==================== design 1
**Design 1: M1 wires**

Supply wires on this layer in gray.
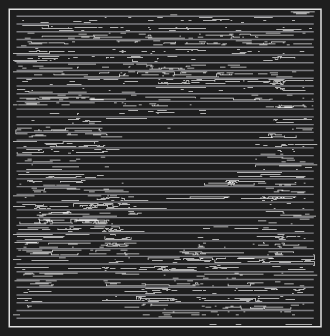
**Design 1: signal wires on met2**

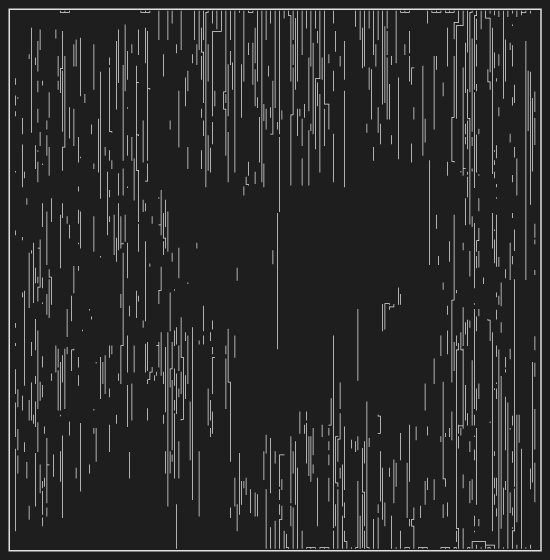
**src/rtl/kmkz_pkg.sv**
```systemverilog
// rtl/kmkz_pkg.sv - shared owner encodings and constants for the memory arbiter
package kmkz_pkg;

  typedef enum logic [1:0] {
    OWN_IDLE = 2'b00,
    OWN_IF   = 2'b01,
    OWN_D    = 2'b10
  } owner_e;

  localparam logic [3:0] IF_BE = 4'hF;

  // Saturating increment of the consecutive-data-grant counter.
  function automatic logic [3:0] run_next(input logic [3:0] cnt, input logic [3:0] max_run);
    return (cnt == max_run) ? cnt : cnt + 4'd1;
  endfunction

endpackage

```
**src/rtl/kamikaze_arb_pick.sv**
```systemverilog
// rtl/kamikaze_arb_pick.sv - combinational fairness rule choosing the next bus owner
module kamikaze_arb_pick
  import kmkz_pkg::*;
#(
  parameter int MAX_DATA_RUN = 4
) (
  input  logic       if_req_i,
  input  logic       if_flush_i,
  input  logic       d_req_i,
  input  logic [3:0] run_cnt_i,
  output logic [1:0] owner_o
);

  localparam logic [3:0] MAX_RUN = 4'(MAX_DATA_RUN);

  logic fetch_ok;

  // A flushed fetch address is stale, so it cannot win this cycle.
  always_comb begin
    fetch_ok = if_req_i && !if_flush_i;
    owner_o  = OWN_IDLE;
    if (fetch_ok && (!d_req_i || run_cnt_i == MAX_RUN)) begin
      owner_o = OWN_IF;
    end else if (d_req_i) begin
      owner_o = OWN_D;
    end
  end

endmodule

```
**src/rtl/kamikaze_mem_arbiter.sv**
```systemverilog
// rtl/kamikaze_mem_arbiter.sv - shares one memory port between instruction fetch and load/store
module kamikaze_mem_arbiter
  import kmkz_pkg::*;
#(
  parameter int MAX_DATA_RUN = 4
) (
  input  logic        clk_i,
  input  logic        rst_i,
  input  logic        if_req_i,
  input  logic [31:0] if_addr_i,
  input  logic        if_flush_i,
  output logic [31:0] if_rdata_o,
  output logic        if_ready_o,
  input  logic        d_req_i,
  input  logic        d_we_i,
  input  logic [3:0]  d_be_i,
  input  logic [31:0] d_addr_i,
  input  logic [31:0] d_wdata_i,
  output logic [31:0] d_rdata_o,
  output logic        d_ready_o,
  output logic        mem_req_o,
  output logic        mem_we_o,
  output logic [3:0]  mem_be_o,
  output logic [31:0] mem_addr_o,
  output logic [31:0] mem_wdata_o,
  input  logic [31:0] mem_rdata_i,
  input  logic        mem_ready_i,
  output logic [1:0]  owner_o
);

  localparam logic [3:0] MAX_RUN = 4'(MAX_DATA_RUN);

  owner_e      state_q, state_d;
  logic        mem_req_q, mem_req_d;
  logic        mem_we_q, mem_we_d;
  logic [3:0]  mem_be_q, mem_be_d;
  logic [31:0] mem_addr_q, mem_addr_d;
  logic [31:0] mem_wdata_q, mem_wdata_d;
  logic [3:0]  run_cnt_q, run_cnt_d;
  logic        drop_q, drop_d;
  logic [1:0]  pick;
  logic        pick_en;

  kamikaze_arb_pick #(
    .MAX_DATA_RUN(MAX_DATA_RUN)
  ) u_pick (
    .if_req_i  (if_req_i),
    .if_flush_i(if_flush_i),
    .d_req_i   (d_req_i),
    .run_cnt_i (run_cnt_q),
    .owner_o   (pick)
  );

  always_comb begin
    state_d     = state_q;
    mem_req_d   = mem_req_q;
    mem_we_d    = mem_we_q;
    mem_be_d    = mem_be_q;
    mem_addr_d  = mem_addr_q;
    mem_wdata_d = mem_wdata_q;
    run_cnt_d   = run_cnt_q;
    drop_d      = drop_q;
    pick_en     = (state_q == OWN_IDLE) || mem_ready_i;

    // A flush during a fetch lets the bus finish but hides the response.
    if (state_q == OWN_IF) begin
      if (mem_ready_i) begin
        drop_d = 1'b0;
      end else if (if_flush_i) begin
        drop_d = 1'b1;
      end
    end

    if (pick_en) begin
      case (pick)
        OWN_IF: begin
          state_d    = OWN_IF;
          mem_req_d  = 1'b1;
          mem_we_d   = 1'b0;
          mem_be_d   = IF_BE;
          mem_addr_d = if_addr_i;
          run_cnt_d  = 4'd0;
        end
        OWN_D: begin
          state_d     = OWN_D;
          mem_req_d   = 1'b1;
          mem_we_d    = d_we_i;
          mem_be_d    = d_be_i;
          mem_addr_d  = d_addr_i;
          mem_wdata_d = d_wdata_i;
          run_cnt_d   = if_req_i ? run_next(run_cnt_q, MAX_RUN) : 4'd0;
        end
        default: begin
          state_d   = OWN_IDLE;
          mem_req_d = 1'b0;
        end
      endcase
    end
  end

  always_ff @(posedge clk_i or negedge rst_i) begin
    if (!rst_i) begin
      state_q     <= OWN_IDLE;
      mem_req_q   <= 1'b0;
      mem_we_q    <= 1'b0;
      mem_be_q    <= 4'd0;
      mem_addr_q  <= 32'd0;
      mem_wdata_q <= 32'd0;
      run_cnt_q   <= 4'd0;
      drop_q      <= 1'b0;
    end else begin
      state_q     <= state_d;
      mem_req_q   <= mem_req_d;
      mem_we_q    <= mem_we_d;
      mem_be_q    <= mem_be_d;
      mem_addr_q  <= mem_addr_d;
      mem_wdata_q <= mem_wdata_d;
      run_cnt_q   <= run_cnt_d;
      drop_q      <= drop_d;
    end
  end

  assign mem_req_o   = mem_req_q;
  assign mem_we_o    = mem_we_q;
  assign mem_be_o    = mem_be_q;
  assign mem_addr_o  = mem_addr_q;
  assign mem_wdata_o = mem_wdata_q;
  assign owner_o     = state_q;

  assign if_ready_o = mem_ready_i && (state_q == OWN_IF) && !drop_q && !if_flush_i;
  assign d_ready_o  = mem_ready_i && (state_q == OWN_D);
  assign if_rdata_o = mem_rdata_i;
  assign d_rdata_o  = mem_rdata_i;

endmodule

```
**config.mk**
```make
export PLATFORM = sky130hd
export DESIGN_NAME = kamikaze_mem_arbiter
export DESIGN_NICKNAME = d
export VERILOG_FILES = /design/src/rtl/kmkz_pkg.sv /design/src/rtl/kamikaze_arb_pick.sv /design/src/rtl/kamikaze_mem_arbiter.sv
export SDC_FILE = /design/constraint.sdc
export NUM_CORES = 1
export LEC_CHECK = 0
export CAP_MARGIN = 10
export CORE_AREA = 2 2 107 109
export CTS_CLUSTER_SIZE = 8
export DETAILED_ROUTE_END_ITERATION = 10
export DIE_AREA = 0 0 109 111
export PLACE_DENSITY_LB_ADDON = 0.25
export SLEW_MARGIN = 20
export SYNTH_ARGS = -nofsm -noshare
export SYNTH_HDL_FRONTEND = slang
export SYNTH_SLANG_ARGS = --single-unit
```
**constraint.sdc**
```tcl
create_clock -name clk_i -period 3.2 [get_ports clk_i]
set_clock_uncertainty 0.2 [all_clocks]
set_input_delay 0.64 -clock clk_i [delete_from_list [all_inputs] [get_ports clk_i]]
set_output_delay 0.64 -clock clk_i [all_outputs]
set_load 0.02 [all_outputs]
```
==> impl_metrics.xml <==
<?xml version="1.0" encoding="UTF-8"?>
<metrics>
  <group name="outcome">
    <metric name="outcome" unit="">completed</metric>
  </group>
  <group name="yosys">
    <metric name="synthAoiAreaFrac" unit="">0.0717</metric>
    <metric name="yosys-stat-cells" unit="">345</metric>
    <metric name="post-synth-top-area-cell" unit="">dfrtp_1</metric>
    <metric name="yosys_warnings" unit="">0</metric>
    <metric name="yosysUniqueCellTypes" unit="">33</metric>
    <metric name="synthesis.instances" unit="">345</metric>
  </group>
  <group name="final_layout">
    <metric name="layout.cells.most_common_list" unit="">179 x clkdlybuf4s50_1, 77 x dfrtp_1, 42 x nor2_1</metric>
    <metric name="n_all_inverters" unit="">5</metric>
    <metric name="clock_area_frac" unit="">0.0621</metric>
    <metric name="area_growth_syn_to_layout" unit="%">45.8</metric>
    <metric name="bufAreaShareNonClock" unit="">0.330</metric>
  </group>
  <group name="routing">
    <metric name="routed_wire_length_per_instance" unit="um">15.5</metric>
    <metric name="highest_layer" unit="">met4</metric>
  </group>
  <group name="timing">
    <metric name="finalSetupViolCount" unit="">0</metric>
    <metric name="fin_crit" unit="ns">2.92</metric>
    <metric name="slew-limit-headroom" unit="">0.353</metric>
  </group>
  <group name="power_and_ir_drop">
    <metric name="power.largest_group" unit="">registers</metric>
    <metric name="power_combinational" unit="uW">944</metric>
    <metric name="internal_power" unit="mW">2.40</metric>
  </group>
  <group name="floorplan">
    <metric name="dieHeight" unit="um">111</metric>
    <metric name="pin_count" unit="">277</metric>
  </group>
  <group name="global_route">
    <metric name="groute.layer.met3.usage" unit="">0.0811</metric>
    <metric name="groute.usage.overall" unit="">0.160</metric>
  </group>
  <group name="cts">
    <metric name="cts.root.buffer_cell" unit="">clkbuf_16</metric>
    <metric name="clkLatencyLatePin" unit="ns">0.33</metric>
    <metric name="post_cts_buffers" unit="">0</metric>
  </group>
  <group name="worst_setup_path">
    <metric name="crit_path_frequent_cell" unit="">clkdlybuf4s50_1</metric>
    <metric name="arrival" unit="ns">2.08</metric>
  </group>
</metrics>
About 'M1 wires' of design 1:
The layer holds 35% of the routed length. The longest straight run is 23.0 um. The layer carries 3320 um of wire.
met1 track demand over resource: 0.169
DR vias: 2829
Routed WL: 9390 um

About 'signal wires on met2' of design 1:
The wires run mostly vertical. The layer carries 4490 um of wire. 528 nets have wire on it.
met2 track utilization from global routing: 0.263

-- state kept, by name, summed over array words and instances, names as in the netlist --
register,flops
mem_addr_o,32
mem_be_o,4
mem_we_o,1
owner_o,2
mem_wdata_o,32
drop_q,1
run_cnt_q,4
mem_req_o,1
-- path summary, 6_finish.rpt --
| path | startpoint | end |
|---|---|---|
| max | mem_ready_i | if_ready_o |
| max in group asynchronous | rst_i | mem_addr_o[9] |
| max reg2reg | run_cnt_q[0] | mem_addr_o[2] |
| min | rst_i | mem_wdata_o[16] |
| min reg2reg | mem_we_o | mem_we_o |
| min in group clk_i | mem_we_o | mem_we_o |

==================== design 2
**Design 2: met3 routing**

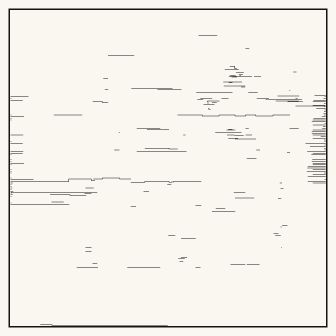
**Design 2: clock routing**

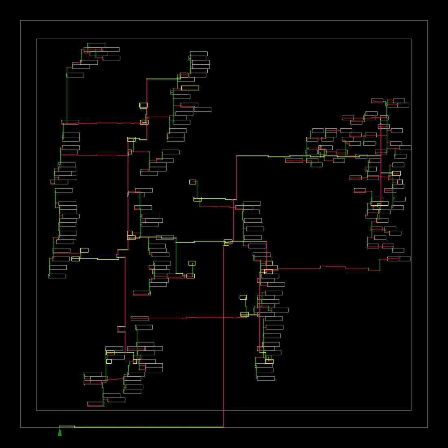
## src/rtl/normalize_stream.sv

```systemverilog
// Multi-channel sample normalizer: offset, scale, gain and saturate, as a
// 3-stage valid/ready pipeline with a sticky saturation flag and frame counter.
module normalize_stream #(
  parameter int N_CH       = 2,
  parameter int IN_W       = 32,
  parameter int OUT_W      = 18,
  parameter int OFFSET     = 262143,
  parameter int SCALE      = 10000,
  parameter int SHIFT      = 19,
  parameter int GAIN       = 1677,
  parameter int FRAC_SHIFT = 14
) (
  input  logic                   ap_clk,
  input  logic                   ap_rst,
  input  logic                   in_valid,
  output logic                   in_ready,
  input  logic [N_CH*IN_W-1:0]   in_data,
  output logic                   out_valid,
  input  logic                   out_ready,
  output logic [N_CH*OUT_W-1:0]  out_data,
  output logic                   sat_flag,
  output logic [15:0]            frame_cnt
);

  localparam int S_W = IN_W + 1;
  localparam logic [63:0] Y_MAX = (64'd1 << OUT_W) - 64'd1;

  logic                    advance;
  logic                    v1_r;
  logic                    v2_r;
  logic                    clamp3_r;
  logic signed [S_W-1:0]   s_next [N_CH];
  logic signed [S_W-1:0]   s_r    [N_CH];
  logic [63:0]             d_next [N_CH];
  logic [63:0]             d_r    [N_CH];
  logic [63:0]             prod   [N_CH];
  logic [N_CH-1:0]         neg_next;
  logic [N_CH-1:0]         neg_r;
  logic [N_CH-1:0]         over;
  logic [N_CH*OUT_W-1:0]   y_next;

  assign advance  = !out_valid || out_ready;
  assign in_ready = advance;

  // Per-lane arithmetic for all three stages; negative sums are carried to S3 as clamps.
  always_comb begin
    y_next = '0;
    for (int k = 0; k < N_CH; k++) begin
      s_next[k]   = S_W'($signed(in_data[k*IN_W +: IN_W])) + S_W'(OFFSET);
      neg_next[k] = s_r[k][S_W-1];
      if (s_r[k][S_W-1]) begin
        d_next[k] = 64'd0;
      end else begin
        d_next[k] = (64'($unsigned(s_r[k])) * 64'(SCALE)) >> SHIFT;
      end
      prod[k] = (d_r[k] * 64'(GAIN)) >> FRAC_SHIFT;
      over[k] = (prod[k] > Y_MAX);
      if (over[k]) begin
        y_next[k*OUT_W +: OUT_W] = OUT_W'(Y_MAX);
      end else begin
        y_next[k*OUT_W +: OUT_W] = OUT_W'(prod[k]);
      end
    end
  end

  // Pipeline stages move together only when the output slot is free or draining.
  always_ff @(posedge ap_clk) begin
    if (ap_rst) begin
      v1_r      <= 1'b0;
      v2_r      <= 1'b0;
      out_valid <= 1'b0;
      out_data  <= '0;
      clamp3_r  <= 1'b0;
      sat_flag  <= 1'b0;
      frame_cnt <= 16'd0;
    end else begin
      if (advance) begin
        v1_r      <= in_valid;
        v2_r      <= v1_r;
        out_valid <= v2_r;
        s_r       <= s_next;
        d_r       <= d_next;
        neg_r     <= neg_next;
        out_data  <= y_next;
        clamp3_r  <= v2_r && (|(neg_r | over));
      end
      if (out_valid && clamp3_r) begin
        sat_flag <= 1'b1;
      end
      if (out_valid && out_ready) begin
        frame_cnt <= frame_cnt + 16'd1;
      end
    end
  end

endmodule
```

## config.mk

```make
export PLATFORM = sky130hd
export DESIGN_NAME = normalize_stream
export DESIGN_NICKNAME = d
export VERILOG_FILES = /design/src/rtl/normalize_stream.sv
export SDC_FILE = /design/constraint.sdc
export NUM_CORES = 1
export LEC_CHECK = 0
export CAP_MARGIN = 25
export CORE_MARGIN = 10
export CORE_UTILIZATION = 50
export CTS_BUF_LIST = sky130_fd_sc_hd__clkbuf_8
export CTS_CLUSTER_DIAMETER = 150
export DETAILED_ROUTE_END_ITERATION = 7
export PLACE_DENSITY = 0.68
export SLEW_MARGIN = 5
export SYNTH_ARGS = -nofsm -noshare
export SYNTH_HDL_FRONTEND = slang
export SYNTH_SLANG_ARGS = --single-unit
```

## constraint.sdc

```tcl
create_clock -name ap_clk -period 10.4 [get_ports ap_clk]
set_input_delay 2.08 -clock ap_clk [delete_from_list [all_inputs] [get_ports ap_clk]]
set_output_delay 2.08 -clock ap_clk [all_outputs]
set_load 0.01 [all_outputs]
```

==> impl_metrics.xml <==
<?xml version="1.0" encoding="UTF-8"?>
<metrics>
  <group name="outcome">
    <metric name="outcome" unit="">completed</metric>
  </group>
  <group name="yosys">
    <metric name="top_area_frac" unit="">0.248</metric>
    <metric name="synth-seq-area-share" unit="">0.170</metric>
  </group>
  <group name="global_route">
    <metric name="globalRouteOverflowTotal" unit="">0</metric>
    <metric name="maximum_number_of_pins_on_one_net_before_global_route_repair" unit="">71</metric>
    <metric name="global_route_wire_length_before_repair" unit="um">95000</metric>
    <metric name="grt_use_met2" unit="">0.276</metric>
  </group>
  <group name="worst_setup_path">
    <metric name="critical_path.endpoint_type" unit="">register</metric>
    <metric name="regToRegEndpoint" unit="">out_data[4]</metric>
    <metric name="critical_path_buffers_and_inverters" unit="">4</metric>
    <metric name="r2r_cells" unit="">19</metric>
  </group>
  <group name="timing">
    <metric name="timing.final.max_slew_violations" unit="">0</metric>
    <metric name="tns" unit="ns">0</metric>
    <metric name="holdWs" unit="ns">0.460</metric>
  </group>
  <group name="routing">
    <metric name="viasPerCell" unit="">4.86</metric>
    <metric name="highest_layer" unit="">met4</metric>
    <metric name="drc" unit="">0</metric>
    <metric name="met3RoutedLength" unit="um">1880</metric>
  </group>
  <group name="placed_design">
    <metric name="place_area" unit="mm2">0.0307</metric>
  </group>
  <group name="floorplan">
    <metric name="pin_count" unit="">123</metric>
  </group>
</metrics>
## Picture notes: 'met3 routing' of design 2
The layer carries 1880 um of wire. The layer holds 3.5% of the routed length. The wires run mostly horizontal. 155 nets have wire on it.
Routed WL: 54500 um
GRT met3 Usage: 0.0241
DR vias: 19393

## Picture notes: 'clock routing' of design 2
Clk Latency, worst-skew pair: 0.59 ns
number of clock buffers inserted by TritonCTS: 17
FFs & Latches: 181

## final cells by class
cell class,instances,area [um2]
fillers,5067,25300
clock inverters,13,156
diodes,3,7.51
well taps,756,946
clock buffers,19,262
flip-flops and latches,181,4860
multi-input cells,1909,20000
repair buffers,129,1280
inverters,980,3680
## sequential cells by signal (all words and copies together), names as in the netlist, 2 cells and up
signal and flops:
neg_r 2, neg_next 2, out_data 36, frame_cnt 16, d_r 56, s_r 64

==================== design 3
## config.mk

```make
export PLATFORM = sky130hd
export DESIGN_NAME = calc_sequencer
export DESIGN_NICKNAME = d
export VERILOG_FILES = /design/src/rtl/calc_pkg.sv /design/src/rtl/calc_iter_unit.sv /design/src/rtl/calc_sequencer.sv
export SDC_FILE = /design/constraint.sdc
export NUM_CORES = 1
export LEC_CHECK = 0
export CAP_MARGIN = 20
export CELL_PAD_IN_SITES_DETAIL_PLACEMENT = 1
export CELL_PAD_IN_SITES_GLOBAL_PLACEMENT = 2
export CORE_MARGIN = 2
export CORE_UTILIZATION = 38
export DETAILED_ROUTE_END_ITERATION = 12
export GPL_ROUTABILITY_DRIVEN = 0
export PLACE_DENSITY = 0.92
export SLEW_MARGIN = 20
export SYNTH_ARGS = -nofsm -noshare
export SYNTH_HDL_FRONTEND = slang
export SYNTH_SLANG_ARGS = --single-unit
```

## constraint.sdc

```tcl
create_clock -name clk -period 6.5 [get_ports clk]
set_input_delay 1.625 -clock clk [delete_from_list [all_inputs] [get_ports clk]]
set_output_delay 1.625 -clock clk [all_outputs]
set_load 0.02 [all_outputs]
```

## src/rtl/calc_pkg.sv

```systemverilog
// Shared types for the calculator sequencer.
//   op_t    : operator encoding, matches the op_sel input
//   state_t : sequencer states
//   SRC_*   : display_src encodings for the display driver
package calc_pkg;

  typedef enum logic [1:0] {
    OP_ADD = 2'd0,
    OP_SUB = 2'd1,
    OP_MUL = 2'd2,
    OP_DIV = 2'd3
  } op_t;

  typedef enum logic [1:0] {
    ST_ENTRY_A = 2'd0,
    ST_ENTRY_B = 2'd1,
    ST_COMPUTE = 2'd2,
    ST_RESULT  = 2'd3
  } state_t;

  localparam logic [1:0] SRC_A      = 2'd0;
  localparam logic [1:0] SRC_B      = 2'd1;
  localparam logic [1:0] SRC_RESULT = 2'd2;

endpackage

```

## src/rtl/calc_iter_unit.sv

```systemverilog
// Iterative shift-add multiplier / restoring divider, one bit per cycle,
// MSB first.
// Ports:
//   clk, reset      : clock, asynchronous active-low reset
//   start           : load operands (first iteration happens on this edge)
//   abort           : synchronous cancel of a running operation
//   is_div          : 1 = divide op_a / op_b, 0 = multiply op_a * op_b
//   op_a, op_b      : unsigned operands, sampled on start
//   done            : one-cycle pulse once WIDTH iterations are complete
//   product         : 2*WIDTH-bit product (valid with done)
//   quotient        : WIDTH-bit quotient (valid with done)
module calc_iter_unit
  import calc_pkg::*;
#(
  parameter int WIDTH = 14
) (
  input  logic               clk,
  input  logic               reset,
  input  logic               start,
  input  logic               abort,
  input  logic               is_div,
  input  logic [WIDTH-1:0]   op_a,
  input  logic [WIDTH-1:0]   op_b,
  output logic               done,
  output logic [2*WIDTH-1:0] product,
  output logic [WIDTH-1:0]   quotient
);

  localparam int CNT_W = $clog2(WIDTH + 1);

  // acc holds the running product (mul) or the partial remainder (div).
  // sh holds the multiplier (mul) or dividend shifting out / quotient
  // shifting in (div).
  logic [2*WIDTH-1:0] acc_q, acc_d, src_acc, step_acc;
  logic [WIDTH-1:0]   sh_q, sh_d, src_sh, step_sh;
  logic [WIDTH-1:0]   opnd_q, opnd_d, src_opnd;
  logic               div_q, div_d, src_div;
  logic               run_q, run_d;
  logic [CNT_W-1:0]   cnt_q, cnt_d;
  logic [WIDTH:0]     rem_shift;

  // The start edge already performs iteration 1, so a result is ready
  // after WIDTH-1 further edges and the caller sees exactly WIDTH busy
  // cycles.
  always_comb begin
    src_acc   = start ? '0 : acc_q;
    src_sh    = start ? (is_div ? op_a : op_b) : sh_q;
    src_opnd  = start ? (is_div ? op_b : op_a) : opnd_q;
    src_div   = start ? is_div : div_q;
    rem_shift = {src_acc[WIDTH-1:0], src_sh[WIDTH-1]};
    if (src_div) begin
      if (rem_shift >= {1'b0, src_opnd}) begin
        // True difference is below the divisor, so WIDTH bits suffice.
        step_acc = {{WIDTH{1'b0}}, rem_shift[WIDTH-1:0] - src_opnd};
        step_sh  = {src_sh[WIDTH-2:0], 1'b1};
      end else begin
        step_acc = {{WIDTH{1'b0}}, rem_shift[WIDTH-1:0]};
        step_sh  = {src_sh[WIDTH-2:0], 1'b0};
      end
    end else begin
      step_acc = {src_acc[2*WIDTH-2:0], 1'b0}
               + (src_sh[WIDTH-1] ? {{WIDTH{1'b0}}, src_opnd} : '0);
      step_sh  = {src_sh[WIDTH-2:0], 1'b0};
    end
  end

  always_comb begin
    acc_d  = acc_q;
    sh_d   = sh_q;
    opnd_d = opnd_q;
    div_d  = div_q;
    run_d  = run_q;
    cnt_d  = cnt_q;
    if (abort) begin
      run_d = 1'b0;
      cnt_d = '0;
    end else if (start) begin
      acc_d  = step_acc;
      sh_d   = step_sh;
      opnd_d = src_opnd;
      div_d  = src_div;
      run_d  = 1'b1;
      cnt_d  = CNT_W'(1);
    end else if (run_q) begin
      if (cnt_q == CNT_W'(WIDTH)) begin
        run_d = 1'b0;
        cnt_d = '0;
      end else begin
        acc_d = step_acc;
        sh_d  = step_sh;
        cnt_d = cnt_q + CNT_W'(1);
      end
    end
  end

  always_ff @(posedge clk or negedge reset) begin
    if (!reset) begin
      acc_q  <= '0;
      sh_q   <= '0;
      opnd_q <= '0;
      div_q  <= 1'b0;
      run_q  <= 1'b0;
      cnt_q  <= '0;
    end else begin
      acc_q  <= acc_d;
      sh_q   <= sh_d;
      opnd_q <= opnd_d;
      div_q  <= div_d;
      run_q  <= run_d;
      cnt_q  <= cnt_d;
    end
  end

  assign done     = run_q && (cnt_q == CNT_W'(WIDTH));
  assign product  = acc_q;
  assign quotient = sh_q;

endmodule

```

## src/rtl/calc_sequencer.sv

```systemverilog
// Operand/operator sequencer and arithmetic core for the calculator.
// Captures A, B and the operator, computes (add/sub in one cycle, mul/div
// iteratively), saturates to MAX_VALUE and shows the result; ent in RESULT
// chains the result into the next A.
// Ports:
//   clk, reset     : clock, asynchronous active-low reset
//   ent, clr       : single-cycle debounced pulses (clr has priority)
//   operand_in     : live unsigned slider value
//   op_sel         : 0 add, 1 sub, 2 mul, 3 div
//   display_value  : value for the display driver (magnitude)
//   display_src    : 0 A entry, 1 B entry / computing, 2 result
//   busy           : registered, high for every COMPUTE cycle
//   neg, overflow, div_err : result flags, valid in RESULT
module calc_sequencer
  import calc_pkg::*;
#(
  parameter int WIDTH     = 14,
  parameter int MAX_VALUE = 9999
) (
  input  logic             clk,
  input  logic             reset,
  input  logic             ent,
  input  logic             clr,
  input  logic [WIDTH-1:0] operand_in,
  input  logic [1:0]       op_sel,
  output logic [WIDTH-1:0] display_value,
  output logic [1:0]       display_src,
  output logic             busy,
  output logic             neg,
  output logic             overflow,
  output logic             div_err
);

  localparam logic [2*WIDTH-1:0] MAX_WIDE = (2*WIDTH)'(MAX_VALUE);

  function automatic logic [WIDTH-1:0] sat_mag(input logic [2*WIDTH-1:0] mag);
    return (mag > MAX_WIDE) ? WIDTH'(MAX_VALUE) : mag[WIDTH-1:0];
  endfunction

  function automatic logic sat_ovf(input logic [2*WIDTH-1:0] mag);
    return mag > MAX_WIDE;
  endfunction

  state_t             state_q, state_d;
  op_t                op_q, op_d;
  logic [WIDTH-1:0]   a_q, a_d, b_q, b_d, result_q, result_d;
  logic               busy_q, busy_d, neg_q, neg_d;
  logic               ovf_q, ovf_d, derr_q, derr_d;

  logic               iu_start, iu_is_div, iu_done;
  logic [2*WIDTH-1:0] iu_product;
  logic [WIDTH-1:0]   iu_quotient;

  logic signed [WIDTH:0] diff_s;
  logic [WIDTH:0]        diff_mag;
  logic [2*WIDTH-1:0]    mag;
  logic                  finish, neg_v, derr_v;

  calc_iter_unit #(.WIDTH(WIDTH)) u_iter (
    .clk      (clk),
    .reset    (reset),
    .start    (iu_start),
    .abort    (clr),
    .is_div   (iu_is_div),
    .op_a     (a_q),
    .op_b     (operand_in),
    .done     (iu_done),
    .product  (iu_product),
    .quotient (iu_quotient)
  );

  // Signed difference of the zero-extended operands gives sign and magnitude.
  assign diff_s   = $signed({1'b0, a_q}) - $signed({1'b0, b_q});
  assign diff_mag = diff_s[WIDTH] ? $unsigned(-diff_s) : $unsigned(diff_s);

  always_comb begin
    state_d   = state_q;
    op_d      = op_q;
    a_d       = a_q;
    b_d       = b_q;
    result_d  = result_q;
    neg_d     = neg_q;
    ovf_d     = ovf_q;
    derr_d    = derr_q;
    iu_start  = 1'b0;
    iu_is_div = (op_t'(op_sel) == OP_DIV);
    mag       = '0;
    finish    = 1'b0;
    neg_v     = 1'b0;
    derr_v    = 1'b0;

    unique case (state_q)
      ST_ENTRY_A: begin
        if (ent) begin
          a_d     = operand_in;
          state_d = ST_ENTRY_B;
        end
      end
      ST_ENTRY_B: begin
        if (ent) begin
          b_d     = operand_in;
          op_d    = op_t'(op_sel);
          state_d = ST_COMPUTE;
          // The iterator loads on this same edge, straight from operand_in.
          iu_start = (op_t'(op_sel) == OP_MUL)
                  || ((op_t'(op_sel) == OP_DIV) && (operand_in != '0));
        end
      end
      ST_COMPUTE: begin
        unique case (op_q)
          OP_ADD: begin
            mag    = (2*WIDTH)'(a_q) + (2*WIDTH)'(b_q);
            finish = 1'b1;
          end
          OP_SUB: begin
            mag    = (2*WIDTH)'(diff_mag);
            neg_v  = diff_s[WIDTH];
            finish = 1'b1;
          end
          OP_MUL: begin
            mag    = iu_product;
            finish = iu_done;
          end
          OP_DIV: begin
            if (b_q == '0) begin
              derr_v = 1'b1;
              finish = 1'b1;
            end else begin
              mag    = (2*WIDTH)'(iu_quotient);
              finish = iu_done;
            end
          end
          default: ;
        endcase
        if (finish) begin
          result_d = sat_mag(mag);
          ovf_d    = sat_ovf(mag);
          neg_d    = neg_v;
          derr_d   = derr_v;
          state_d  = ST_RESULT;
        end
      end
      ST_RESULT: begin
        if (ent) begin
          // A negative result cannot be an unsigned operand; chain zero.
          a_d     = neg_q ? '0 : result_q;
          neg_d   = 1'b0;
          ovf_d   = 1'b0;
          derr_d  = 1'b0;
          state_d = ST_ENTRY_B;
        end
      end
      default: state_d = ST_ENTRY_A;
    endcase

    if (clr) begin
      state_d  = ST_ENTRY_A;
      op_d     = OP_ADD;
      a_d      = '0;
      b_d      = '0;
      result_d = '0;
      neg_d    = 1'b0;
      ovf_d    = 1'b0;
      derr_d   = 1'b0;
      iu_start = 1'b0;
    end

    busy_d = (state_d == ST_COMPUTE);
  end

  always_ff @(posedge clk or negedge reset) begin
    if (!reset) begin
      state_q  <= ST_ENTRY_A;
      op_q     <= OP_ADD;
      a_q      <= '0;
      b_q      <= '0;
      result_q <= '0;
      busy_q   <= 1'b0;
      neg_q    <= 1'b0;
      ovf_q    <= 1'b0;
      derr_q   <= 1'b0;
    end else begin
      state_q  <= state_d;
      op_q     <= op_d;
      a_q      <= a_d;
      b_q      <= b_d;
      result_q <= result_d;
      busy_q   <= busy_d;
      neg_q    <= neg_d;
      ovf_q    <= ovf_d;
      derr_q   <= derr_d;
    end
  end

  always_comb begin
    display_value = operand_in;
    display_src   = SRC_A;
    unique case (state_q)
      ST_ENTRY_A: begin
        display_value = operand_in;
        display_src   = SRC_A;
      end
      ST_ENTRY_B: begin
        display_value = operand_in;
        display_src   = SRC_B;
      end
      ST_COMPUTE: begin
        display_value = b_q;
        display_src   = SRC_B;
      end
      ST_RESULT: begin
        display_value = result_q;
        display_src   = SRC_RESULT;
      end
      default: ;
    endcase
  end

  assign busy     = busy_q;
  assign neg      = neg_q;
  assign overflow = ovf_q;
  assign div_err  = derr_q;

endmodule

```

**Design 3: clock routing**

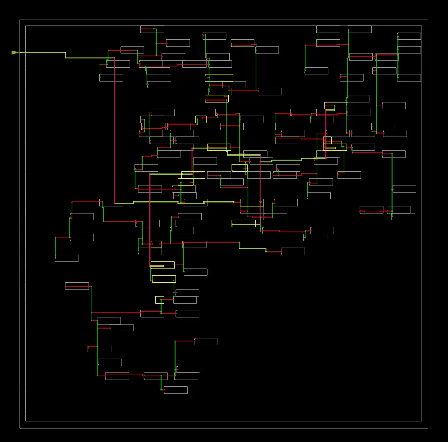
maximum clock skew at final layout: 0.0168 ns
clock group total power: 627 uW

**Design 3: M1 wires**

Supply wires on this layer in gray.
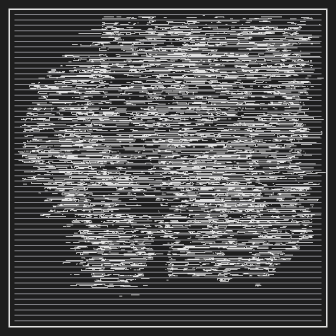
The layer holds 45% of the routed length. 1135 nets have wire on it. The wires run mostly horizontal.
Routed WL: 33300 um
DR vias: 8884
met1 track demand over resource: 0.347

==> impl_metrics.xml <==
<?xml version="1.0" encoding="UTF-8"?>
<metrics>
  <group name="power_and_ir_drop">
    <metric name="power_sequential" unit="mW">1.10</metric>
    <metric name="sequentialPowerShare" unit="">0.234</metric>
    <metric name="clkPwrFrac" unit="">0.133</metric>
  </group>
  <group name="final_layout">
    <metric name="area_growth_syn_to_layout" unit="%">12.6</metric>
    <metric name="bufAreaShareNonClock" unit="">0.0658</metric>
    <metric name="layout.cells.most_common_list" unit="">112 x dfrtp_1, 110 x nand2_1, 97 x nor2_1</metric>
    <metric name="logic_gate_count" unit="">870</metric>
    <metric name="flops" unit="">112</metric>
  </group>
  <group name="timing">
    <metric name="timing.final.max_slew_violations" unit="">0</metric>
    <metric name="holdWs" unit="ns">0.499</metric>
  </group>
  <group name="outcome">
    <metric name="outcome" unit="">completed</metric>
  </group>
  <group name="worst_setup_path">
    <metric name="crit_path_max_fanout" unit="">11</metric>
    <metric name="cp.depth" unit="">23</metric>
    <metric name="critPathTopFamily" unit="">AND-OR/OR-AND gates</metric>
  </group>
  <group name="floorplan">
    <metric name="die_area" unit="mm2">0.0256</metric>
    <metric name="die_width" unit="um">160</metric>
  </group>
  <group name="hold_path">
    <metric name="hold_path_class" unit="">register to register</metric>
  </group>
  <group name="routing">
    <metric name="first_iter_violations" unit="">829</metric>
    <metric name="highest_layer" unit="">met4</metric>
  </group>
</metrics>
**Design 3: M4 wires**

Bar = 50 um. Supply wires on this layer in gray. Cells faint in the background.
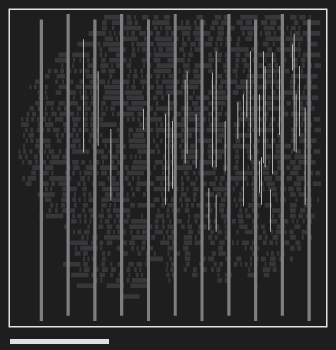
The wires run mostly vertical. The layer holds 3.5% of the routed length. The longest straight run is 61.2 um. The layer carries 1170 um of wire. 28 nets have wire on it.

[kinds of logic (layout without fill, tap and decap cells)]
group / count (synthesis) / in the layout / synth area share
simple gates: 347 / 347 / 0.178
mux: 41 / 41 / 0.0461
buf+inv: 124 / 160 / 0.0566
fa+ha+maj: 67 / 67 / 0.0938
flops: 112 / 112 / 0.303
compound gates: 354 / 354 / 0.265
xor+xnor: 61 / 61 / 0.0577

==================== design 4
<file path="src/rtl/npc_ctrl.sv">
// ============================================================================
// Module      : npc_ctrl
// Description : Next-PC controller. Arbitrates redirects against sequential
//               advance and sequences I-cache fetch requests.
// Revision    : 1.0 - initial release
// ============================================================================
`default_nettype none

module npc_ctrl #(
  parameter logic [31:0] RESET_PC         = 32'h1c000000,
  parameter int          PRED_KILL_CYCLES = 1,
  parameter int          CNT_W            = 16
) (
  input  logic             clk,
  input  logic             rst_n,
  input  logic             excp_valid_i,
  input  logic [31:0]      excp_target_i,
  input  logic             br_valid_i,
  input  logic [31:0]      br_target_i,
  input  logic             pred_valid_i,
  input  logic [31:0]      pred_target_i,
  input  logic             stall_i,
  input  logic             idle_i,
  input  logic             wake_i,
  input  logic             fetch_ready_i,
  output logic             fetch_valid_o,
  output logic [31:0]      pc_o,
  output logic             flush_o,
  output logic             halted_o,
  output logic [CNT_W-1:0] redirect_cnt_o
);

  localparam logic [1:0] c_KILL_INIT = 2'(PRED_KILL_CYCLES);

  typedef enum logic [1:0] {
    S_BOOT = 2'd0,
    S_RUN  = 2'd1,
    S_HALT = 2'd2
  } state_t;

  state_t           r_state;
  state_t           w_state_nxt;
  logic             r_hold;
  logic [1:0]       r_kill;
  logic [CNT_W-1:0] r_cnt;
  logic             w_hard;
  logic             w_redirect;
  logic             w_to_halt;
  logic             w_adv;
  logic [31:0]      w_target;
  logic [31:0]      w_pc_nxt;

  always_comb begin
    w_hard     = excp_valid_i | br_valid_i;
    w_redirect = w_hard | (pred_valid_i & (r_kill == 2'd0));

    w_target = pred_target_i;
    if (excp_valid_i)    w_target = excp_target_i;
    else if (br_valid_i) w_target = br_target_i;

    // A request left hanging last cycle stays up even if stall_i rises.
    fetch_valid_o = (r_state == S_RUN) & (~stall_i | r_hold);

    w_state_nxt = r_state;
    w_to_halt   = 1'b0;
    case (r_state)
      S_BOOT: w_state_nxt = S_RUN;
      S_RUN: begin
        if (idle_i & ~excp_valid_i & ~wake_i) begin
          w_state_nxt = S_HALT;
          w_to_halt   = 1'b1;
        end
      end
      S_HALT: begin
        if (wake_i | excp_valid_i) w_state_nxt = S_RUN;
      end
      default: w_state_nxt = S_BOOT;
    endcase

    w_adv    = ~w_redirect & fetch_valid_o & fetch_ready_i & ~w_to_halt;
    w_pc_nxt = pc_o;
    if (w_redirect)  w_pc_nxt = {w_target[31:2], 2'b00};
    else if (w_adv)  w_pc_nxt = {pc_o[31:3] + 29'd1, 3'b000};
  end

  always_ff @(posedge clk) begin
    if (!rst_n) begin
      r_state <= S_BOOT;
      pc_o    <= RESET_PC;
      flush_o <= 1'b0;
      r_hold  <= 1'b0;
      r_kill  <= 2'd0;
      r_cnt   <= '0;
    end else begin
      r_state <= w_state_nxt;
      pc_o    <= w_pc_nxt;
      flush_o <= w_hard;
      r_hold  <= fetch_valid_o & ~fetch_ready_i & ~w_redirect;
      if (w_hard)              r_kill <= c_KILL_INIT;
      else if (r_kill != 2'd0) r_kill <= r_kill - 2'd1;
      if (w_redirect && !(&r_cnt)) r_cnt <= r_cnt + 1'b1;
    end
  end

  assign halted_o       = (r_state == S_HALT);
  assign redirect_cnt_o = r_cnt;

endmodule

`default_nettype wire
</file>
<file path="config.mk">
export PLATFORM = sky130hd
export DESIGN_NAME = npc_ctrl
export DESIGN_NICKNAME = d
export VERILOG_FILES = /design/src/rtl/npc_ctrl.sv
export SDC_FILE = /design/constraint.sdc
export NUM_CORES = 1
export LEC_CHECK = 0
export ABC_CLOCK_PERIOD_IN_PS = 4400
export CAP_MARGIN = 0
export CORE_MARGIN = 1.5
export CORE_UTILIZATION = 33
export CTS_CLUSTER_SIZE = 20
export DETAILED_ROUTE_END_ITERATION = 8
export HOLD_SLACK_MARGIN = 0.08
export PLACE_DENSITY = 0.66
export SYNTH_ARGS = -nofsm -noshare
export SYNTH_HDL_FRONTEND = slang
export SYNTH_SLANG_ARGS = --single-unit
</file>
<file path="constraint.sdc">
create_clock -name clk -period 4.4 [get_ports clk]
set_input_delay 0.88 -clock clk [delete_from_list [all_inputs] [get_ports clk]]
set_output_delay 0.88 -clock clk [all_outputs]
set_load 0.1 [all_outputs]
</file>
==> impl_metrics.xml <==
<?xml version="1.0" encoding="UTF-8"?>
<metrics>
  <group name="power_and_ir_drop">
    <metric name="clkPwrFrac" unit="">0.243</metric>
    <metric name="power_combinational" unit="uW">511</metric>
  </group>
  <group name="floorplan">
    <metric name="pin_count" unit="">156</metric>
    <metric name="dieHeight" unit="um">105</metric>
    <metric name="nWellTaps" unit="">133</metric>
  </group>
  <group name="yosys">
    <metric name="synthAoiAreaFrac" unit="">0.158</metric>
    <metric name="synthSimpleGateAreaFrac" unit="">0.245</metric>
    <metric name="synth.area.mux_share" unit="">0.151</metric>
    <metric name="synth-seq-area-share" unit="">0.306</metric>
    <metric name="synth-main-ff-cell" unit="">dfxtp_1</metric>
  </group>
  <group name="global_route">
    <metric name="top_usage_layer" unit="">met2</metric>
  </group>
  <group name="outcome">
    <metric name="outcome" unit="">completed</metric>
  </group>
  <group name="placed_design">
    <metric name="dp_worst_setup_slack" unit="ns">1.12</metric>
  </group>
  <group name="final_layout">
    <metric name="layout-drive-gt1-share" unit="">0.125</metric>
  </group>
  <group name="flow_run">
    <metric name="warning_count" unit="">32</metric>
  </group>
  <group name="hold_path">
    <metric name="min_path_cells" unit="">2</metric>
    <metric name="holdCritStartpoint" unit="">pc_o[4]</metric>
  </group>
  <group name="routing">
    <metric name="first_iter_violations" unit="">136</metric>
    <metric name="routed_wire_length_per_instance" unit="um">15.3</metric>
    <metric name="viasPerCell" unit="">5.21</metric>
    <metric name="drt.antenna.violating_nets" unit="">0</metric>
    <metric name="met3RoutedLength" unit="um">714</metric>
  </group>
</metrics>
[metrics by stage]
| step | power (mW) | utilization | instances | hold WS, ns |
|---|---|---|---|---|
| floorplan | 0.880 | - | 394 | 0.493 |
| global placement | 1.05 | 0.501 | 652 | 0.494 |
| detailed placement | 1.06 | 0.501 | 652 | 0.502 |
| CTS | 1.39 | 0.511 | 660 | 0.519 |
| global route | 1.44 | 0.511 | 660 | 0.547 |
| finish | 1.38 | 0.511 | 660 | 0.519 |
[registers in the layout (all words and copies together) (netlist names)]
signal	count
pc_o	30
redirect_cnt_o	16
r_kill	2
r_state	2
flush_o	1
r_hold	1
**Design 4: M1 wires**

Supply wires on this layer in gray.
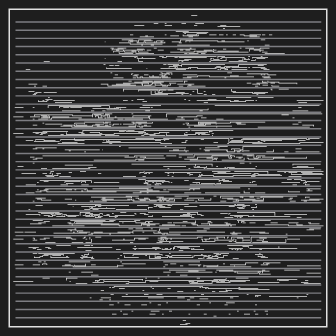
The wires run mostly horizontal. The layer carries 4500 um of wire. 537 nets have wire on it. The longest straight run is 51.5 um. The layer holds 44% of the routed length.
met1 track demand over resource: 0.223
DR vias: 3438
Routed WL: 10100 um

**Design 4: signal wires on met2**

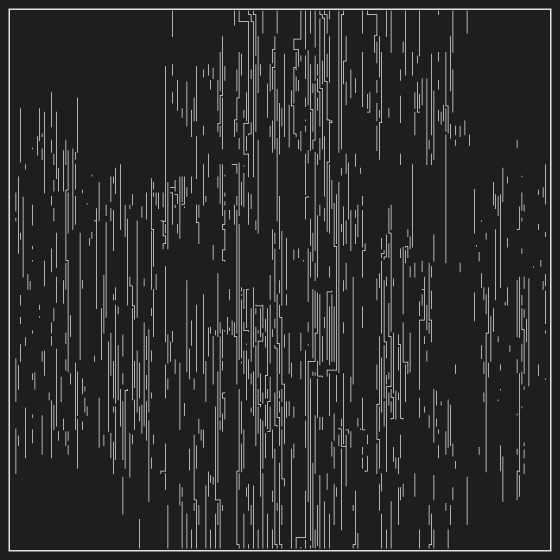
534 nets have wire on it. The wires run mostly vertical.
met2 track utilization from global routing: 0.305

**Design 4: met3 routing**

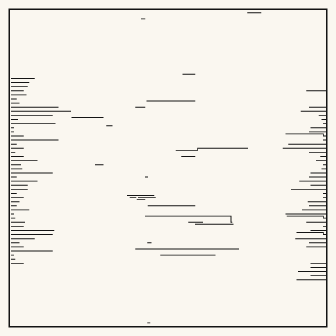
The layer holds 7.1% of the routed length. 101 nets have wire on it. The layer carries 715 um of wire. The wires run mostly horizontal. The longest straight run is 34.0 um.
GRT met3 Usage: 0.0424


==================== design 5
**Design 5: M1 wires**

Supply wires on this layer in gray.
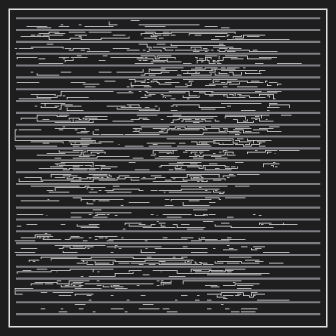
**Design 5: signal wires on met2**

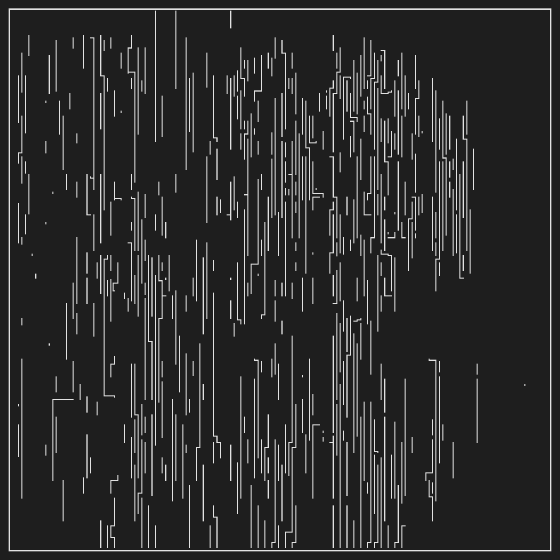
File: src/rtl/alu_uart_pkg.sv
// Shared definitions for the UART-to-ALU sequencer: FSM state encoding,
// status-byte layout and the ALU opcode set.
package alu_uart_pkg;

  typedef enum logic [2:0] {
    ST_IDLE     = 3'd0,
    ST_WAIT_B   = 3'd1,
    ST_WAIT_OP  = 3'd2,
    ST_EXEC     = 3'd3,
    ST_SEND_RES = 3'd4,
    ST_WAIT_RES = 3'd5,
    ST_SEND_FLG = 3'd6,
    ST_WAIT_FLG = 3'd7
  } state_t;

  // Bit of the returned status byte that carries the ALU overflow flag
  localparam int STATUS_OVF_BIT = 0;

  localparam logic [5:0] OP_ADD = 6'b100000;
  localparam logic [5:0] OP_SUB = 6'b100010;
  localparam logic [5:0] OP_AND = 6'b100100;
  localparam logic [5:0] OP_OR  = 6'b100101;
  localparam logic [5:0] OP_XOR = 6'b100110;
  localparam logic [5:0] OP_NOR = 6'b100111;
  localparam logic [5:0] OP_SRA = 6'b000011;
  localparam logic [5:0] OP_SRL = 6'b000010;

endpackage

File: src/rtl/timeout_counter.sv
// Inter-byte watchdog: counts enabled cycles and flags the last allowed one.
// The count saturates instead of wrapping; TIMEOUT_CYCLES=0 never expires.
module timeout_counter #(
  parameter int NB_TIMEOUT     = 20,
  parameter int TIMEOUT_CYCLES = 1000000
) (
  input  logic clk,
  input  logic reset,
  input  logic clear,
  input  logic enable,
  output logic expire
);

  localparam logic [NB_TIMEOUT-1:0] LAST =
    (TIMEOUT_CYCLES == 0) ? '0 : NB_TIMEOUT'(TIMEOUT_CYCLES - 1);

  logic [NB_TIMEOUT-1:0] count;

  always_ff @(posedge clk) begin
    if (reset || clear) begin
      count <= '0;
    end else if (enable && (count != LAST)) begin
      count <= count + NB_TIMEOUT'(1);
    end
  end

  assign expire = (TIMEOUT_CYCLES != 0) && enable && (count == LAST);

endmodule

File: src/rtl/alu_uart_ctrl.sv
// Sequencer between UART RX/TX and an external ALU: gathers A, B, opcode,
// then returns the result byte followed by a status byte.
module alu_uart_ctrl
  import alu_uart_pkg::*;
#(
  parameter int NB_DATA        = 8,
  parameter int NB_OP          = 6,
  parameter int NB_TIMEOUT     = 20,
  parameter int TIMEOUT_CYCLES = 1000000
) (
  input  logic               i_clk,
  input  logic               i_reset,
  input  logic [NB_DATA-1:0] i_rx_data,
  input  logic               i_rx_done,
  input  logic               i_tx_done,
  output logic               o_tx_start,
  output logic [NB_DATA-1:0] o_tx_data,
  output logic [NB_DATA-1:0] o_alu_a,
  output logic [NB_DATA-1:0] o_alu_b,
  output logic [NB_OP-1:0]   o_alu_op,
  input  logic [NB_DATA-1:0] i_alu_result,
  input  logic               i_alu_overflow,
  output logic               o_busy,
  output logic               o_error
);

  state_t state;
  logic   flag;
  logic   waiting_rx;
  logic   expire;

  function automatic logic [NB_DATA-1:0] status_byte(input logic ovf);
    logic [NB_DATA-1:0] s;
    s = '0;
    s[STATUS_OVF_BIT] = ovf;
    return s;
  endfunction

  assign waiting_rx = (state == ST_WAIT_B) || (state == ST_WAIT_OP);
  assign o_busy     = (state != ST_IDLE);

  // Held at zero outside the mid-frame states, restarted by every accepted byte
  timeout_counter #(
    .NB_TIMEOUT     (NB_TIMEOUT),
    .TIMEOUT_CYCLES (TIMEOUT_CYCLES)
  ) u_timeout (
    .clk    (i_clk),
    .reset  (i_reset),
    .clear  (i_rx_done || !waiting_rx),
    .enable (waiting_rx),
    .expire (expire)
  );

  always_ff @(posedge i_clk) begin
    if (i_reset) begin
      state      <= ST_IDLE;
      o_tx_start <= 1'b0;
      o_tx_data  <= '0;
      o_alu_a    <= '0;
      o_alu_b    <= '0;
      o_alu_op   <= '0;
      flag       <= 1'b0;
      o_error    <= 1'b0;
    end else begin
      o_tx_start <= 1'b0;
      o_error    <= 1'b0;
      if (waiting_rx && expire && !i_rx_done) begin
        // A byte arriving in the last allowed cycle wins over the abort
        state    <= ST_IDLE;
        o_error  <= 1'b1;
        o_alu_a  <= '0;
        o_alu_b  <= '0;
        o_alu_op <= '0;
      end else begin
        case (state)
          ST_IDLE: begin
            if (i_rx_done) begin
              o_alu_a <= i_rx_data;
              state   <= ST_WAIT_B;
            end
          end
          ST_WAIT_B: begin
            if (i_rx_done) begin
              o_alu_b <= i_rx_data;
              state   <= ST_WAIT_OP;
            end
          end
          ST_WAIT_OP: begin
            if (i_rx_done) begin
              o_alu_op <= i_rx_data[NB_OP-1:0];
              state    <= ST_EXEC;
            end
          end
          ST_EXEC: begin
            // o_tx_data doubles as the result latch; it holds until the status byte
            o_tx_data  <= i_alu_result;
            flag       <= i_alu_overflow;
            o_tx_start <= 1'b1;
            state      <= ST_SEND_RES;
          end
          ST_SEND_RES: begin
            state <= ST_WAIT_RES;
          end
          ST_WAIT_RES: begin
            if (i_tx_done) begin
              o_tx_data  <= status_byte(flag);
              o_tx_start <= 1'b1;
              state      <= ST_SEND_FLG;
            end
          end
          ST_SEND_FLG: begin
            state <= ST_WAIT_FLG;
          end
          ST_WAIT_FLG: begin
            if (i_tx_done) begin
              state <= ST_IDLE;
            end
          end
        endcase
      end
    end
  end

endmodule

File: config.mk
export PLATFORM = sky130hd
export DESIGN_NAME = alu_uart_ctrl
export DESIGN_NICKNAME = d
export VERILOG_FILES = /design/src/rtl/alu_uart_pkg.sv /design/src/rtl/timeout_counter.sv /design/src/rtl/alu_uart_ctrl.sv
export SDC_FILE = /design/constraint.sdc
export NUM_CORES = 1
export LEC_CHECK = 0
export CAP_MARGIN = 20
export CORE_UTILIZATION = 50
export CTS_BUF_LIST = sky130_fd_sc_hd__clkbuf_8
export CTS_CLUSTER_DIAMETER = 200
export CTS_CLUSTER_SIZE = 12
export DETAILED_ROUTE_END_ITERATION = 10
export PLACE_DENSITY_LB_ADDON = 0.3
export SYNTH_ARGS = -nofsm -noshare
export SYNTH_HDL_FRONTEND = slang
export SYNTH_HIERARCHICAL = 1
export SYNTH_SLANG_ARGS = --single-unit
File: constraint.sdc
create_clock -name i_clk -period 2.4 [get_ports i_clk]
set_input_delay 0.72 -clock i_clk [delete_from_list [all_inputs] [get_ports i_clk]]
set_output_delay 0.72 -clock i_clk [all_outputs]
set_load 0.01 [all_outputs]
==> impl_metrics.xml <==
<?xml version="1.0" encoding="UTF-8"?>
<metrics>
  <group name="outcome">
    <metric name="outcome" unit="">completed</metric>
  </group>
  <group name="yosys">
    <metric name="yosys.area_share.adder" unit="">0.00502</metric>
    <metric name="post-synth-top-area-cell" unit="">dfxtp_1</metric>
    <metric name="yosys-stat-cells" unit="">268</metric>
    <metric name="yosys-stat-area" unit="mm2">0.00249</metric>
    <metric name="yosysUniqueCellTypes" unit="">52</metric>
    <metric name="post_synth_main_area_contributors" unit="">dfxtp_1 45%, mux2i_1 8.0%, nand2_1 5.7%</metric>
  </group>
  <group name="worst_setup_path">
    <metric name="crit_path_cell_trace" unit="">ha_1, nand2_1, nor3_1, nand4_1, nor4bb_1, a31o_2, buf_12, a311oi_1</metric>
  </group>
  <group name="floorplan">
    <metric name="initial_core_util" unit="">0.524</metric>
  </group>
  <group name="placed_design">
    <metric name="dp.cells" unit="">390</metric>
  </group>
  <group name="cts">
    <metric name="clkTransAtPathRegs" unit="ns">0.09</metric>
    <metric name="cts.hold.buffers_added" unit="">0</metric>
    <metric name="cts.sink_count" unit="">56</metric>
  </group>
  <group name="power_and_ir_drop">
    <metric name="power.clock.total" unit="uW">546</metric>
    <metric name="power_combinational" unit="uW">229</metric>
  </group>
  <group name="global_route">
    <metric name="groute.layer.met3.usage" unit="">0.0456</metric>
    <metric name="global_route_wire_length_before_repair" unit="um">9130</metric>
    <metric name="number_of_antenna_violations_at_the_first_check_in_global_routing" unit="">0</metric>
  </group>
  <group name="routing">
    <metric name="viasPerCell" unit="">5.44</metric>
    <metric name="routed_wire_length_per_instance" unit="um">13.6</metric>
  </group>
  <group name="final_layout">
    <metric name="core_utilization_of_the_finished_layout" unit="">0.680</metric>
    <metric name="final-seq-area" unit="mm2">0.00112</metric>
  </group>
</metrics>
## Picture notes: 'M1 wires' of design 5
The layer carries 2530 um of wire. The longest straight run is 21.2 um.
DR vias: 2158
met1 track demand over resource: 0.295
Routed WL: 5380 um

## Picture notes: 'signal wires on met2' of design 5
The layer carries 2540 um of wire. The wires run mostly vertical.
met2 track utilization from global routing: 0.348

## worst min-delay path by stage
stage	from	end	slack [ns]	cells after the start
6_report	o_alu_a[1]	o_alu_a[1]	0.46	2
5_1_grt	o_alu_a[5]	o_alu_a[5]	0.49	2
4_1_cts	o_alu_a[1]	o_alu_a[1]	0.46	2
3_3_place_gp	o_alu_a[2]	o_alu_a[2]	0.44	2
3_5_place_dp	o_alu_a[1]	o_alu_a[1]	0.45	2
2_1_floorplan	flag	flag	0.43	2

==================== design 6
`src/rtl/uart_pkg.sv`:
```
// -----------------------------------------------------------------------------
// uart_pkg
// Shared definitions for the UART transmitter slice:
//   - UART_DATA_W      : payload width of one character (8)
//   - uart_tx_state_t  : transmitter FSM state encoding
//   - calc_div()       : rounded clocks-per-bit from clock and baud rate
//   - even_parity()    : parity bit helper (only with UART_TX_PARITY_EN)
// Configuration macro: UART_TX_PARITY_EN adds the PARITY state (8E1/8E2).
// -----------------------------------------------------------------------------
package uart_pkg;

  localparam int UART_DATA_W = 8;

`ifdef UART_TX_PARITY_EN
  typedef enum logic [2:0] {
    ST_IDLE   = 3'd0,
    ST_START  = 3'd1,
    ST_DATA   = 3'd2,
    ST_PARITY = 3'd3,
    ST_STOP   = 3'd4
  } uart_tx_state_t;

  // Even parity: the extra bit makes the total count of ones even.
  function automatic logic even_parity(input logic [UART_DATA_W-1:0] data);
    return ^data;
  endfunction
`else
  typedef enum logic [2:0] {
    ST_IDLE  = 3'd0,
    ST_START = 3'd1,
    ST_DATA  = 3'd2,
    ST_STOP  = 3'd4
  } uart_tx_state_t;
`endif

  // Clocks per bit, rounded to nearest.
  function automatic int calc_div(input int clk_hz, input int baud);
    return (clk_hz + baud / 2) / baud;
  endfunction

endpackage

```
`src/rtl/uart_tx_fifo.sv`:
```
// -----------------------------------------------------------------------------
// uart_tx_fifo
// Small synchronous FIFO buffering bytes ahead of the UART shifter.
// Flags and level are registered so that the ready signal seen upstream
// never depends combinationally on the push request.
// Ports:
//   clk, rst_n      clock, asynchronous active-low reset
//   push, push_data write request / data (ignored while full)
//   pop             read request (ignored while empty)
//   head            data at the read pointer (valid when !empty)
//   full, empty     registered status flags
//   level           registered occupancy
//   level_next      occupancy after the current edge (for registered status
//                   outputs elsewhere)
// DEPTH must be a power of two >= 2 so the pointers wrap naturally.
// Configuration macro UART_TX_PARITY_EN: not used in this file.
// -----------------------------------------------------------------------------
module uart_tx_fifo #(
  parameter int  DEPTH = 4,
  parameter int  WIDTH = 8,
  localparam int PTR_W = $clog2(DEPTH),
  localparam int LVL_W = PTR_W + 1
) (
  input  logic             clk,
  input  logic             rst_n,
  input  logic             push,
  input  logic [WIDTH-1:0] push_data,
  input  logic             pop,
  output logic [WIDTH-1:0] head,
  output logic             full,
  output logic             empty,
  output logic [LVL_W-1:0] level,
  output logic [LVL_W-1:0] level_next
);

  logic [WIDTH-1:0] mem_r [DEPTH];
  logic [PTR_W-1:0] wr_ptr_r;
  logic [PTR_W-1:0] rd_ptr_r;
  logic [LVL_W-1:0] level_r;
  logic [LVL_W-1:0] level_next_s;
  logic             full_r;
  logic             empty_r;
  logic             push_ok_s;
  logic             pop_ok_s;

  assign push_ok_s  = push && !full_r;
  assign pop_ok_s   = pop && !empty_r;
  assign head       = mem_r[rd_ptr_r];
  assign full       = full_r;
  assign empty      = empty_r;
  assign level      = level_r;
  assign level_next = level_next_s;

  // Occupancy after this edge; simultaneous push and pop leave it unchanged.
  always_comb begin
    level_next_s = level_r;
    case ({push_ok_s, pop_ok_s})
      2'b10:   level_next_s = level_r + LVL_W'(1);
      2'b01:   level_next_s = level_r - LVL_W'(1);
      default: level_next_s = level_r;
    endcase
  end

  // Pointers, level and status flags.
  always_ff @(posedge clk or negedge rst_n) begin
    if (!rst_n) begin
      wr_ptr_r <= {PTR_W{1'b0}};
      rd_ptr_r <= {PTR_W{1'b0}};
      level_r  <= {LVL_W{1'b0}};
      full_r   <= 1'b0;
      empty_r  <= 1'b1;
    end else begin
      if (push_ok_s) begin
        wr_ptr_r <= wr_ptr_r + PTR_W'(1);
      end
      if (pop_ok_s) begin
        rd_ptr_r <= rd_ptr_r + PTR_W'(1);
      end
      level_r <= level_next_s;
      full_r  <= (level_next_s == LVL_W'(DEPTH));
      empty_r <= (level_next_s == {LVL_W{1'b0}});
    end
  end

  // Storage array.
  always_ff @(posedge clk or negedge rst_n) begin
    if (!rst_n) begin
      for (int i = 0; i < DEPTH; i++) begin
        mem_r[i] <= {WIDTH{1'b0}};
      end
    end else if (push_ok_s) begin
      mem_r[wr_ptr_r] <= push_data;
    end
  end

endmodule

```
`src/rtl/uart_tx_serializer.sv`:
```
// -----------------------------------------------------------------------------
// uart_tx_serializer
// UART transmitter: bytes arrive on a valid/ready handshake, are queued in
// uart_tx_fifo and sent LSB-first as 8N1 / 8N2 frames (8E1 / 8E2 when the
// parity option is built in). Back-to-back frames have no idle gap.
// Ports:
//   aclk          system clock
//   aresetn       asynchronous reset, active-low
//   i_data        byte to send
//   i_valid       i_data valid; transfer on a rising edge with o_ready
//   o_ready       FIFO can accept (registered, independent of i_valid)
//   O_UART_TX     serial line, idle high (registered)
//   o_busy        frame in progress or bytes still queued (registered)
//   o_fifo_level  bytes queued, excluding the byte in the shifter
// Parameters: CLK_HZ, BAUD (DIV = rounded CLK_HZ/BAUD, must be >= 2),
//   FIFO_DEPTH (power of two >= 2), STOP_BITS (1 or 2).
// Configuration macro: UART_TX_PARITY_EN inserts an even-parity bit.
// -----------------------------------------------------------------------------
module uart_tx_serializer
  import uart_pkg::*;
#(
  parameter int CLK_HZ     = 50000000,
  parameter int BAUD       = 115200,
  parameter int FIFO_DEPTH = 4,
  parameter int STOP_BITS  = 1
) (
  input  logic                         aclk,
  input  logic                         aresetn,
  input  logic [7:0]                   i_data,
  input  logic                         i_valid,
  output logic                         o_ready,
  output logic                         O_UART_TX,
  output logic                         o_busy,
  output logic [$clog2(FIFO_DEPTH):0]  o_fifo_level
);

  localparam int DIV   = calc_div(CLK_HZ, BAUD);
  localparam int CNT_W = $clog2(DIV);
  localparam int LVL_W = $clog2(FIFO_DEPTH) + 1;
  localparam logic [2:0] LAST_DATA = 3'd7;
  localparam logic [2:0] LAST_STOP = 3'(STOP_BITS - 1);

  uart_tx_state_t         state_r;
  uart_tx_state_t         state_next_s;
  logic [CNT_W-1:0]       cnt_r;
  logic [2:0]             bit_idx_r;
  logic [UART_DATA_W-1:0] shift_r;
  logic                   tx_r;
  logic                   busy_r;
  logic                   line_s;
  logic                   pop_s;
  logic                   bit_end_s;
  logic                   stop_done_s;
  logic [UART_DATA_W-1:0] fifo_head_s;
  logic                   fifo_full_s;
  logic                   fifo_empty_s;
  logic [LVL_W-1:0]       fifo_level_s;
  logic [LVL_W-1:0]       fifo_level_next_s;
`ifdef UART_TX_PARITY_EN
  logic                   parity_r;
`endif

  uart_tx_fifo #(
    .DEPTH (FIFO_DEPTH),
    .WIDTH (UART_DATA_W)
  ) u_fifo (
    .clk        (aclk),
    .rst_n      (aresetn),
    .push       (i_valid),
    .push_data  (i_data),
    .pop        (pop_s),
    .head       (fifo_head_s),
    .full       (fifo_full_s),
    .empty      (fifo_empty_s),
    .level      (fifo_level_s),
    .level_next (fifo_level_next_s)
  );

  assign bit_end_s   = (cnt_r == CNT_W'(DIV - 1));
  assign stop_done_s = bit_end_s && (bit_idx_r == LAST_STOP);

  assign o_ready      = !fifo_full_s;
  assign o_fifo_level = fifo_level_s;
  assign O_UART_TX    = tx_r;
  assign o_busy       = busy_r;

  // FSM state register.
  always_ff @(posedge aclk or negedge aresetn) begin
    if (!aresetn) begin
      state_r <= ST_IDLE;
    end else begin
      state_r <= state_next_s;
    end
  end

  // FSM next-state logic.
  always_comb begin
    state_next_s = state_r;
    case (state_r)
      ST_IDLE: begin
        if (!fifo_empty_s) begin
          state_next_s = ST_START;
        end else begin
          state_next_s = ST_IDLE;
        end
      end
      ST_START: begin
        if (bit_end_s) begin
          state_next_s = ST_DATA;
        end else begin
          state_next_s = ST_START;
        end
      end
      ST_DATA: begin
        if (bit_end_s && (bit_idx_r == LAST_DATA)) begin
`ifdef UART_TX_PARITY_EN
          state_next_s = ST_PARITY;
`else
          state_next_s = ST_STOP;
`endif
        end else begin
          state_next_s = ST_DATA;
        end
      end
`ifdef UART_TX_PARITY_EN
      ST_PARITY: begin
        if (bit_end_s) begin
          state_next_s = ST_STOP;
        end else begin
          state_next_s = ST_PARITY;
        end
      end
`endif
      ST_STOP: begin
        // Chain straight into the next start bit when more data is queued.
        if (stop_done_s) begin
          state_next_s = fifo_empty_s ? ST_IDLE : ST_START;
        end else begin
          state_next_s = ST_STOP;
        end
      end
      default: state_next_s = ST_IDLE;
    endcase
  end

  // FSM outputs: line level for this cycle and FIFO pop request.
  always_comb begin
    line_s = 1'b1;
    pop_s  = 1'b0;
    case (state_r)
      ST_IDLE: begin
        line_s = 1'b1;
        pop_s  = !fifo_empty_s;
      end
      ST_START: line_s = 1'b0;
      ST_DATA:  line_s = shift_r[0];
`ifdef UART_TX_PARITY_EN
      ST_PARITY: line_s = parity_r;
`endif
      ST_STOP: begin
        line_s = 1'b1;
        pop_s  = stop_done_s && !fifo_empty_s;
      end
      default: begin
        line_s = 1'b1;
        pop_s  = 1'b0;
      end
    endcase
  end

  // Baud counter and bit index; both restart on every state change.
  always_ff @(posedge aclk or negedge aresetn) begin
    if (!aresetn) begin
      cnt_r     <= {CNT_W{1'b0}};
      bit_idx_r <= 3'd0;
    end else if ((state_next_s != state_r) || (state_r == ST_IDLE)) begin
      cnt_r     <= {CNT_W{1'b0}};
      bit_idx_r <= 3'd0;
    end else if (bit_end_s) begin
      cnt_r     <= {CNT_W{1'b0}};
      bit_idx_r <= bit_idx_r + 3'd1;
    end else begin
      cnt_r     <= cnt_r + CNT_W'(1);
    end
  end

  // Shift register: loaded on pop, shifted right at each data bit boundary.
  always_ff @(posedge aclk or negedge aresetn) begin
    if (!aresetn) begin
      shift_r <= {UART_DATA_W{1'b0}};
    end else if (pop_s) begin
      shift_r <= fifo_head_s;
    end else if ((state_r == ST_DATA) && bit_end_s) begin
      shift_r <= {1'b0, shift_r[UART_DATA_W-1:1]};
    end
  end

`ifdef UART_TX_PARITY_EN
  // Parity of the byte in flight, captured when it leaves the FIFO.
  always_ff @(posedge aclk or negedge aresetn) begin
    if (!aresetn) begin
      parity_r <= 1'b0;
    end else if (pop_s) begin
      parity_r <= even_parity(fifo_head_s);
    end
  end
`endif

  // Registered outputs; busy uses next-cycle values so it lines up with state.
  always_ff @(posedge aclk or negedge aresetn) begin
    if (!aresetn) begin
      tx_r   <= 1'b1;
      busy_r <= 1'b0;
    end else begin
      tx_r   <= line_s;
      busy_r <= (state_next_s != ST_IDLE) || (fifo_level_next_s != {LVL_W{1'b0}});
    end
  end

endmodule
```
`config.mk`:
```
export PLATFORM = sky130hd
export DESIGN_NAME = uart_tx_serializer
export DESIGN_NICKNAME = d
export VERILOG_FILES = /design/src/rtl/uart_pkg.sv /design/src/rtl/uart_tx_fifo.sv /design/src/rtl/uart_tx_serializer.sv
export SDC_FILE = /design/constraint.sdc
export NUM_CORES = 1
export LEC_CHECK = 0
export CORE_ASPECT_RATIO = 2
export CORE_UTILIZATION = 45
export CTS_CLUSTER_DIAMETER = 120
export DETAILED_ROUTE_END_ITERATION = 8
export GPL_TIMING_DRIVEN = 0
export SLEW_MARGIN = 10
export SYNTH_ARGS = -nofsm -noshare
export SYNTH_HDL_FRONTEND = slang
export SYNTH_SLANG_ARGS = --single-unit
```
`constraint.sdc`:
```
create_clock -name aclk -period 3.1 [get_ports aclk]
set_clock_uncertainty 0.1 [all_clocks]
set_input_delay 0.465 -clock aclk [delete_from_list [all_inputs] [get_ports aclk]]
set_output_delay 0.465 -clock aclk [all_outputs]
set_load 0.01 [all_outputs]
```
==> impl_metrics.xml <==
<?xml version="1.0" encoding="UTF-8"?>
<metrics>
  <group name="final_layout">
    <metric name="final_cells" unit="">371</metric>
    <metric name="final_design_area_no_fill" unit="mm2">0.00378</metric>
    <metric name="final_nets" unit="">300</metric>
  </group>
  <group name="cts">
    <metric name="clkLatencyLatePin" unit="ns">0.32</metric>
  </group>
  <group name="worst_setup_path">
    <metric name="critical_path_buffers_and_inverters" unit="">2</metric>
    <metric name="crit_path_cell_trace" unit="">inv_1, ha_1, nand4b_4, o31ai_4, nand2_2, clkinvlp_4, ha_1, fa_1, nor2_1, a21oi_1, a2111o_1</metric>
    <metric name="timing.critical_path.from_type" unit="">register</metric>
    <metric name="crit_path_frequent_cell" unit="">ha_1</metric>
  </group>
  <group name="global_route">
    <metric name="groute.usage.overall" unit="">0.188</metric>
  </group>
  <group name="routing">
    <metric name="first_iter_violations" unit="">127</metric>
  </group>
  <group name="yosys">
    <metric name="post_synth_main_area_contributors" unit="">dfrtp_1 51%, mux2_2 12%, mux4_2 5.7%</metric>
    <metric name="top_area_frac" unit="">0.506</metric>
  </group>
  <group name="floorplan">
    <metric name="rows" unit="">42</metric>
    <metric name="dieHeight" unit="um">121</metric>
  </group>
  <group name="outcome">
    <metric name="outcome" unit="">completed</metric>
  </group>
</metrics>
[report_power, final]
group / switching, mW / internal, mW / total, mW
combinational: 0.440 / 0.628 / 1.07
clock: 0.331 / 0.603 / 0.934
sequential: 0.226 / 1.22 / 1.45
[kinds of logic (layout without fill, tap and decap cells)]
logic type | Yosys count | in the layout
flops | 66 | 66
fa+ha+maj | 11 | 11
compound gates | 24 | 24
xor+xnor | 15 | 15
buf+inv | 22 | 58
mux | 48 | 48
simple gates | 61 | 61
**Design 6: M1 wires**

Supply wires on this layer in gray.
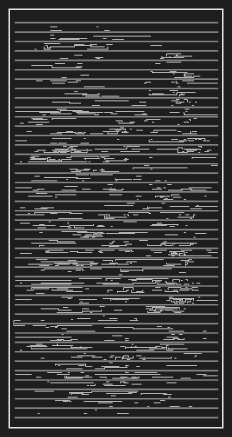
The layer carries 2200 um of wire. The wires run mostly horizontal. The longest straight run is 18.9 um. 273 nets have wire on it.
Routed WL: 5680 um
met1 track demand over resource: 0.212
DR vias: 1931

**Design 6: met3 routing**

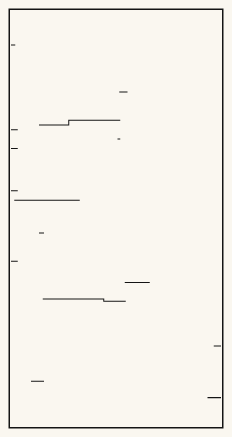
The layer holds 1.7% of the routed length. The layer carries 94.2 um of wire.
GRT met3 Usage: 0.0385


==================== design 7
[src/rtl/traffic_pkg.sv]
`default_nettype none
// ============================================================================
// Module      : traffic_pkg
// Description : Shared types, default phase timings and helpers for the
//               intersection phase scheduler family.
// Revision    : 1.0 - initial release
// ============================================================================
package traffic_pkg;

  localparam int NUM_APPROACH  = 4;
  localparam int DEF_GREEN_MIN = 4;
  localparam int DEF_GREEN_MAX = 14;
  localparam int DEF_YELLOW_T  = 4;
  localparam int DEF_ALLRED_T  = 2;

  typedef enum logic [1:0] {
    ST_IDLE    = 2'd0,
    ST_GREEN   = 2'd1,
    ST_YELLOW  = 2'd2,
    ST_ALL_RED = 2'd3
  } phase_state_t;

  function automatic logic [NUM_APPROACH-1:0] onehot(input logic [1:0] idx);
    onehot      = '0;
    onehot[idx] = 1'b1;
  endfunction

  function automatic int max4(input int a, input int b, input int c, input int d);
    int m;
    m = a;
    if (b > m) m = b;
    if (c > m) m = c;
    if (d > m) m = d;
    return m;
  endfunction

endpackage
`default_nettype wire

[src/rtl/rr_arbiter.sv]
`default_nettype none
// ============================================================================
// Module      : rr_arbiter
// Description : Combinational round-robin picker with emergency preempt.
// Revision    : 1.0 - initial release
// ============================================================================
module rr_arbiter
  import traffic_pkg::*;
(
  input  logic [NUM_APPROACH-1:0] i_req,
  input  logic [1:0]              i_last,
  input  logic                    i_preempt,
  input  logic [1:0]              i_preempt_id,
  output logic [1:0]              o_winner,
  output logic                    o_valid
);

  logic [1:0] w_idx;

  always_comb begin
    o_winner = i_last;
    o_valid  = 1'b0;
    w_idx    = '0;
    if (i_preempt) begin
      o_winner = i_preempt_id;
      o_valid  = 1'b1;
    end else begin
      // Search starts just after the last-served approach, so it ranks lowest.
      for (int i = 1; i <= NUM_APPROACH; i++) begin
        w_idx = i_last + 2'(i);
        if (!o_valid && i_req[w_idx]) begin
          o_winner = w_idx;
          o_valid  = 1'b1;
        end
      end
    end
  end

endmodule
`default_nettype wire

[src/rtl/traffic_phase_scheduler.sv]
`default_nettype none
// ============================================================================
// Module      : traffic_phase_scheduler
// Description : Four-approach GREEN/YELLOW/ALL_RED sequencer with RR + preempt.
// Revision    : 1.0 - initial release
// ============================================================================
module traffic_phase_scheduler
  import traffic_pkg::*;
#(
  parameter int GREEN_MIN = DEF_GREEN_MIN,
  parameter int GREEN_MAX = DEF_GREEN_MAX,
  parameter int YELLOW_T  = DEF_YELLOW_T,
  parameter int ALLRED_T  = DEF_ALLRED_T
) (
  input  logic                    Clk,
  input  logic                    reset,
  input  logic [NUM_APPROACH-1:0] req,
  input  logic                    preempt,
  input  logic [1:0]              preempt_id,
  output logic [NUM_APPROACH-1:0] grant,
  output logic [NUM_APPROACH-1:0] yellow,
  output logic                    all_red,
  output logic                    phase_done
);

  localparam int TW = $clog2(max4(GREEN_MIN, GREEN_MAX, YELLOW_T, ALLRED_T)) + 1;

  localparam logic [TW-1:0] c_GMIN_LAST = TW'(GREEN_MIN - 1);
  localparam logic [TW-1:0] c_GMAX_LAST = TW'(GREEN_MAX - 1);
  localparam logic [TW-1:0] c_Y_LAST    = TW'(YELLOW_T - 1);
  localparam logic [TW-1:0] c_AR_LAST   = TW'(ALLRED_T - 1);

  phase_state_t            r_state, w_state_nxt;
  logic [1:0]              r_cur, w_cur_nxt;
  logic [1:0]              r_last, w_last_nxt;
  logic [TW-1:0]           r_timer, w_timer_nxt;
  logic [NUM_APPROACH-1:0] r_grant, w_grant_nxt;
  logic [NUM_APPROACH-1:0] r_yellow, w_yellow_nxt;
  logic                    r_all_red, w_all_red_nxt;
  logic                    r_phase_done, w_phase_done_nxt;

  logic [1:0] w_arb_last;
  logic [1:0] w_winner;
  logic       w_valid;
  logic       w_other;

  // Re-arbitration at the end of ALL_RED must already see the served approach as last.
  assign w_arb_last = (r_state == ST_ALL_RED) ? r_cur : r_last;
  assign w_other    = |(req & ~onehot(r_cur));

  rr_arbiter u_arb (
    .i_req        (req),
    .i_last       (w_arb_last),
    .i_preempt    (preempt),
    .i_preempt_id (preempt_id),
    .o_winner     (w_winner),
    .o_valid      (w_valid)
  );

  always_ff @(posedge Clk or posedge reset) begin
    if (reset) begin
      r_state      <= ST_IDLE;
      r_cur        <= 2'd0;
      r_last       <= 2'd3;
      r_timer      <= '0;
      r_grant      <= '0;
      r_yellow     <= '0;
      r_all_red    <= 1'b1;
      r_phase_done <= 1'b0;
    end else begin
      r_state      <= w_state_nxt;
      r_cur        <= w_cur_nxt;
      r_last       <= w_last_nxt;
      r_timer      <= w_timer_nxt;
      r_grant      <= w_grant_nxt;
      r_yellow     <= w_yellow_nxt;
      r_all_red    <= w_all_red_nxt;
      r_phase_done <= w_phase_done_nxt;
    end
  end

  always_comb begin
    w_state_nxt = r_state;
    w_cur_nxt   = r_cur;
    w_last_nxt  = r_last;
    w_timer_nxt = r_timer;
    case (r_state)
      ST_IDLE: begin
        if (w_valid) begin
          w_state_nxt = ST_GREEN;
          w_cur_nxt   = w_winner;
        end
      end
      ST_GREEN: begin
        if (preempt) begin
          if (preempt_id != r_cur) w_state_nxt = ST_YELLOW;
        end else if (r_timer >= c_GMIN_LAST && !req[r_cur]) begin
          w_state_nxt = ST_YELLOW;
        end else if (r_timer == c_GMAX_LAST && w_other) begin
          w_state_nxt = ST_YELLOW;
        end
      end
      ST_YELLOW: begin
        if (r_timer == c_Y_LAST) w_state_nxt = ST_ALL_RED;
      end
      ST_ALL_RED: begin
        if (r_timer == c_AR_LAST) begin
          w_last_nxt = r_cur;
          if (w_valid) begin
            w_state_nxt = ST_GREEN;
            w_cur_nxt   = w_winner;
          end else begin
            w_state_nxt = ST_IDLE;
          end
        end
      end
      default: w_state_nxt = ST_IDLE;
    endcase

    // Timer restarts on every state entry; green saturates so it can extend indefinitely.
    if (w_state_nxt != r_state || r_state == ST_IDLE) begin
      w_timer_nxt = '0;
    end else if (!(r_state == ST_GREEN && r_timer == c_GMAX_LAST)) begin
      w_timer_nxt = r_timer + TW'(1);
    end

    w_grant_nxt      = (w_state_nxt == ST_GREEN)  ? onehot(w_cur_nxt) : '0;
    w_yellow_nxt     = (w_state_nxt == ST_YELLOW) ? onehot(w_cur_nxt) : '0;
    w_all_red_nxt    = (w_state_nxt == ST_IDLE) || (w_state_nxt == ST_ALL_RED);
    w_phase_done_nxt = (w_state_nxt == ST_ALL_RED) && (w_timer_nxt == c_AR_LAST);
  end

  assign grant      = r_grant;
  assign yellow     = r_yellow;
  assign all_red    = r_all_red;
  assign phase_done = r_phase_done;

endmodule
`default_nettype wire

[config.mk]
export PLATFORM = sky130hd
export DESIGN_NAME = traffic_phase_scheduler
export DESIGN_NICKNAME = d
export VERILOG_FILES = /design/src/rtl/traffic_pkg.sv /design/src/rtl/rr_arbiter.sv /design/src/rtl/traffic_phase_scheduler.sv
export SDC_FILE = /design/constraint.sdc
export NUM_CORES = 1
export LEC_CHECK = 0
export CORE_MARGIN = 10
export CORE_UTILIZATION = 45
export CTS_BUF_LIST = sky130_fd_sc_hd__clkbuf_8
export DETAILED_ROUTE_END_ITERATION = 10
export PLACE_DENSITY = 0.73
export SLEW_MARGIN = 40
export SYNTH_ARGS = -nofsm -noshare
export SYNTH_HDL_FRONTEND = slang
export SYNTH_SLANG_ARGS = --single-unit
[constraint.sdc]
create_clock -name Clk -period 4.81 [get_ports Clk]
set_clock_uncertainty 0.05 [all_clocks]
set_input_delay 0.962 -clock Clk [delete_from_list [all_inputs] [get_ports Clk]]
set_output_delay 0.962 -clock Clk [all_outputs]
set_load 0.01 [all_outputs]
**Design 7: M1 wires**

Supply wires on this layer in gray.
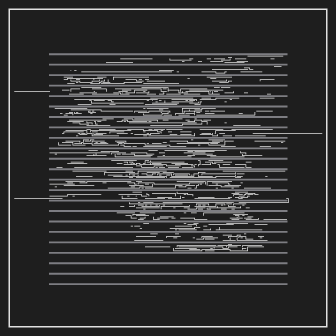
191 nets have wire on it. The layer holds 49% of the routed length. The longest straight run is 23.5 um.
DR vias: 1512
Routed WL: 4080 um
met1 track demand over resource: 0.186

==> impl_metrics.xml <==
<?xml version="1.0" encoding="UTF-8"?>
<metrics>
  <group name="worst_setup_path">
    <metric name="cp_slowest_stage_delay" unit="ns">0.63</metric>
    <metric name="crit_path_top_delay_cell" unit="">or4_4</metric>
    <metric name="critPathTopFamily" unit="">simple AND/OR/NAND/NOR gates</metric>
    <metric name="critical_path_buffers_and_inverters" unit="">2</metric>
  </group>
  <group name="yosys">
    <metric name="yosys-stat-cells" unit="">185</metric>
    <metric name="async_reset_ff_frac" unit="">1.00</metric>
    <metric name="synth-seq-area-share" unit="">0.304</metric>
    <metric name="yosysUniqueCellTypes" unit="">60</metric>
    <metric name="synthTopCellsByCount" unit="">18 x dfrtp_1, 12 x nand2_1, 11 x inv_1</metric>
    <metric name="synth-main-ff-cell" unit="">dfrtp_1</metric>
  </group>
  <group name="final_layout">
    <metric name="area_growth_syn_to_layout" unit="%">11.0</metric>
    <metric name="clock_buffers" unit="">3</metric>
    <metric name="bufAreaShareNonClock" unit="">0.0931</metric>
    <metric name="logic_gate_count" unit="">143</metric>
    <metric name="multi_input_comb_area" unit="mm2">0.00108</metric>
    <metric name="final_cells" unit="">245</metric>
  </group>
  <group name="floorplan">
    <metric name="initial_core_util" unit="">0.469</metric>
  </group>
  <group name="power_and_ir_drop">
    <metric name="total_power" unit="mW">1.12</metric>
    <metric name="sequentialPowerShare" unit="">0.273</metric>
    <metric name="total_leakage_power" unit="nW">0.772</metric>
  </group>
  <group name="flow_run">
    <metric name="warning_count" unit="">32</metric>
  </group>
  <group name="cts">
    <metric name="post_cts_buffers" unit="">0</metric>
    <metric name="cts_tree" unit="">yes</metric>
    <metric name="clkTransAtPathRegs" unit="ns">0.08</metric>
  </group>
  <group name="timing">
    <metric name="slew-limit-headroom" unit="">0.510</metric>
    <metric name="finalSetupViolCount" unit="">0</metric>
    <metric name="holdWs" unit="ns">0.595</metric>
  </group>
  <group name="placed_design">
    <metric name="placement.io_buffers" unit="">18</metric>
    <metric name="dp_worst_setup_slack" unit="ns">1.01</metric>
    <metric name="place.detailed.hpwl" unit="um">3120</metric>
  </group>
  <group name="global_route">
    <metric name="grt_pass1_vias" unit="">1451</metric>
    <metric name="groute.layer.met3.usage" unit="">0.0335</metric>
  </group>
  <group name="outcome">
    <metric name="outcome" unit="">completed</metric>
  </group>
  <group name="routing">
    <metric name="drc" unit="">0</metric>
  </group>
</metrics>
-- power groups by stage --
| stage | clock (mW) | combinational (mW) | sequential [mW] |
|---|---|---|---|
| 2_1_floorplan | 0 | 0.519 | 0.292 |
| 3_3_place_gp | 0 | 0.684 | 0.306 |
| 3_5_place_dp | 0 | 0.683 | 0.306 |
| 4_1_cts | 0.120 | 0.689 | 0.304 |
| 5_1_grt | 0.129 | 0.775 | 0.314 |
| 6_report | 0.118 | 0.695 | 0.305 |
-- registers in the layout (all words and copies together) (netlist names) --
register,flops
all_red,1
yellow,4
r_cur,2
phase_done,1
r_timer,5
grant,4
r_last,2
r_state,2

==================== design 8
<file path="src/rtl/mvm_pkg.sv">
// Shared MVM datapath definitions: default widths and the signed types
// exchanged between the dot-product stage, the row accumulator and writeback.
package mvm_pkg;

  localparam int IWIDTH_DEF = 32;
  localparam int OWIDTH_DEF = 32;
  localparam int CWIDTH_DEF = 8;

  // Partial dot product produced by the 8-lane dot-product stage.
  typedef logic signed [IWIDTH_DEF-1:0] psum_t;

  // Accumulated matrix-row result handed to writeback.
  typedef logic signed [OWIDTH_DEF-1:0] acc_t;

endpackage

</file>
<file path="src/rtl/dot8_accum_fifo.sv">
// Synchronous first-word-fall-through FIFO for completed row results.
// A push while full is accepted only if a pop happens in the same cycle;
// otherwise the push is ignored and the contents stay unchanged.
module dot8_accum_fifo #(
  parameter int WIDTH = 32,
  parameter int DEPTH = 4
) (
  input  logic             clk,
  input  logic             rst,
  input  logic             clr,
  input  logic             push,
  input  logic [WIDTH-1:0] push_data,
  input  logic             pop,
  output logic [WIDTH-1:0] head_data,
  output logic             empty,
  output logic             full
);

  localparam int AW = (DEPTH > 1) ? $clog2(DEPTH) : 1;

  logic [WIDTH-1:0] mem [DEPTH];
  logic [AW-1:0]    wr_ptr_q, wr_ptr_d;
  logic [AW-1:0]    rd_ptr_q, rd_ptr_d;
  logic [AW:0]      count_q, count_d;
  logic             do_push;
  logic             do_pop;

  assign empty     = (count_q == '0);
  assign full      = (count_q == (AW+1)'(DEPTH));
  assign head_data = mem[rd_ptr_q];

  // Effective push/pop and next pointer/count state; clr flushes everything.
  always_comb begin
    do_pop   = pop & ~empty & ~clr;
    do_push  = push & (~full | do_pop) & ~clr;
    wr_ptr_d = wr_ptr_q;
    rd_ptr_d = rd_ptr_q;
    count_d  = count_q;
    if (clr) begin
      wr_ptr_d = '0;
      rd_ptr_d = '0;
      count_d  = '0;
    end else begin
      if (do_push) wr_ptr_d = wr_ptr_q + AW'(1);
      if (do_pop)  rd_ptr_d = rd_ptr_q + AW'(1);
      count_d = count_q + (AW+1)'(do_push) - (AW+1)'(do_pop);
    end
  end

  // Pointer and occupancy registers.
  always_ff @(posedge clk or posedge rst) begin
    if (rst) begin
      wr_ptr_q <= '0;
      rd_ptr_q <= '0;
      count_q  <= '0;
    end else begin
      wr_ptr_q <= wr_ptr_d;
      rd_ptr_q <= rd_ptr_d;
      count_q  <= count_d;
    end
  end

  // Storage array; contents are only meaningful between rd and wr pointers.
  always_ff @(posedge clk) begin
    if (do_push) mem[wr_ptr_q] <= push_data;
  end

endmodule

</file>
<file path="src/rtl/dot8_accum.sv">
// Row accumulator behind the 8-lane dot-product stage. Sums a configurable
// number of consecutive partial dot products into one row element and queues
// finished rows in a small FWFT FIFO towards writeback.
module dot8_accum
  import mvm_pkg::*;
#(
  parameter int IWIDTH     = IWIDTH_DEF,
  parameter int OWIDTH     = OWIDTH_DEF,
  parameter int CWIDTH     = CWIDTH_DEF,
  parameter int FIFO_DEPTH = 4
) (
  input  logic              clk,
  input  logic              rst,
  input  logic              clear,
  input  logic [CWIDTH-1:0] cfg_chunks,
  input  logic [IWIDTH-1:0] idata,
  input  logic              ivalid,
  output logic [OWIDTH-1:0] odata,
  output logic              ovalid,
  input  logic              oready,
  output logic              busy,
  output logic              overflow
);

  localparam logic [CWIDTH-1:0] ONE = CWIDTH'(1);

  // Sign-extend a partial dot product to the accumulator width.
  function automatic logic signed [OWIDTH-1:0] sext_psum(input logic signed [IWIDTH-1:0] p);
    return OWIDTH'(p);
  endfunction

  // A chunk count of zero means a single chunk per row.
  function automatic logic [CWIDTH-1:0] eff_chunks(input logic [CWIDTH-1:0] c);
    return (c == '0) ? ONE : c;
  endfunction

  logic [CWIDTH-1:0]        cnt_q, cnt_d;
  logic [CWIDTH-1:0]        chunks_q, chunks_d;
  logic signed [OWIDTH-1:0] acc_q, acc_d;
  logic                     ovf_q, ovf_d;

  logic [CWIDTH-1:0]        limit;
  logic                     last_chunk;
  logic signed [OWIDTH-1:0] base;
  logic signed [OWIDTH-1:0] sum;
  logic                     push;
  logic                     pop;
  logic                     fifo_empty;
  logic                     fifo_full;
  logic [OWIDTH-1:0]        fifo_head;

  // Row bookkeeping: latch the chunk count at row start, accumulate, and
  // emit the sum on the final chunk. clear overrides any input this cycle.
  always_comb begin
    limit      = (cnt_q == '0) ? eff_chunks(cfg_chunks) : chunks_q;
    last_chunk = (cnt_q == (limit - ONE));
    base       = (cnt_q == '0) ? '0 : acc_q;
    sum        = base + sext_psum($signed(idata));

    cnt_d    = cnt_q;
    chunks_d = chunks_q;
    acc_d    = acc_q;
    push     = 1'b0;

    if (clear) begin
      cnt_d    = '0;
      chunks_d = '0;
      acc_d    = '0;
    end else if (ivalid) begin
      if (cnt_q == '0) chunks_d = limit;
      if (last_chunk) begin
        push  = 1'b1;
        cnt_d = '0;
        acc_d = '0;
      end else begin
        acc_d = sum;
        cnt_d = cnt_q + ONE;
      end
    end
  end

  // Pop only a valid head; a result dropped on a full FIFO with no pop
  // sets the sticky overflow flag.
  always_comb begin
    pop   = ~fifo_empty & oready & ~clear;
    ovf_d = ovf_q;
    if (clear) begin
      ovf_d = 1'b0;
    end else if (push & fifo_full & ~pop) begin
      ovf_d = 1'b1;
    end
  end

  // Control and accumulator state.
  always_ff @(posedge clk or posedge rst) begin
    if (rst) begin
      cnt_q    <= '0;
      chunks_q <= '0;
      acc_q    <= '0;
      ovf_q    <= 1'b0;
    end else begin
      cnt_q    <= cnt_d;
      chunks_q <= chunks_d;
      acc_q    <= acc_d;
      ovf_q    <= ovf_d;
    end
  end

  dot8_accum_fifo #(
    .WIDTH (OWIDTH),
    .DEPTH (FIFO_DEPTH)
  ) u_fifo (
    .clk       (clk),
    .rst       (rst),
    .clr       (clear),
    .push      (push),
    .push_data (sum),
    .pop       (pop),
    .head_data (fifo_head),
    .empty     (fifo_empty),
    .full      (fifo_full)
  );

  assign ovalid   = ~fifo_empty;
  assign odata    = fifo_empty ? '0 : fifo_head;
  assign busy     = (cnt_q != '0);
  assign overflow = ovf_q;

endmodule
</file>
<file path="config.mk">
export PLATFORM = sky130hd
export DESIGN_NAME = dot8_accum
export DESIGN_NICKNAME = d
export VERILOG_FILES = /design/src/rtl/mvm_pkg.sv /design/src/rtl/dot8_accum_fifo.sv /design/src/rtl/dot8_accum.sv
export SDC_FILE = /design/constraint.sdc
export NUM_CORES = 1
export LEC_CHECK = 0
export ABC_AREA = 1
export CAP_MARGIN = 10
export CORE_UTILIZATION = 53
export CTS_CLUSTER_DIAMETER = 50
export DETAILED_ROUTE_END_ITERATION = 10
export PLACE_DENSITY_LB_ADDON = 0.05
export SLEW_MARGIN = 20
export SYNTH_ARGS = -nofsm -noshare
export SYNTH_HDL_FRONTEND = slang
export SYNTH_HIERARCHICAL = 1
export SYNTH_SLANG_ARGS = --single-unit
</file>
<file path="constraint.sdc">
create_clock -name clk -period 4.2 [get_ports clk]
set_clock_uncertainty 0.1 [all_clocks]
set_input_delay 0.84 -clock clk [delete_from_list [all_inputs] [get_ports clk]]
set_output_delay 0.84 -clock clk [all_outputs]
set_load 0.01 [all_outputs]
</file>
**Design 8: M1 wires**

Supply wires on this layer in gray.
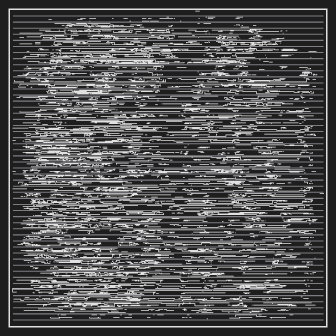
The layer carries 12000 um of wire. 1257 nets have wire on it. The longest straight run is 58.4 um.
Routed WL: 24400 um
DR vias: 8208
met1 track demand over resource: 0.382

**Design 8: signal wires on met2**

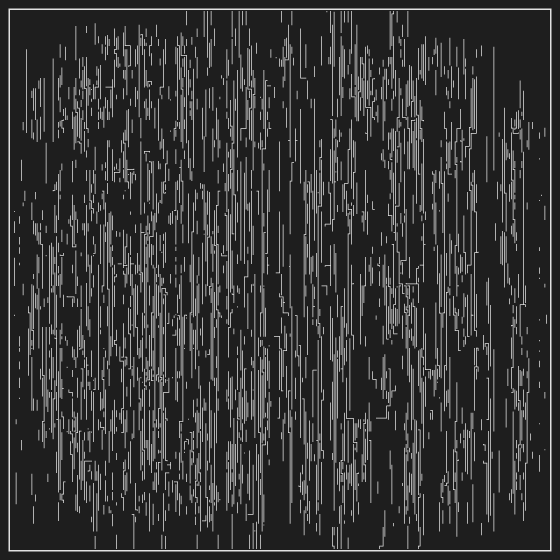
The longest straight run is 43.0 um. The layer carries 11100 um of wire. The layer holds 46% of the routed length. The wires run mostly vertical.
met2 track utilization from global routing: 0.408

**Design 8: met3 routing**

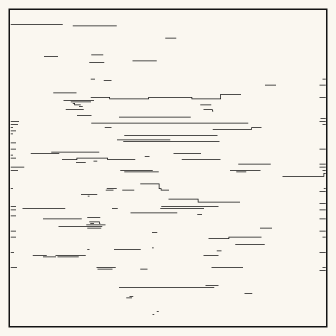
The layer carries 1120 um of wire. 100 nets have wire on it. The layer holds 4.6% of the routed length.
GRT met3 Usage: 0.0375

==> impl_metrics.xml <==
<?xml version="1.0" encoding="UTF-8"?>
<metrics>
  <group name="final_layout">
    <metric name="logic_gate_count" unit="">774</metric>
    <metric name="core_utilization_of_the_finished_layout" unit="">0.646</metric>
    <metric name="flops" unit="">184</metric>
    <metric name="number_of_inserted_filler_cells_in_the_final_layout" unit="">1626</metric>
  </group>
  <group name="timing">
    <metric name="timing.final.max_slew_violations" unit="">0</metric>
    <metric name="slew-limit-headroom" unit="">0.295</metric>
    <metric name="tightestPinTransition" unit="ns">1.06</metric>
    <metric name="smallest_setup_slack_after_layout" unit="ns">0.291</metric>
    <metric name="final_hold_viol_count" unit="">0</metric>
  </group>
  <group name="cts">
    <metric name="cts.sink_count" unit="">184</metric>
    <metric name="clkLatencyLatePin" unit="ns">0.43</metric>
  </group>
  <group name="power_and_ir_drop">
    <metric name="internal_power" unit="mW">3.91</metric>
    <metric name="total_power" unit="mW">6.13</metric>
    <metric name="power-per-cell-area" unit="mW/mm2">502</metric>
  </group>
  <group name="worst_setup_path">
    <metric name="critical_path.endpoint_type" unit="">register</metric>
    <metric name="cp.depth" unit="">24</metric>
    <metric name="crit_path_max_fanout" unit="">10</metric>
    <metric name="timing.critical_path.from_type" unit="">register</metric>
  </group>
  <group name="floorplan">
    <metric name="nWellTaps" unit="">260</metric>
  </group>
  <group name="routing">
    <metric name="drc" unit="">0</metric>
    <metric name="routedLengthMet1" unit="um">12000</metric>
    <metric name="routed_wire_length_per_instance" unit="um">15.8</metric>
  </group>
  <group name="yosys">
    <metric name="synthTopCellsByCount" unit="">194 x nor2_1, 173 x nand2_1, 163 x inv_1</metric>
    <metric name="synthAoiAreaFrac" unit="">0.124</metric>
    <metric name="netlist_area" unit="mm2">0.0103</metric>
    <metric name="synth-main-ff-cell" unit="">edfxtp_1</metric>
    <metric name="syn_nets" unit="">1255</metric>
  </group>
  <group name="outcome">
    <metric name="outcome" unit="">completed</metric>
  </group>
  <group name="hold_path">
    <metric name="min_path_cells" unit="">2</metric>
  </group>
  <group name="global_route">
    <metric name="grt_pass1_vias" unit="">7786</metric>
  </group>
</metrics>
[power groups by stage]
stage | clock network [mW] | registers, mW | logic, mW
after global placement | 0 | 2.28 | 2.07
after detailed placement | 0 | 2.28 | 2.09
after floorplan | 0 | 2.26 | 1.47
final | 1.70 | 2.25 | 2.19
after global routing | 1.79 | 2.26 | 2.43
after CTS | 1.72 | 2.25 | 2.10
[worst register-to-register path, delay by kind of cell (launching register included)]
family                     cells  cell delay (ns)
xor gates and xnor gates       1             0.13
and+or+nand+nor               14             1.57
buffers and inverters          4             0.36
adders and majority gates      5             1.25
DFF                            1             0.41

==================== design 9
<file path="src/rtl/fetch_unit.sv">
// Instruction-fetch stage: owns the PC, issues single-outstanding fetches and
// feeds the IF/ID slot, with a one-entry pending buffer to ride out decode stalls.
module fetch_unit #(
  parameter logic [31:0] RESET_PC  = 32'h0000_0000,
  parameter logic [31:0] NOP_INSTR = 32'h0000_0013
) (
  input  logic        clk,
  input  logic        reset,
  output logic        imem_req_valid,
  input  logic        imem_req_ready,
  output logic [31:0] imem_req_addr,
  input  logic        imem_rsp_valid,
  input  logic [31:0] imem_rsp_data,
  input  logic        stall_f,
  input  logic        redirect_valid,
  input  logic [31:0] redirect_pc,
  output logic [31:0] instr_f,
  output logic [31:0] Address_f,
  output logic [31:0] PC4_f,
  output logic        fetch_valid
);

  typedef enum logic [1:0] {
    S_REQ  = 2'd0,
    S_WAIT = 2'd1,
    S_KILL = 2'd2
  } state_t;

  state_t      state, state_nx;
  logic [31:0] pc, pc_nx;
  logic [31:0] inflight_pc, inflight_pc_nx;
  logic        pend_full, pend_full_nx;
  logic [31:0] pend_instr, pend_instr_nx;
  logic [31:0] pend_addr, pend_addr_nx;
  logic        fetch_valid_nx;
  logic [31:0] instr_nx, addr_nx, pc4_nx;
  logic        consumed, slot_free, handshake, rsp_wait;

  // Requests are held off while reset is low and whenever the pending entry is occupied.
  assign imem_req_valid = reset && (state == S_REQ) && !pend_full;
  assign imem_req_addr  = pc;

  // State, PC, pending buffer and output slot registers.
  always_ff @(posedge clk or negedge reset) begin
    if (!reset) begin
      state       <= S_REQ;
      pc          <= RESET_PC;
      inflight_pc <= 32'h0000_0000;
      pend_full   <= 1'b0;
      pend_instr  <= 32'h0000_0000;
      pend_addr   <= 32'h0000_0000;
      fetch_valid <= 1'b0;
      instr_f     <= NOP_INSTR;
      Address_f   <= 32'h0000_0000;
      PC4_f       <= 32'h0000_0000;
    end else begin
      state       <= state_nx;
      pc          <= pc_nx;
      inflight_pc <= inflight_pc_nx;
      pend_full   <= pend_full_nx;
      pend_instr  <= pend_instr_nx;
      pend_addr   <= pend_addr_nx;
      fetch_valid <= fetch_valid_nx;
      instr_f     <= instr_nx;
      Address_f   <= addr_nx;
      PC4_f       <= pc4_nx;
    end
  end

  // Next-state, slot and pending-buffer update.
  always_comb begin
    state_nx       = state;
    pc_nx          = pc;
    inflight_pc_nx = inflight_pc;
    pend_full_nx   = pend_full;
    pend_instr_nx  = pend_instr;
    pend_addr_nx   = pend_addr;
    fetch_valid_nx = fetch_valid;
    instr_nx       = instr_f;
    addr_nx        = Address_f;
    pc4_nx         = PC4_f;

    consumed  = fetch_valid && !stall_f;
    slot_free = !fetch_valid || consumed;
    handshake = imem_req_valid && imem_req_ready;
    rsp_wait  = (state == S_WAIT) && imem_rsp_valid;

    if (redirect_valid) begin
      fetch_valid_nx = 1'b0;
      instr_nx       = NOP_INSTR;
      pend_full_nx   = 1'b0;
      pc_nx          = redirect_pc & 32'hFFFF_FFFC;
      // A response landing in the redirect cycle is the inflight one, so no kill is needed.
      case (state)
        S_REQ:   state_nx = handshake ? S_KILL : S_REQ;
        S_WAIT:  state_nx = imem_rsp_valid ? S_REQ : S_KILL;
        S_KILL:  state_nx = imem_rsp_valid ? S_REQ : S_KILL;
        default: state_nx = S_REQ;
      endcase
    end else begin
      if (slot_free && pend_full) begin
        fetch_valid_nx = 1'b1;
        instr_nx       = pend_instr;
        addr_nx        = pend_addr;
        pc4_nx         = pend_addr + 32'd4;
        pend_full_nx   = 1'b0;
      end else if (slot_free && rsp_wait) begin
        fetch_valid_nx = 1'b1;
        instr_nx       = imem_rsp_data;
        addr_nx        = inflight_pc;
        pc4_nx         = inflight_pc + 32'd4;
      end else if (consumed) begin
        fetch_valid_nx = 1'b0;
        instr_nx       = NOP_INSTR;
      end else begin
        fetch_valid_nx = fetch_valid;
      end

      if (rsp_wait && (!slot_free || pend_full)) begin
        pend_full_nx  = 1'b1;
        pend_instr_nx = imem_rsp_data;
        pend_addr_nx  = inflight_pc;
      end else begin
        pend_instr_nx = pend_instr;
      end

      case (state)
        S_REQ: begin
          if (handshake) begin
            inflight_pc_nx = pc;
            state_nx       = S_WAIT;
          end else begin
            state_nx = S_REQ;
          end
        end
        S_WAIT: begin
          if (imem_rsp_valid) begin
            pc_nx    = inflight_pc + 32'd4;
            state_nx = S_REQ;
          end else begin
            state_nx = S_WAIT;
          end
        end
        S_KILL: begin
          if (imem_rsp_valid) begin
            state_nx = S_REQ;
          end else begin
            state_nx = S_KILL;
          end
        end
        default: state_nx = S_REQ;
      endcase
    end
  end

endmodule

</file>
<file path="config.mk">
export PLATFORM = sky130hd
export DESIGN_NAME = fetch_unit
export DESIGN_NICKNAME = d
export VERILOG_FILES = /design/src/rtl/fetch_unit.sv
export SDC_FILE = /design/constraint.sdc
export NUM_CORES = 1
export LEC_CHECK = 0
export CAP_MARGIN = 15
export CORE_UTILIZATION = 30
export DETAILED_ROUTE_END_ITERATION = 8
export MAX_ROUTING_LAYER = met4
export PLACE_DENSITY = 0.55
export SLEW_MARGIN = 20
export SYNTH_ARGS = -nofsm -noshare
export SYNTH_HDL_FRONTEND = slang
export SYNTH_SLANG_ARGS = --single-unit
</file>
<file path="constraint.sdc">
create_clock -name clk -period 3.28 [get_ports clk]
set_clock_uncertainty 0.2 [all_clocks]
set_input_delay 0.656 -clock clk [delete_from_list [all_inputs] [get_ports clk]]
set_output_delay 0.656 -clock clk [all_outputs]
set_load 0.02 [all_outputs]
</file>
==> impl_metrics.xml <==
<?xml version="1.0" encoding="UTF-8"?>
<metrics>
  <group name="power_and_ir_drop">
    <metric name="power.switching_fraction" unit="">0.312</metric>
    <metric name="sequentialPowerShare" unit="">0.414</metric>
    <metric name="total_switching_power" unit="mW">2.88</metric>
  </group>
  <group name="worst_setup_path">
    <metric name="critPathTopFamily" unit="">buffers and inverters</metric>
    <metric name="crit_path_cell_trace" unit="">dlygate4sd3_1, buf_8, nand2_1, nor2_1, dlymetal6s2s_1</metric>
    <metric name="timing.critical_path.from_type" unit="">primary input</metric>
  </group>
  <group name="global_route">
    <metric name="groute.usage.overall" unit="">0.185</metric>
    <metric name="grt_pass1_vias" unit="">8585</metric>
  </group>
  <group name="timing">
    <metric name="fin_crit" unit="ns">2.81</metric>
  </group>
  <group name="yosys">
    <metric name="largest_family_of_logic_cells_by_area" unit="">simple AND/OR/NAND/NOR gates</metric>
    <metric name="yosys-stat-area" unit="mm2">0.0107</metric>
    <metric name="syn-mean-instance-area" unit="um2">10.3</metric>
    <metric name="yosys.area_share.xor_xnor" unit="">0.0376</metric>
    <metric name="yosys_warnings" unit="">0</metric>
    <metric name="post_synth_main_area_contributors" unit="">dfrtp_1 52%, mux2_2 10%, nand2_1 6.3%</metric>
  </group>
  <group name="routing">
    <metric name="drc" unit="">0</metric>
  </group>
  <group name="cts">
    <metric name="clock_tree.htree_level_count" unit="">1</metric>
    <metric name="cts.repair.resized" unit="">0</metric>
    <metric name="cts.hold.buffers_added" unit="">1</metric>
  </group>
  <group name="placed_design">
    <metric name="dp_worst_setup_slack" unit="ns">0.480</metric>
  </group>
  <group name="final_layout">
    <metric name="comb_area_share" unit="">0.330</metric>
    <metric name="layout.cells.most_common" unit="">dfrtp_1</metric>
    <metric name="clock_buffers" unit="">41</metric>
    <metric name="multi_input_comb_area" unit="mm2">0.00468</metric>
  </group>
  <group name="outcome">
    <metric name="outcome" unit="">completed</metric>
  </group>
  <group name="floorplan">
    <metric name="initial_core_util" unit="">0.308</metric>
  </group>
</metrics>
## how the worst min path moves through the flow
stage,from,to,cells past startpoint
after detailed placement,instr_f[4],instr_f[4],2
after CTS,instr_f[0],instr_f[0],2
after global routing,instr_f[0],instr_f[0],2
after floorplan,reset,Address_f[0],0
final,instr_f[0],instr_f[0],2
after global placement,instr_f[0],instr_f[0],2
## through the flow
stage,power (mW),instance area [um2]
6_report,9.24,14200
5_1_grt,9.71,14200
4_1_cts,9.37,14200
3_5_place_dp,6.21,13200
3_3_place_gp,6.18,13200
2_1_floorplan,4.94,10700
**Design 9: M1 wires**

Supply wires on this layer in gray.
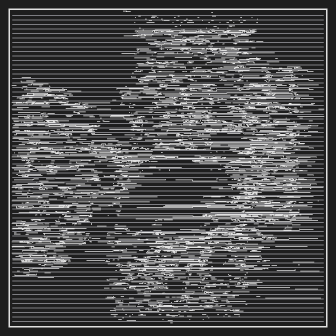
The layer holds 45% of the routed length. The layer carries 14600 um of wire.
met1 track demand over resource: 0.241
Routed WL: 32600 um
DR vias: 8616

**Design 9: signal wires on met2**

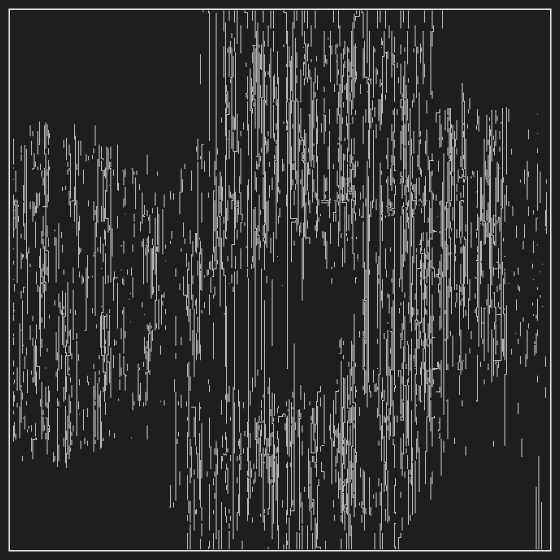
The wires run mostly vertical. The layer holds 45% of the routed length. 1075 nets have wire on it. The layer carries 14700 um of wire.
met2 track utilization from global routing: 0.278


==================== design 10
**Design 10: M1 wires**

Supply wires on this layer in gray.
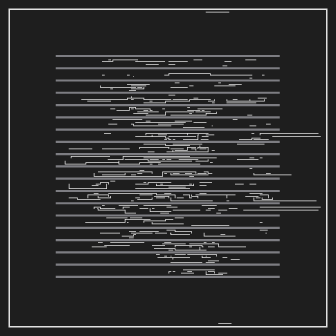
File: config.mk
export PLATFORM = sky130hd
export DESIGN_NAME = multicycle_control
export DESIGN_NICKNAME = d
export VERILOG_FILES = /design/src/rtl/multicycle_control.sv
export SDC_FILE = /design/constraint.sdc
export NUM_CORES = 1
export LEC_CHECK = 0
export CAP_MARGIN = 20
export CELL_PAD_IN_SITES_DETAIL_PLACEMENT = 1
export CELL_PAD_IN_SITES_GLOBAL_PLACEMENT = 1
export CORE_MARGIN = 10
export CORE_UTILIZATION = 35
export DETAILED_ROUTE_END_ITERATION = 7
export DONT_BUFFER_PORTS = 1
export GPL_ROUTABILITY_DRIVEN = 0
export HOLD_SLACK_MARGIN = 0.12
export PLACE_DENSITY = 0.75
export SLEW_MARGIN = 5
export SYNTH_ARGS = -nofsm -noshare
export SYNTH_HDL_FRONTEND = slang
export SYNTH_SLANG_ARGS = --single-unit
File: constraint.sdc
create_clock -name clk -period 2.5 [get_ports clk]
set_input_delay 0.625 -clock clk [delete_from_list [all_inputs] [get_ports clk]]
set_output_delay 0.625 -clock clk [all_outputs]
set_load 0.1 [all_outputs]
File: src/rtl/multicycle_control.sv
// multicycle_control: Moore main FSM plus ALU and immediate decoders driving an RV32I-subset multicycle datapath.
// Revision 1.0 - initial release.
`default_nettype none

module multicycle_control (
  input  logic       clk,
  input  logic       reset,
  input  logic [6:0] op,
  input  logic [2:0] funct3,
  input  logic       funct7b5,
  input  logic       zero,
  output logic       PCWrite,
  output logic       AdrSrc,
  output logic       MemWrite,
  output logic       IRWrite,
  output logic       RegWrite,
  output logic [1:0] ResultSrc,
  output logic [1:0] ALUSrcA,
  output logic [1:0] ALUSrcB,
  output logic [2:0] ALUControl,
  output logic [1:0] immSrc,
  output logic [3:0] state
);

  localparam logic [6:0] OP_LW   = 7'b0000011;
  localparam logic [6:0] OP_SW   = 7'b0100011;
  localparam logic [6:0] OP_R    = 7'b0110011;
  localparam logic [6:0] OP_I    = 7'b0010011;
  localparam logic [6:0] OP_BEQ  = 7'b1100011;
  localparam logic [6:0] OP_JAL  = 7'b1101111;

  typedef enum logic [3:0] {
    FETCH    = 4'd0,
    DECODE   = 4'd1,
    MEMADR   = 4'd2,
    MEMREAD  = 4'd3,
    MEMWB    = 4'd4,
    MEMWRITE = 4'd5,
    EXECUTER = 4'd6,
    ALUWB    = 4'd7,
    EXECUTEI = 4'd8,
    JAL      = 4'd9,
    BEQ      = 4'd10
  } state_t;

  state_t     cur_state, next_state, target;
  logic       pc_update_r, branch_r, adr_src_r, mem_write_r, ir_write_r, reg_write_r;
  logic [1:0] result_src_r, alu_src_a_r, alu_src_b_r, alu_op_r;
  logic [1:0] alu_op;

  always_comb begin
    next_state = FETCH;
    case (cur_state)
      FETCH:    next_state = DECODE;
      DECODE: begin
        case (op)
          OP_LW, OP_SW: next_state = MEMADR;
          OP_R:         next_state = EXECUTER;
          OP_I:         next_state = EXECUTEI;
          OP_JAL:       next_state = JAL;
          OP_BEQ:       next_state = BEQ;
          default:      next_state = FETCH;
        endcase
      end
      MEMADR:   next_state = (op == OP_LW) ? MEMREAD : MEMWRITE;
      MEMREAD:  next_state = MEMWB;
      MEMWB:    next_state = FETCH;
      MEMWRITE: next_state = FETCH;
      EXECUTER: next_state = ALUWB;
      EXECUTEI: next_state = ALUWB;
      JAL:      next_state = ALUWB;
      ALUWB:    next_state = FETCH;
      BEQ:      next_state = FETCH;
      default:  next_state = FETCH;
    endcase
  end

  assign target = reset ? FETCH : next_state;

  // Moore outputs are registered by decoding the state being entered.
  always_ff @(posedge clk) begin
    cur_state    <= target;
    pc_update_r  <= 1'b0;
    branch_r     <= 1'b0;
    adr_src_r    <= 1'b0;
    mem_write_r  <= 1'b0;
    ir_write_r   <= 1'b0;
    reg_write_r  <= 1'b0;
    result_src_r <= 2'b00;
    alu_src_a_r  <= 2'b00;
    alu_src_b_r  <= 2'b00;
    alu_op_r     <= 2'b00;
    case (target)
      FETCH: begin
        ir_write_r   <= 1'b1;
        alu_src_b_r  <= 2'b10;
        result_src_r <= 2'b10;
        pc_update_r  <= 1'b1;
      end
      DECODE: begin
        alu_src_a_r <= 2'b01;
        alu_src_b_r <= 2'b01;
      end
      MEMADR: begin
        alu_src_a_r <= 2'b10;
        alu_src_b_r <= 2'b01;
      end
      MEMREAD:  adr_src_r <= 1'b1;
      MEMWB: begin
        result_src_r <= 2'b01;
        reg_write_r  <= 1'b1;
      end
      MEMWRITE: begin
        adr_src_r   <= 1'b1;
        mem_write_r <= 1'b1;
      end
      EXECUTER: begin
        alu_src_a_r <= 2'b10;
        alu_op_r    <= 2'b10;
      end
      EXECUTEI: begin
        alu_src_a_r <= 2'b10;
        alu_src_b_r <= 2'b01;
        alu_op_r    <= 2'b10;
      end
      ALUWB:    reg_write_r <= 1'b1;
      JAL: begin
        alu_src_a_r <= 2'b01;
        alu_src_b_r <= 2'b10;
        pc_update_r <= 1'b1;
      end
      BEQ: begin
        alu_src_a_r <= 2'b10;
        alu_op_r    <= 2'b01;
        branch_r    <= 1'b1;
      end
      default: ;
    endcase
  end

  // Reset takes effect on outputs immediately so an aborted instruction writes nothing.
  assign PCWrite   = ~reset & (pc_update_r | (branch_r & zero));
  assign IRWrite   = ~reset & ir_write_r;
  assign RegWrite  = ~reset & reg_write_r;
  assign MemWrite  = ~reset & mem_write_r;
  assign AdrSrc    = reset ? 1'b0  : adr_src_r;
  assign ResultSrc = reset ? 2'b10 : result_src_r;
  assign ALUSrcA   = reset ? 2'b00 : alu_src_a_r;
  assign ALUSrcB   = reset ? 2'b10 : alu_src_b_r;
  assign alu_op    = reset ? 2'b00 : alu_op_r;
  assign state     = cur_state;

  always_comb begin
    ALUControl = 3'b000;
    case (alu_op)
      2'b00: ALUControl = 3'b000;
      2'b01: ALUControl = 3'b001;
      default: begin
        case (funct3)
          3'b000:  ALUControl = (op[5] & funct7b5) ? 3'b001 : 3'b000;
          3'b010:  ALUControl = 3'b101;
          3'b110:  ALUControl = 3'b011;
          3'b111:  ALUControl = 3'b010;
          default: ALUControl = 3'b000;
        endcase
      end
    endcase
  end

  always_comb begin
    immSrc = 2'b00;
    case (op)
      OP_SW:   immSrc = 2'b01;
      OP_BEQ:  immSrc = 2'b10;
      OP_JAL:  immSrc = 2'b11;
      default: immSrc = 2'b00;
    endcase
  end

endmodule

`default_nettype wire

==> impl_metrics.xml <==
<?xml version="1.0" encoding="UTF-8"?>
<metrics>
  <group name="yosys">
    <metric name="synthesis.instances" unit="">102</metric>
    <metric name="synth-edff-count" unit="">0</metric>
    <metric name="async_reset_ff_frac" unit="">0</metric>
    <metric name="synth-seq-area-share" unit="">0.343</metric>
  </group>
  <group name="global_route">
    <metric name="globalRouteOverflowTotal" unit="">0</metric>
    <metric name="global_route_wire_length_before_repair" unit="um">4320</metric>
  </group>
  <group name="final_layout">
    <metric name="final_nets" unit="">137</metric>
    <metric name="core_utilization_of_the_finished_layout" unit="">0.475</metric>
    <metric name="layout-drive-gt1-share" unit="">0.426</metric>
  </group>
  <group name="cts">
    <metric name="cts.hold.buffers_added" unit="">0</metric>
    <metric name="clockBufferDepth" unit="">2</metric>
    <metric name="clkLatencyLatePin" unit="ns">0.29</metric>
    <metric name="post_cts_buffers" unit="">0</metric>
  </group>
  <group name="timing">
    <metric name="holdWs" unit="ns">0.607</metric>
    <metric name="finalClockSkew" unit="ns">0.00325</metric>
    <metric name="finalSetupViolCount" unit="">0</metric>
  </group>
  <group name="outcome">
    <metric name="outcome" unit="">completed</metric>
  </group>
  <group name="floorplan">
    <metric name="pin_count" unit="">34</metric>
  </group>
  <group name="power_and_ir_drop">
    <metric name="share_comb_of_total_power" unit="">0.255</metric>
  </group>
  <group name="flow_run">
    <metric name="warning_count" unit="">27</metric>
    <metric name="drv_cap" unit="">0</metric>
  </group>
  <group name="hold_path">
    <metric name="hold_end" unit="">branch_r</metric>
  </group>
  <group name="worst_setup_path">
    <metric name="timing.critical_path.required" unit="ns">1.88</metric>
  </group>
</metrics>
About 'M1 wires' of design 10:
The layer carries 1040 um of wire. The wires run mostly horizontal. The longest straight run is 16.6 um. 122 nets have wire on it.
DR vias: 805
met1 track demand over resource: 0.115

==> area by class of cell <==
type / count / area, um2
Multi-Input combinational cell: 75 / 601
Clock inverter: 1 / 5.00
Sequential cell: 15 / 302
Timing Repair Buffer: 19 / 155
Fill cell: 293 / 1280
Clock buffer: 3 / 22.5
Tap cell: 30 / 37.5
Inverter: 9 / 33.8
==> per-layer routing <==
metal	vias up	track usage	wire, um
met5	-	0	0
met4	0	0.0329	34
met3	5	0.0452	203
met2	21	0.170	1230
met1	381	0.115	1040
li1	398	-	-

==================== design 11
--- src/rtl/int_seq_pkg.sv ---
// Shared encodings for the interrupt/reset entry sequencer.
// Latency: n/a (types, constants and helper functions only).
// Backpressure: n/a.
package int_seq_pkg;

  typedef enum logic [2:0] {
    ST_IDLE = 3'd0,
    ST_PCH  = 3'd1,
    ST_PCL  = 3'd2,
    ST_PSW  = 3'd3,
    ST_VLO  = 3'd4,
    ST_VHI  = 3'd5
  } state_t;

  typedef enum logic [1:0] {
    SRC_RES = 2'd0,
    SRC_NMI = 2'd1,
    SRC_IRQ = 2'd2,
    SRC_BRK = 2'd3
  } src_t;

  localparam logic [1:0] DSEL_PCH = 2'd0;
  localparam logic [1:0] DSEL_PCL = 2'd1;
  localparam logic [1:0] DSEL_PSW = 2'd2;

  localparam logic [15:0] VEC_NMI_DEF = 16'hFFFA;
  localparam logic [15:0] VEC_RES_DEF = 16'hFFFC;
  localparam logic [15:0] VEC_IRQ_DEF = 16'hFFFE;
  localparam logic [7:0]  SP_PAGE_DEF = 8'h01;

  // Vector low-byte address for a given entry source; BRK shares the IRQ vector.
  function automatic logic [15:0] vec_sel(input src_t src, input logic [15:0] nmi_v,
                                          input logic [15:0] res_v, input logic [15:0] irq_v);
    logic [15:0] v;
    v = irq_v;
    case (src)
      SRC_NMI: v = nmi_v;
      SRC_RES: v = res_v;
      default: v = irq_v;
    endcase
    return v;
  endfunction

endpackage

--- src/rtl/int_seq_nmi_det.sv ---
// NMI rising-edge detector with pending latch (set wins over clear).
// Latency: edge seen in cycle N -> pend high in cycle N+1 (when rdy).
// Backpressure: rdy=0 freezes pend; edges seen meanwhile are held and folded in once rdy returns.
// Ports: clk, rst (async, active-high), rdy, nmi (request), clr (consume pending), pend (pending NMI).
module int_seq_nmi_det (
  input  logic clk,
  input  logic rst,
  input  logic rdy,
  input  logic nmi,
  input  logic clr,
  output logic pend
);

  logic nmi_q;
  logic edge_hold;
  logic rise;

  assign rise = nmi & ~nmi_q;

  always_ff @(posedge clk or posedge rst) begin
    if (rst) begin
      nmi_q     <= 1'b0;
      edge_hold <= 1'b0;
      pend      <= 1'b0;
    end else begin
      // The edge sampler keeps running while stalled so a short pulse is not lost.
      nmi_q <= nmi;
      if (rdy) begin
        edge_hold <= 1'b0;
        if (rise || edge_hold) begin
          pend <= 1'b1;
        end else if (clr) begin
          pend <= 1'b0;
        end
      end else if (rise) begin
        edge_hold <= 1'b1;
      end
    end
  end

endmodule

--- src/rtl/int_seq.sv ---
// Interrupt/reset/BRK entry sequencer: pushes PCH, PCL, P then fetches the vector lo/hi.
// Latency: accepting SYNC -> first push 2 cycles; PCH -> IDLE 5 cycles; busy high PCH..VHI.
// Backpressure: rdy=0 freezes state, pending NMI and all outputs; busy stalls the main fsm.
// Ports: clk, rst (async, active-high), rdy, sync, brk, nmi, irq, i_flag, sp[7:0] in;
//        adr[15:0], wr, spdec, dsel[1:0], bflag, set_i, ld_pcl, ld_pch, inj, busy out.
// Build option: define INT_SEQ_NMI_HIJACK_EN to let a pending NMI redirect an IRQ/BRK entry
// to the NMI vector if it is seen during the pushes.
module int_seq
  import int_seq_pkg::*;
#(
  parameter logic [15:0] VEC_NMI = VEC_NMI_DEF,
  parameter logic [15:0] VEC_RES = VEC_RES_DEF,
  parameter logic [15:0] VEC_IRQ = VEC_IRQ_DEF,
  parameter logic [7:0]  SP_PAGE = SP_PAGE_DEF
) (
  input  logic        clk,
  input  logic        rst,
  input  logic        rdy,
  input  logic        sync,
  input  logic        brk,
  input  logic        nmi,
  input  logic        irq,
  input  logic        i_flag,
  input  logic [7:0]  sp,
  output logic [15:0] adr,
  output logic        wr,
  output logic        spdec,
  output logic [1:0]  dsel,
  output logic        bflag,
  output logic        set_i,
  output logic        ld_pcl,
  output logic        ld_pch,
  output logic        inj,
  output logic        busy
);

  state_t      state_q, state_d;
  src_t        src_q, src_d;
  logic        bflag_q, bflag_d;
  logic        inj_q, inj_d;
  logic        sync_q;
  logic        nmi_pend;
  logic        nmi_clr;
  logic        start;
  logic [15:0] vec_base;

  int_seq_nmi_det u_nmi_det (
    .clk  (clk),
    .rst  (rst),
    .rdy  (rdy),
    .nmi  (nmi),
    .clr  (nmi_clr),
    .pend (nmi_pend)
  );

  always_ff @(posedge clk or posedge rst) begin
    if (rst) begin
      // Reset itself is an entry sequence: come out of reset already in PCH.
      state_q <= ST_PCH;
      src_q   <= SRC_RES;
      bflag_q <= 1'b0;
      inj_q   <= 1'b0;
      sync_q  <= 1'b0;
    end else if (rdy) begin
      state_q <= state_d;
      src_q   <= src_d;
      bflag_q <= bflag_d;
      inj_q   <= inj_d;
      sync_q  <= sync;
    end
  end

  assign vec_base = vec_sel(src_q, VEC_NMI, VEC_RES, VEC_IRQ);
  assign nmi_clr  = (state_q == ST_VLO) && (src_q == SRC_NMI);
  assign start    = (state_q == ST_IDLE) && sync_q && (inj_q || brk);

  always_comb begin
    state_d = state_q;
    src_d   = src_q;
    bflag_d = bflag_q;
    inj_d   = 1'b0;
    adr     = 16'h0000;
    wr      = 1'b0;
    spdec   = 1'b0;
    dsel    = DSEL_PCH;
    set_i   = 1'b0;
    ld_pcl  = 1'b0;
    ld_pch  = 1'b0;
    busy    = (state_q != ST_IDLE);
    bflag   = (state_q != ST_IDLE) && bflag_q;
    inj     = inj_q;

    unique case (state_q)
      ST_IDLE: begin
        if (start) begin
          state_d = ST_PCH;
          // An accepted interrupt outranks a BRK decoded in the same slot.
          if (inj_q) begin
            bflag_d = 1'b0;
          end else begin
            src_d   = SRC_BRK;
            bflag_d = 1'b1;
          end
        end else if (sync && !inj_q && (nmi_pend || (irq && !i_flag))) begin
          inj_d = 1'b1;
          src_d = nmi_pend ? SRC_NMI : SRC_IRQ;
        end
      end
      ST_PCH, ST_PCL, ST_PSW: begin
        adr   = {SP_PAGE, sp};
        spdec = 1'b1;
        // Reset walks the stack pointer down without writing (dummy pushes).
        wr    = (src_q != SRC_RES);
        case (state_q)
          ST_PCH:  begin dsel = DSEL_PCH; state_d = ST_PCL; end
          ST_PCL:  begin dsel = DSEL_PCL; state_d = ST_PSW; end
          default: begin dsel = DSEL_PSW; state_d = ST_VLO; end
        endcase
`ifdef INT_SEQ_NMI_HIJACK_EN
        // Redirect to the NMI vector; the B bit already chosen stays as pushed.
        if (nmi_pend && (src_q == SRC_IRQ || src_q == SRC_BRK)) begin
          src_d = SRC_NMI;
        end
`endif
      end
      ST_VLO: begin
        adr     = vec_base;
        ld_pcl  = 1'b1;
        set_i   = 1'b1;
        state_d = ST_VHI;
      end
      ST_VHI: begin
        adr     = vec_base + 16'd1;
        ld_pch  = 1'b1;
        state_d = ST_IDLE;
      end
      default: begin
        state_d = ST_IDLE;
      end
    endcase

    // While reset is held only busy is shown; the sequence starts on release.
    if (rst) begin
      adr    = 16'h0000;
      wr     = 1'b0;
      spdec  = 1'b0;
      dsel   = DSEL_PCH;
      set_i  = 1'b0;
      ld_pcl = 1'b0;
      ld_pch = 1'b0;
      bflag  = 1'b0;
      inj    = 1'b0;
      busy   = 1'b1;
    end
  end

endmodule

--- config.mk ---
export PLATFORM = sky130hd
export DESIGN_NAME = int_seq
export DESIGN_NICKNAME = d
export VERILOG_FILES = /design/src/rtl/int_seq_pkg.sv /design/src/rtl/int_seq_nmi_det.sv /design/src/rtl/int_seq.sv
export SDC_FILE = /design/constraint.sdc
export NUM_CORES = 1
export LEC_CHECK = 0
export ABC_AREA = 0
export CORE_AREA = 5 5 52 54
export DETAILED_ROUTE_END_ITERATION = 7
export DIE_AREA = 0 0 57 59
export MAX_ROUTING_LAYER = met4
export PLACE_DENSITY = 0.76
export SETUP_SLACK_MARGIN = 0.15
export SLEW_MARGIN = 20
export SYNTH_ARGS = -nofsm -noshare
export SYNTH_HDL_FRONTEND = slang
export SYNTH_HIERARCHICAL = 1
export SYNTH_SLANG_ARGS = --single-unit
--- constraint.sdc ---
create_clock -name clk -period 2.1 [get_ports clk]
set_input_delay 0.315 -clock clk [delete_from_list [all_inputs] [get_ports clk]]
set_output_delay 0.315 -clock clk [all_outputs]
set_load 0.02 [all_outputs]
**Design 11: M1 wires**

Supply wires on this layer in gray.
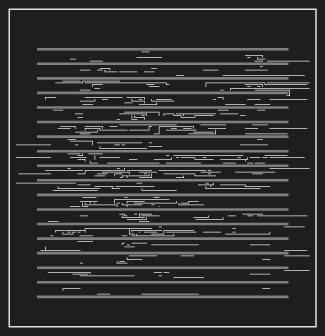
The longest straight run is 15.2 um. 130 nets have wire on it.
met1 track demand over resource: 0.144
DR vias: 796
Routed WL: 2160 um

**Design 11: signal wires on met2**

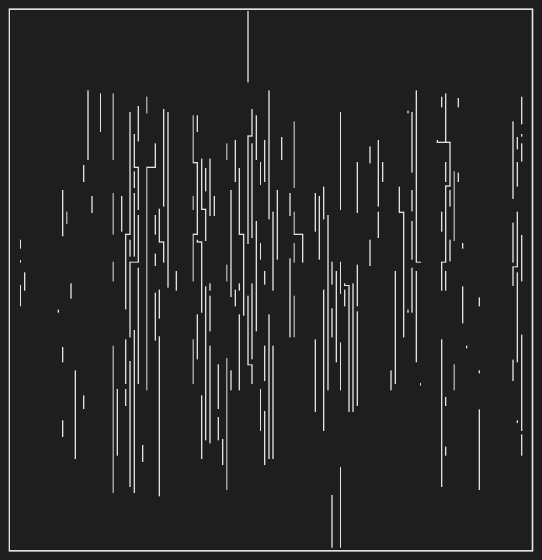
128 nets have wire on it. The layer holds 48% of the routed length. The longest straight run is 24.3 um. The layer carries 1030 um of wire. The wires run mostly vertical.
met2 track utilization from global routing: 0.253

==> impl_metrics.xml <==
<?xml version="1.0" encoding="UTF-8"?>
<metrics>
  <group name="timing">
    <metric name="max_freq" unit="MHz">528</metric>
    <metric name="fin_crit" unit="ns">1.89</metric>
  </group>
  <group name="placed_design">
    <metric name="place.detailed.hpwl" unit="um">1670</metric>
    <metric name="place_area" unit="mm2">0.00127</metric>
  </group>
  <group name="cts">
    <metric name="cts_made_buffers" unit="">3</metric>
  </group>
  <group name="final_layout">
    <metric name="flops" unit="">11</metric>
    <metric name="layout-drive-gt1-share" unit="">0.366</metric>
    <metric name="clock_buffers" unit="">4</metric>
  </group>
  <group name="yosys">
    <metric name="synth.area.mux_share" unit="">0.0519</metric>
    <metric name="syn_nets" unit="">98</metric>
    <metric name="yosys-stat-cells" unit="">82</metric>
  </group>
  <group name="floorplan">
    <metric name="pin_count" unit="">42</metric>
    <metric name="die_area" unit="mm2">0.00336</metric>
  </group>
  <group name="routing">
    <metric name="drt.antenna.violating_nets" unit="">0</metric>
  </group>
  <group name="outcome">
    <metric name="outcome" unit="">completed</metric>
  </group>
  <group name="global_route">
    <metric name="global_route_wire_length_before_repair" unit="um">3560</metric>
  </group>
</metrics>
**Design 11: met3 routing**

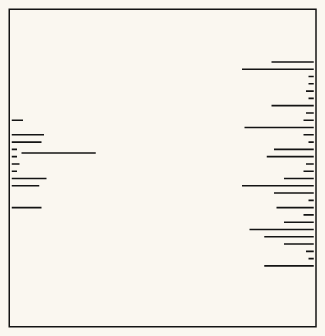
The layer carries 190 um of wire. The longest straight run is 13.6 um. The wires run mostly horizontal. 39 nets have wire on it. The layer holds 8.8% of the routed length.
GRT met3 Usage: 0.0283

-- worst min-delay path, cell delays in order --
cell           delay, ns
dlygate4sd2_1       0.32
buf_4               0.18
inv_1               0.11
-- layer usage --
| layer | vias to the layer above | wire [um] |
|---|---|---|
| li1 | 390 | - |
| met1 | 365 | 932 |
| met2 | 39 | 1030 |
| met3 | 2 | 190 |
| met4 | 0 | 6 |
| met5 | - | 0 |
-- worst max path at each step --
stage	to	depth (start not counted)
after global placement	adr[6]	5
after floorplan	set_i	4
after global routing	adr[0]	3
final	bflag	4
after CTS	adr[6]	6
after detailed placement	adr[6]	5


==> gallery <==
M4 wires.
shot_01.png
Bar = 20 um. Supply wires on this layer in gray. Cells faint in the background.
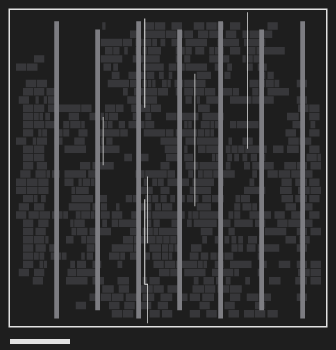
shot_02.png
Bar = 100 um. Supply wires on this layer in gray. Cells faint in the background.
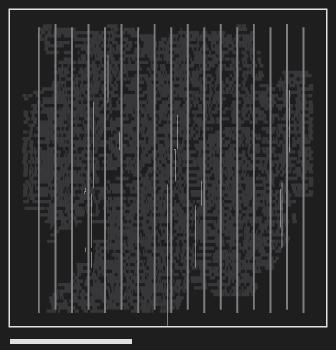
shot_03.png
Bar = 50 um. Supply wires on this layer in gray. Cells faint in the background.
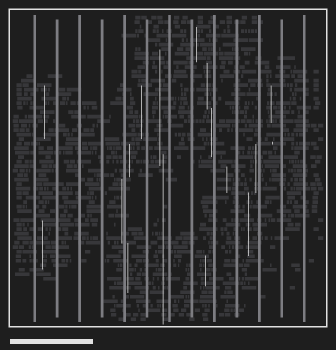
shot_04.png
Bar = 20 um. Supply wires on this layer in gray. Cells faint in the background.
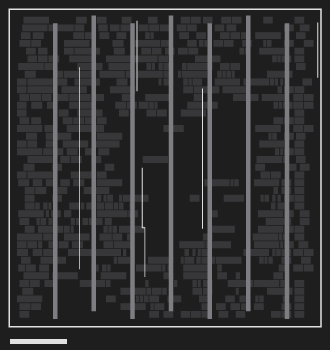
shot_05.png
Bar = 50 um. Supply wires on this layer in gray. Cells faint in the background.
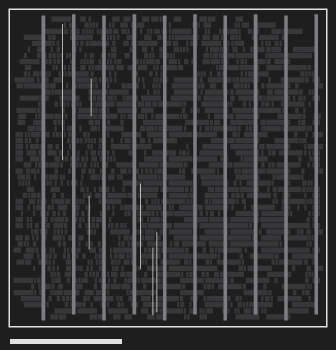
Design 2 is shot_02.png.
Design 8 is shot_05.png.
Design 1 is shot_04.png.
Design 9 is shot_03.png.
Design 4 is shot_01.png.


==> layout pictures side by side <==
Clock routing.
Plate I
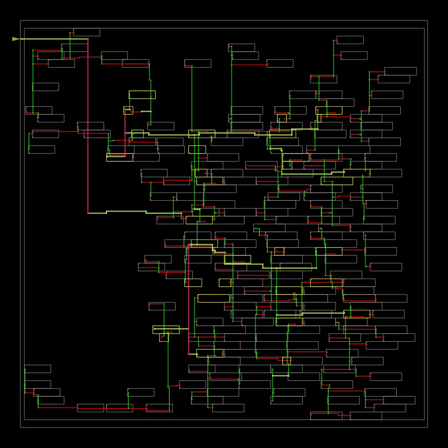
Plate II
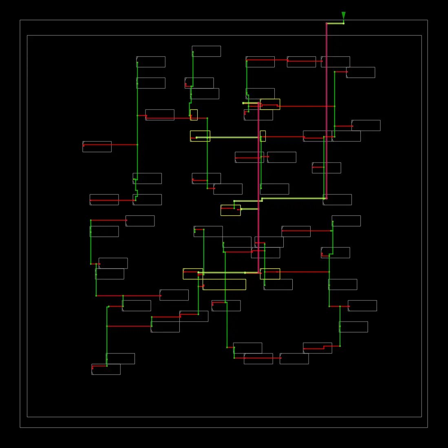
Plate III
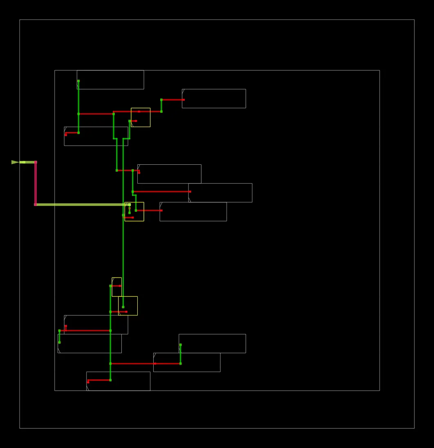
Plate IV
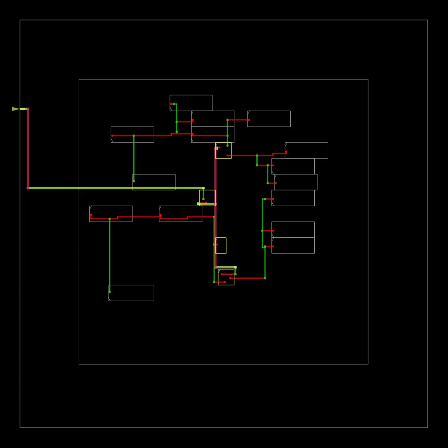
Plate V
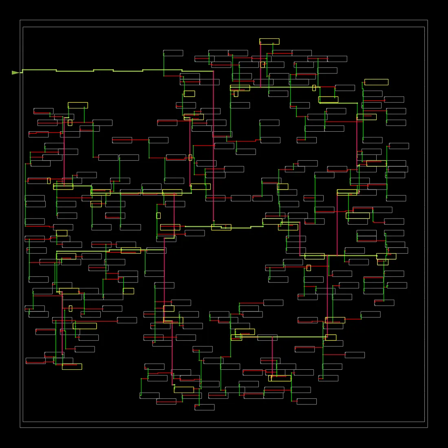
Plate VI
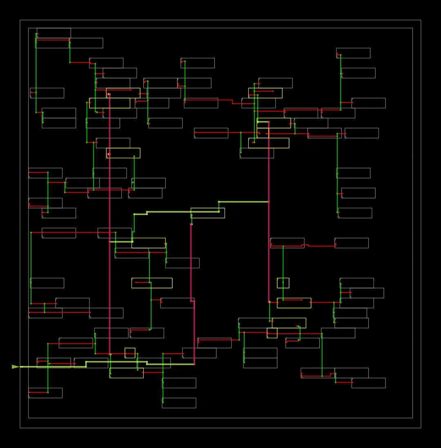
- fewest sequential cells: Plate III
- most clock buffers: Plate V
design 8: Plate I
design 10: Plate IV
design 4: Plate II
design 9: Plate V
design 11: Plate III
design 1: Plate VI

No activity file was given, so power comes from the tool's default toggle rates.
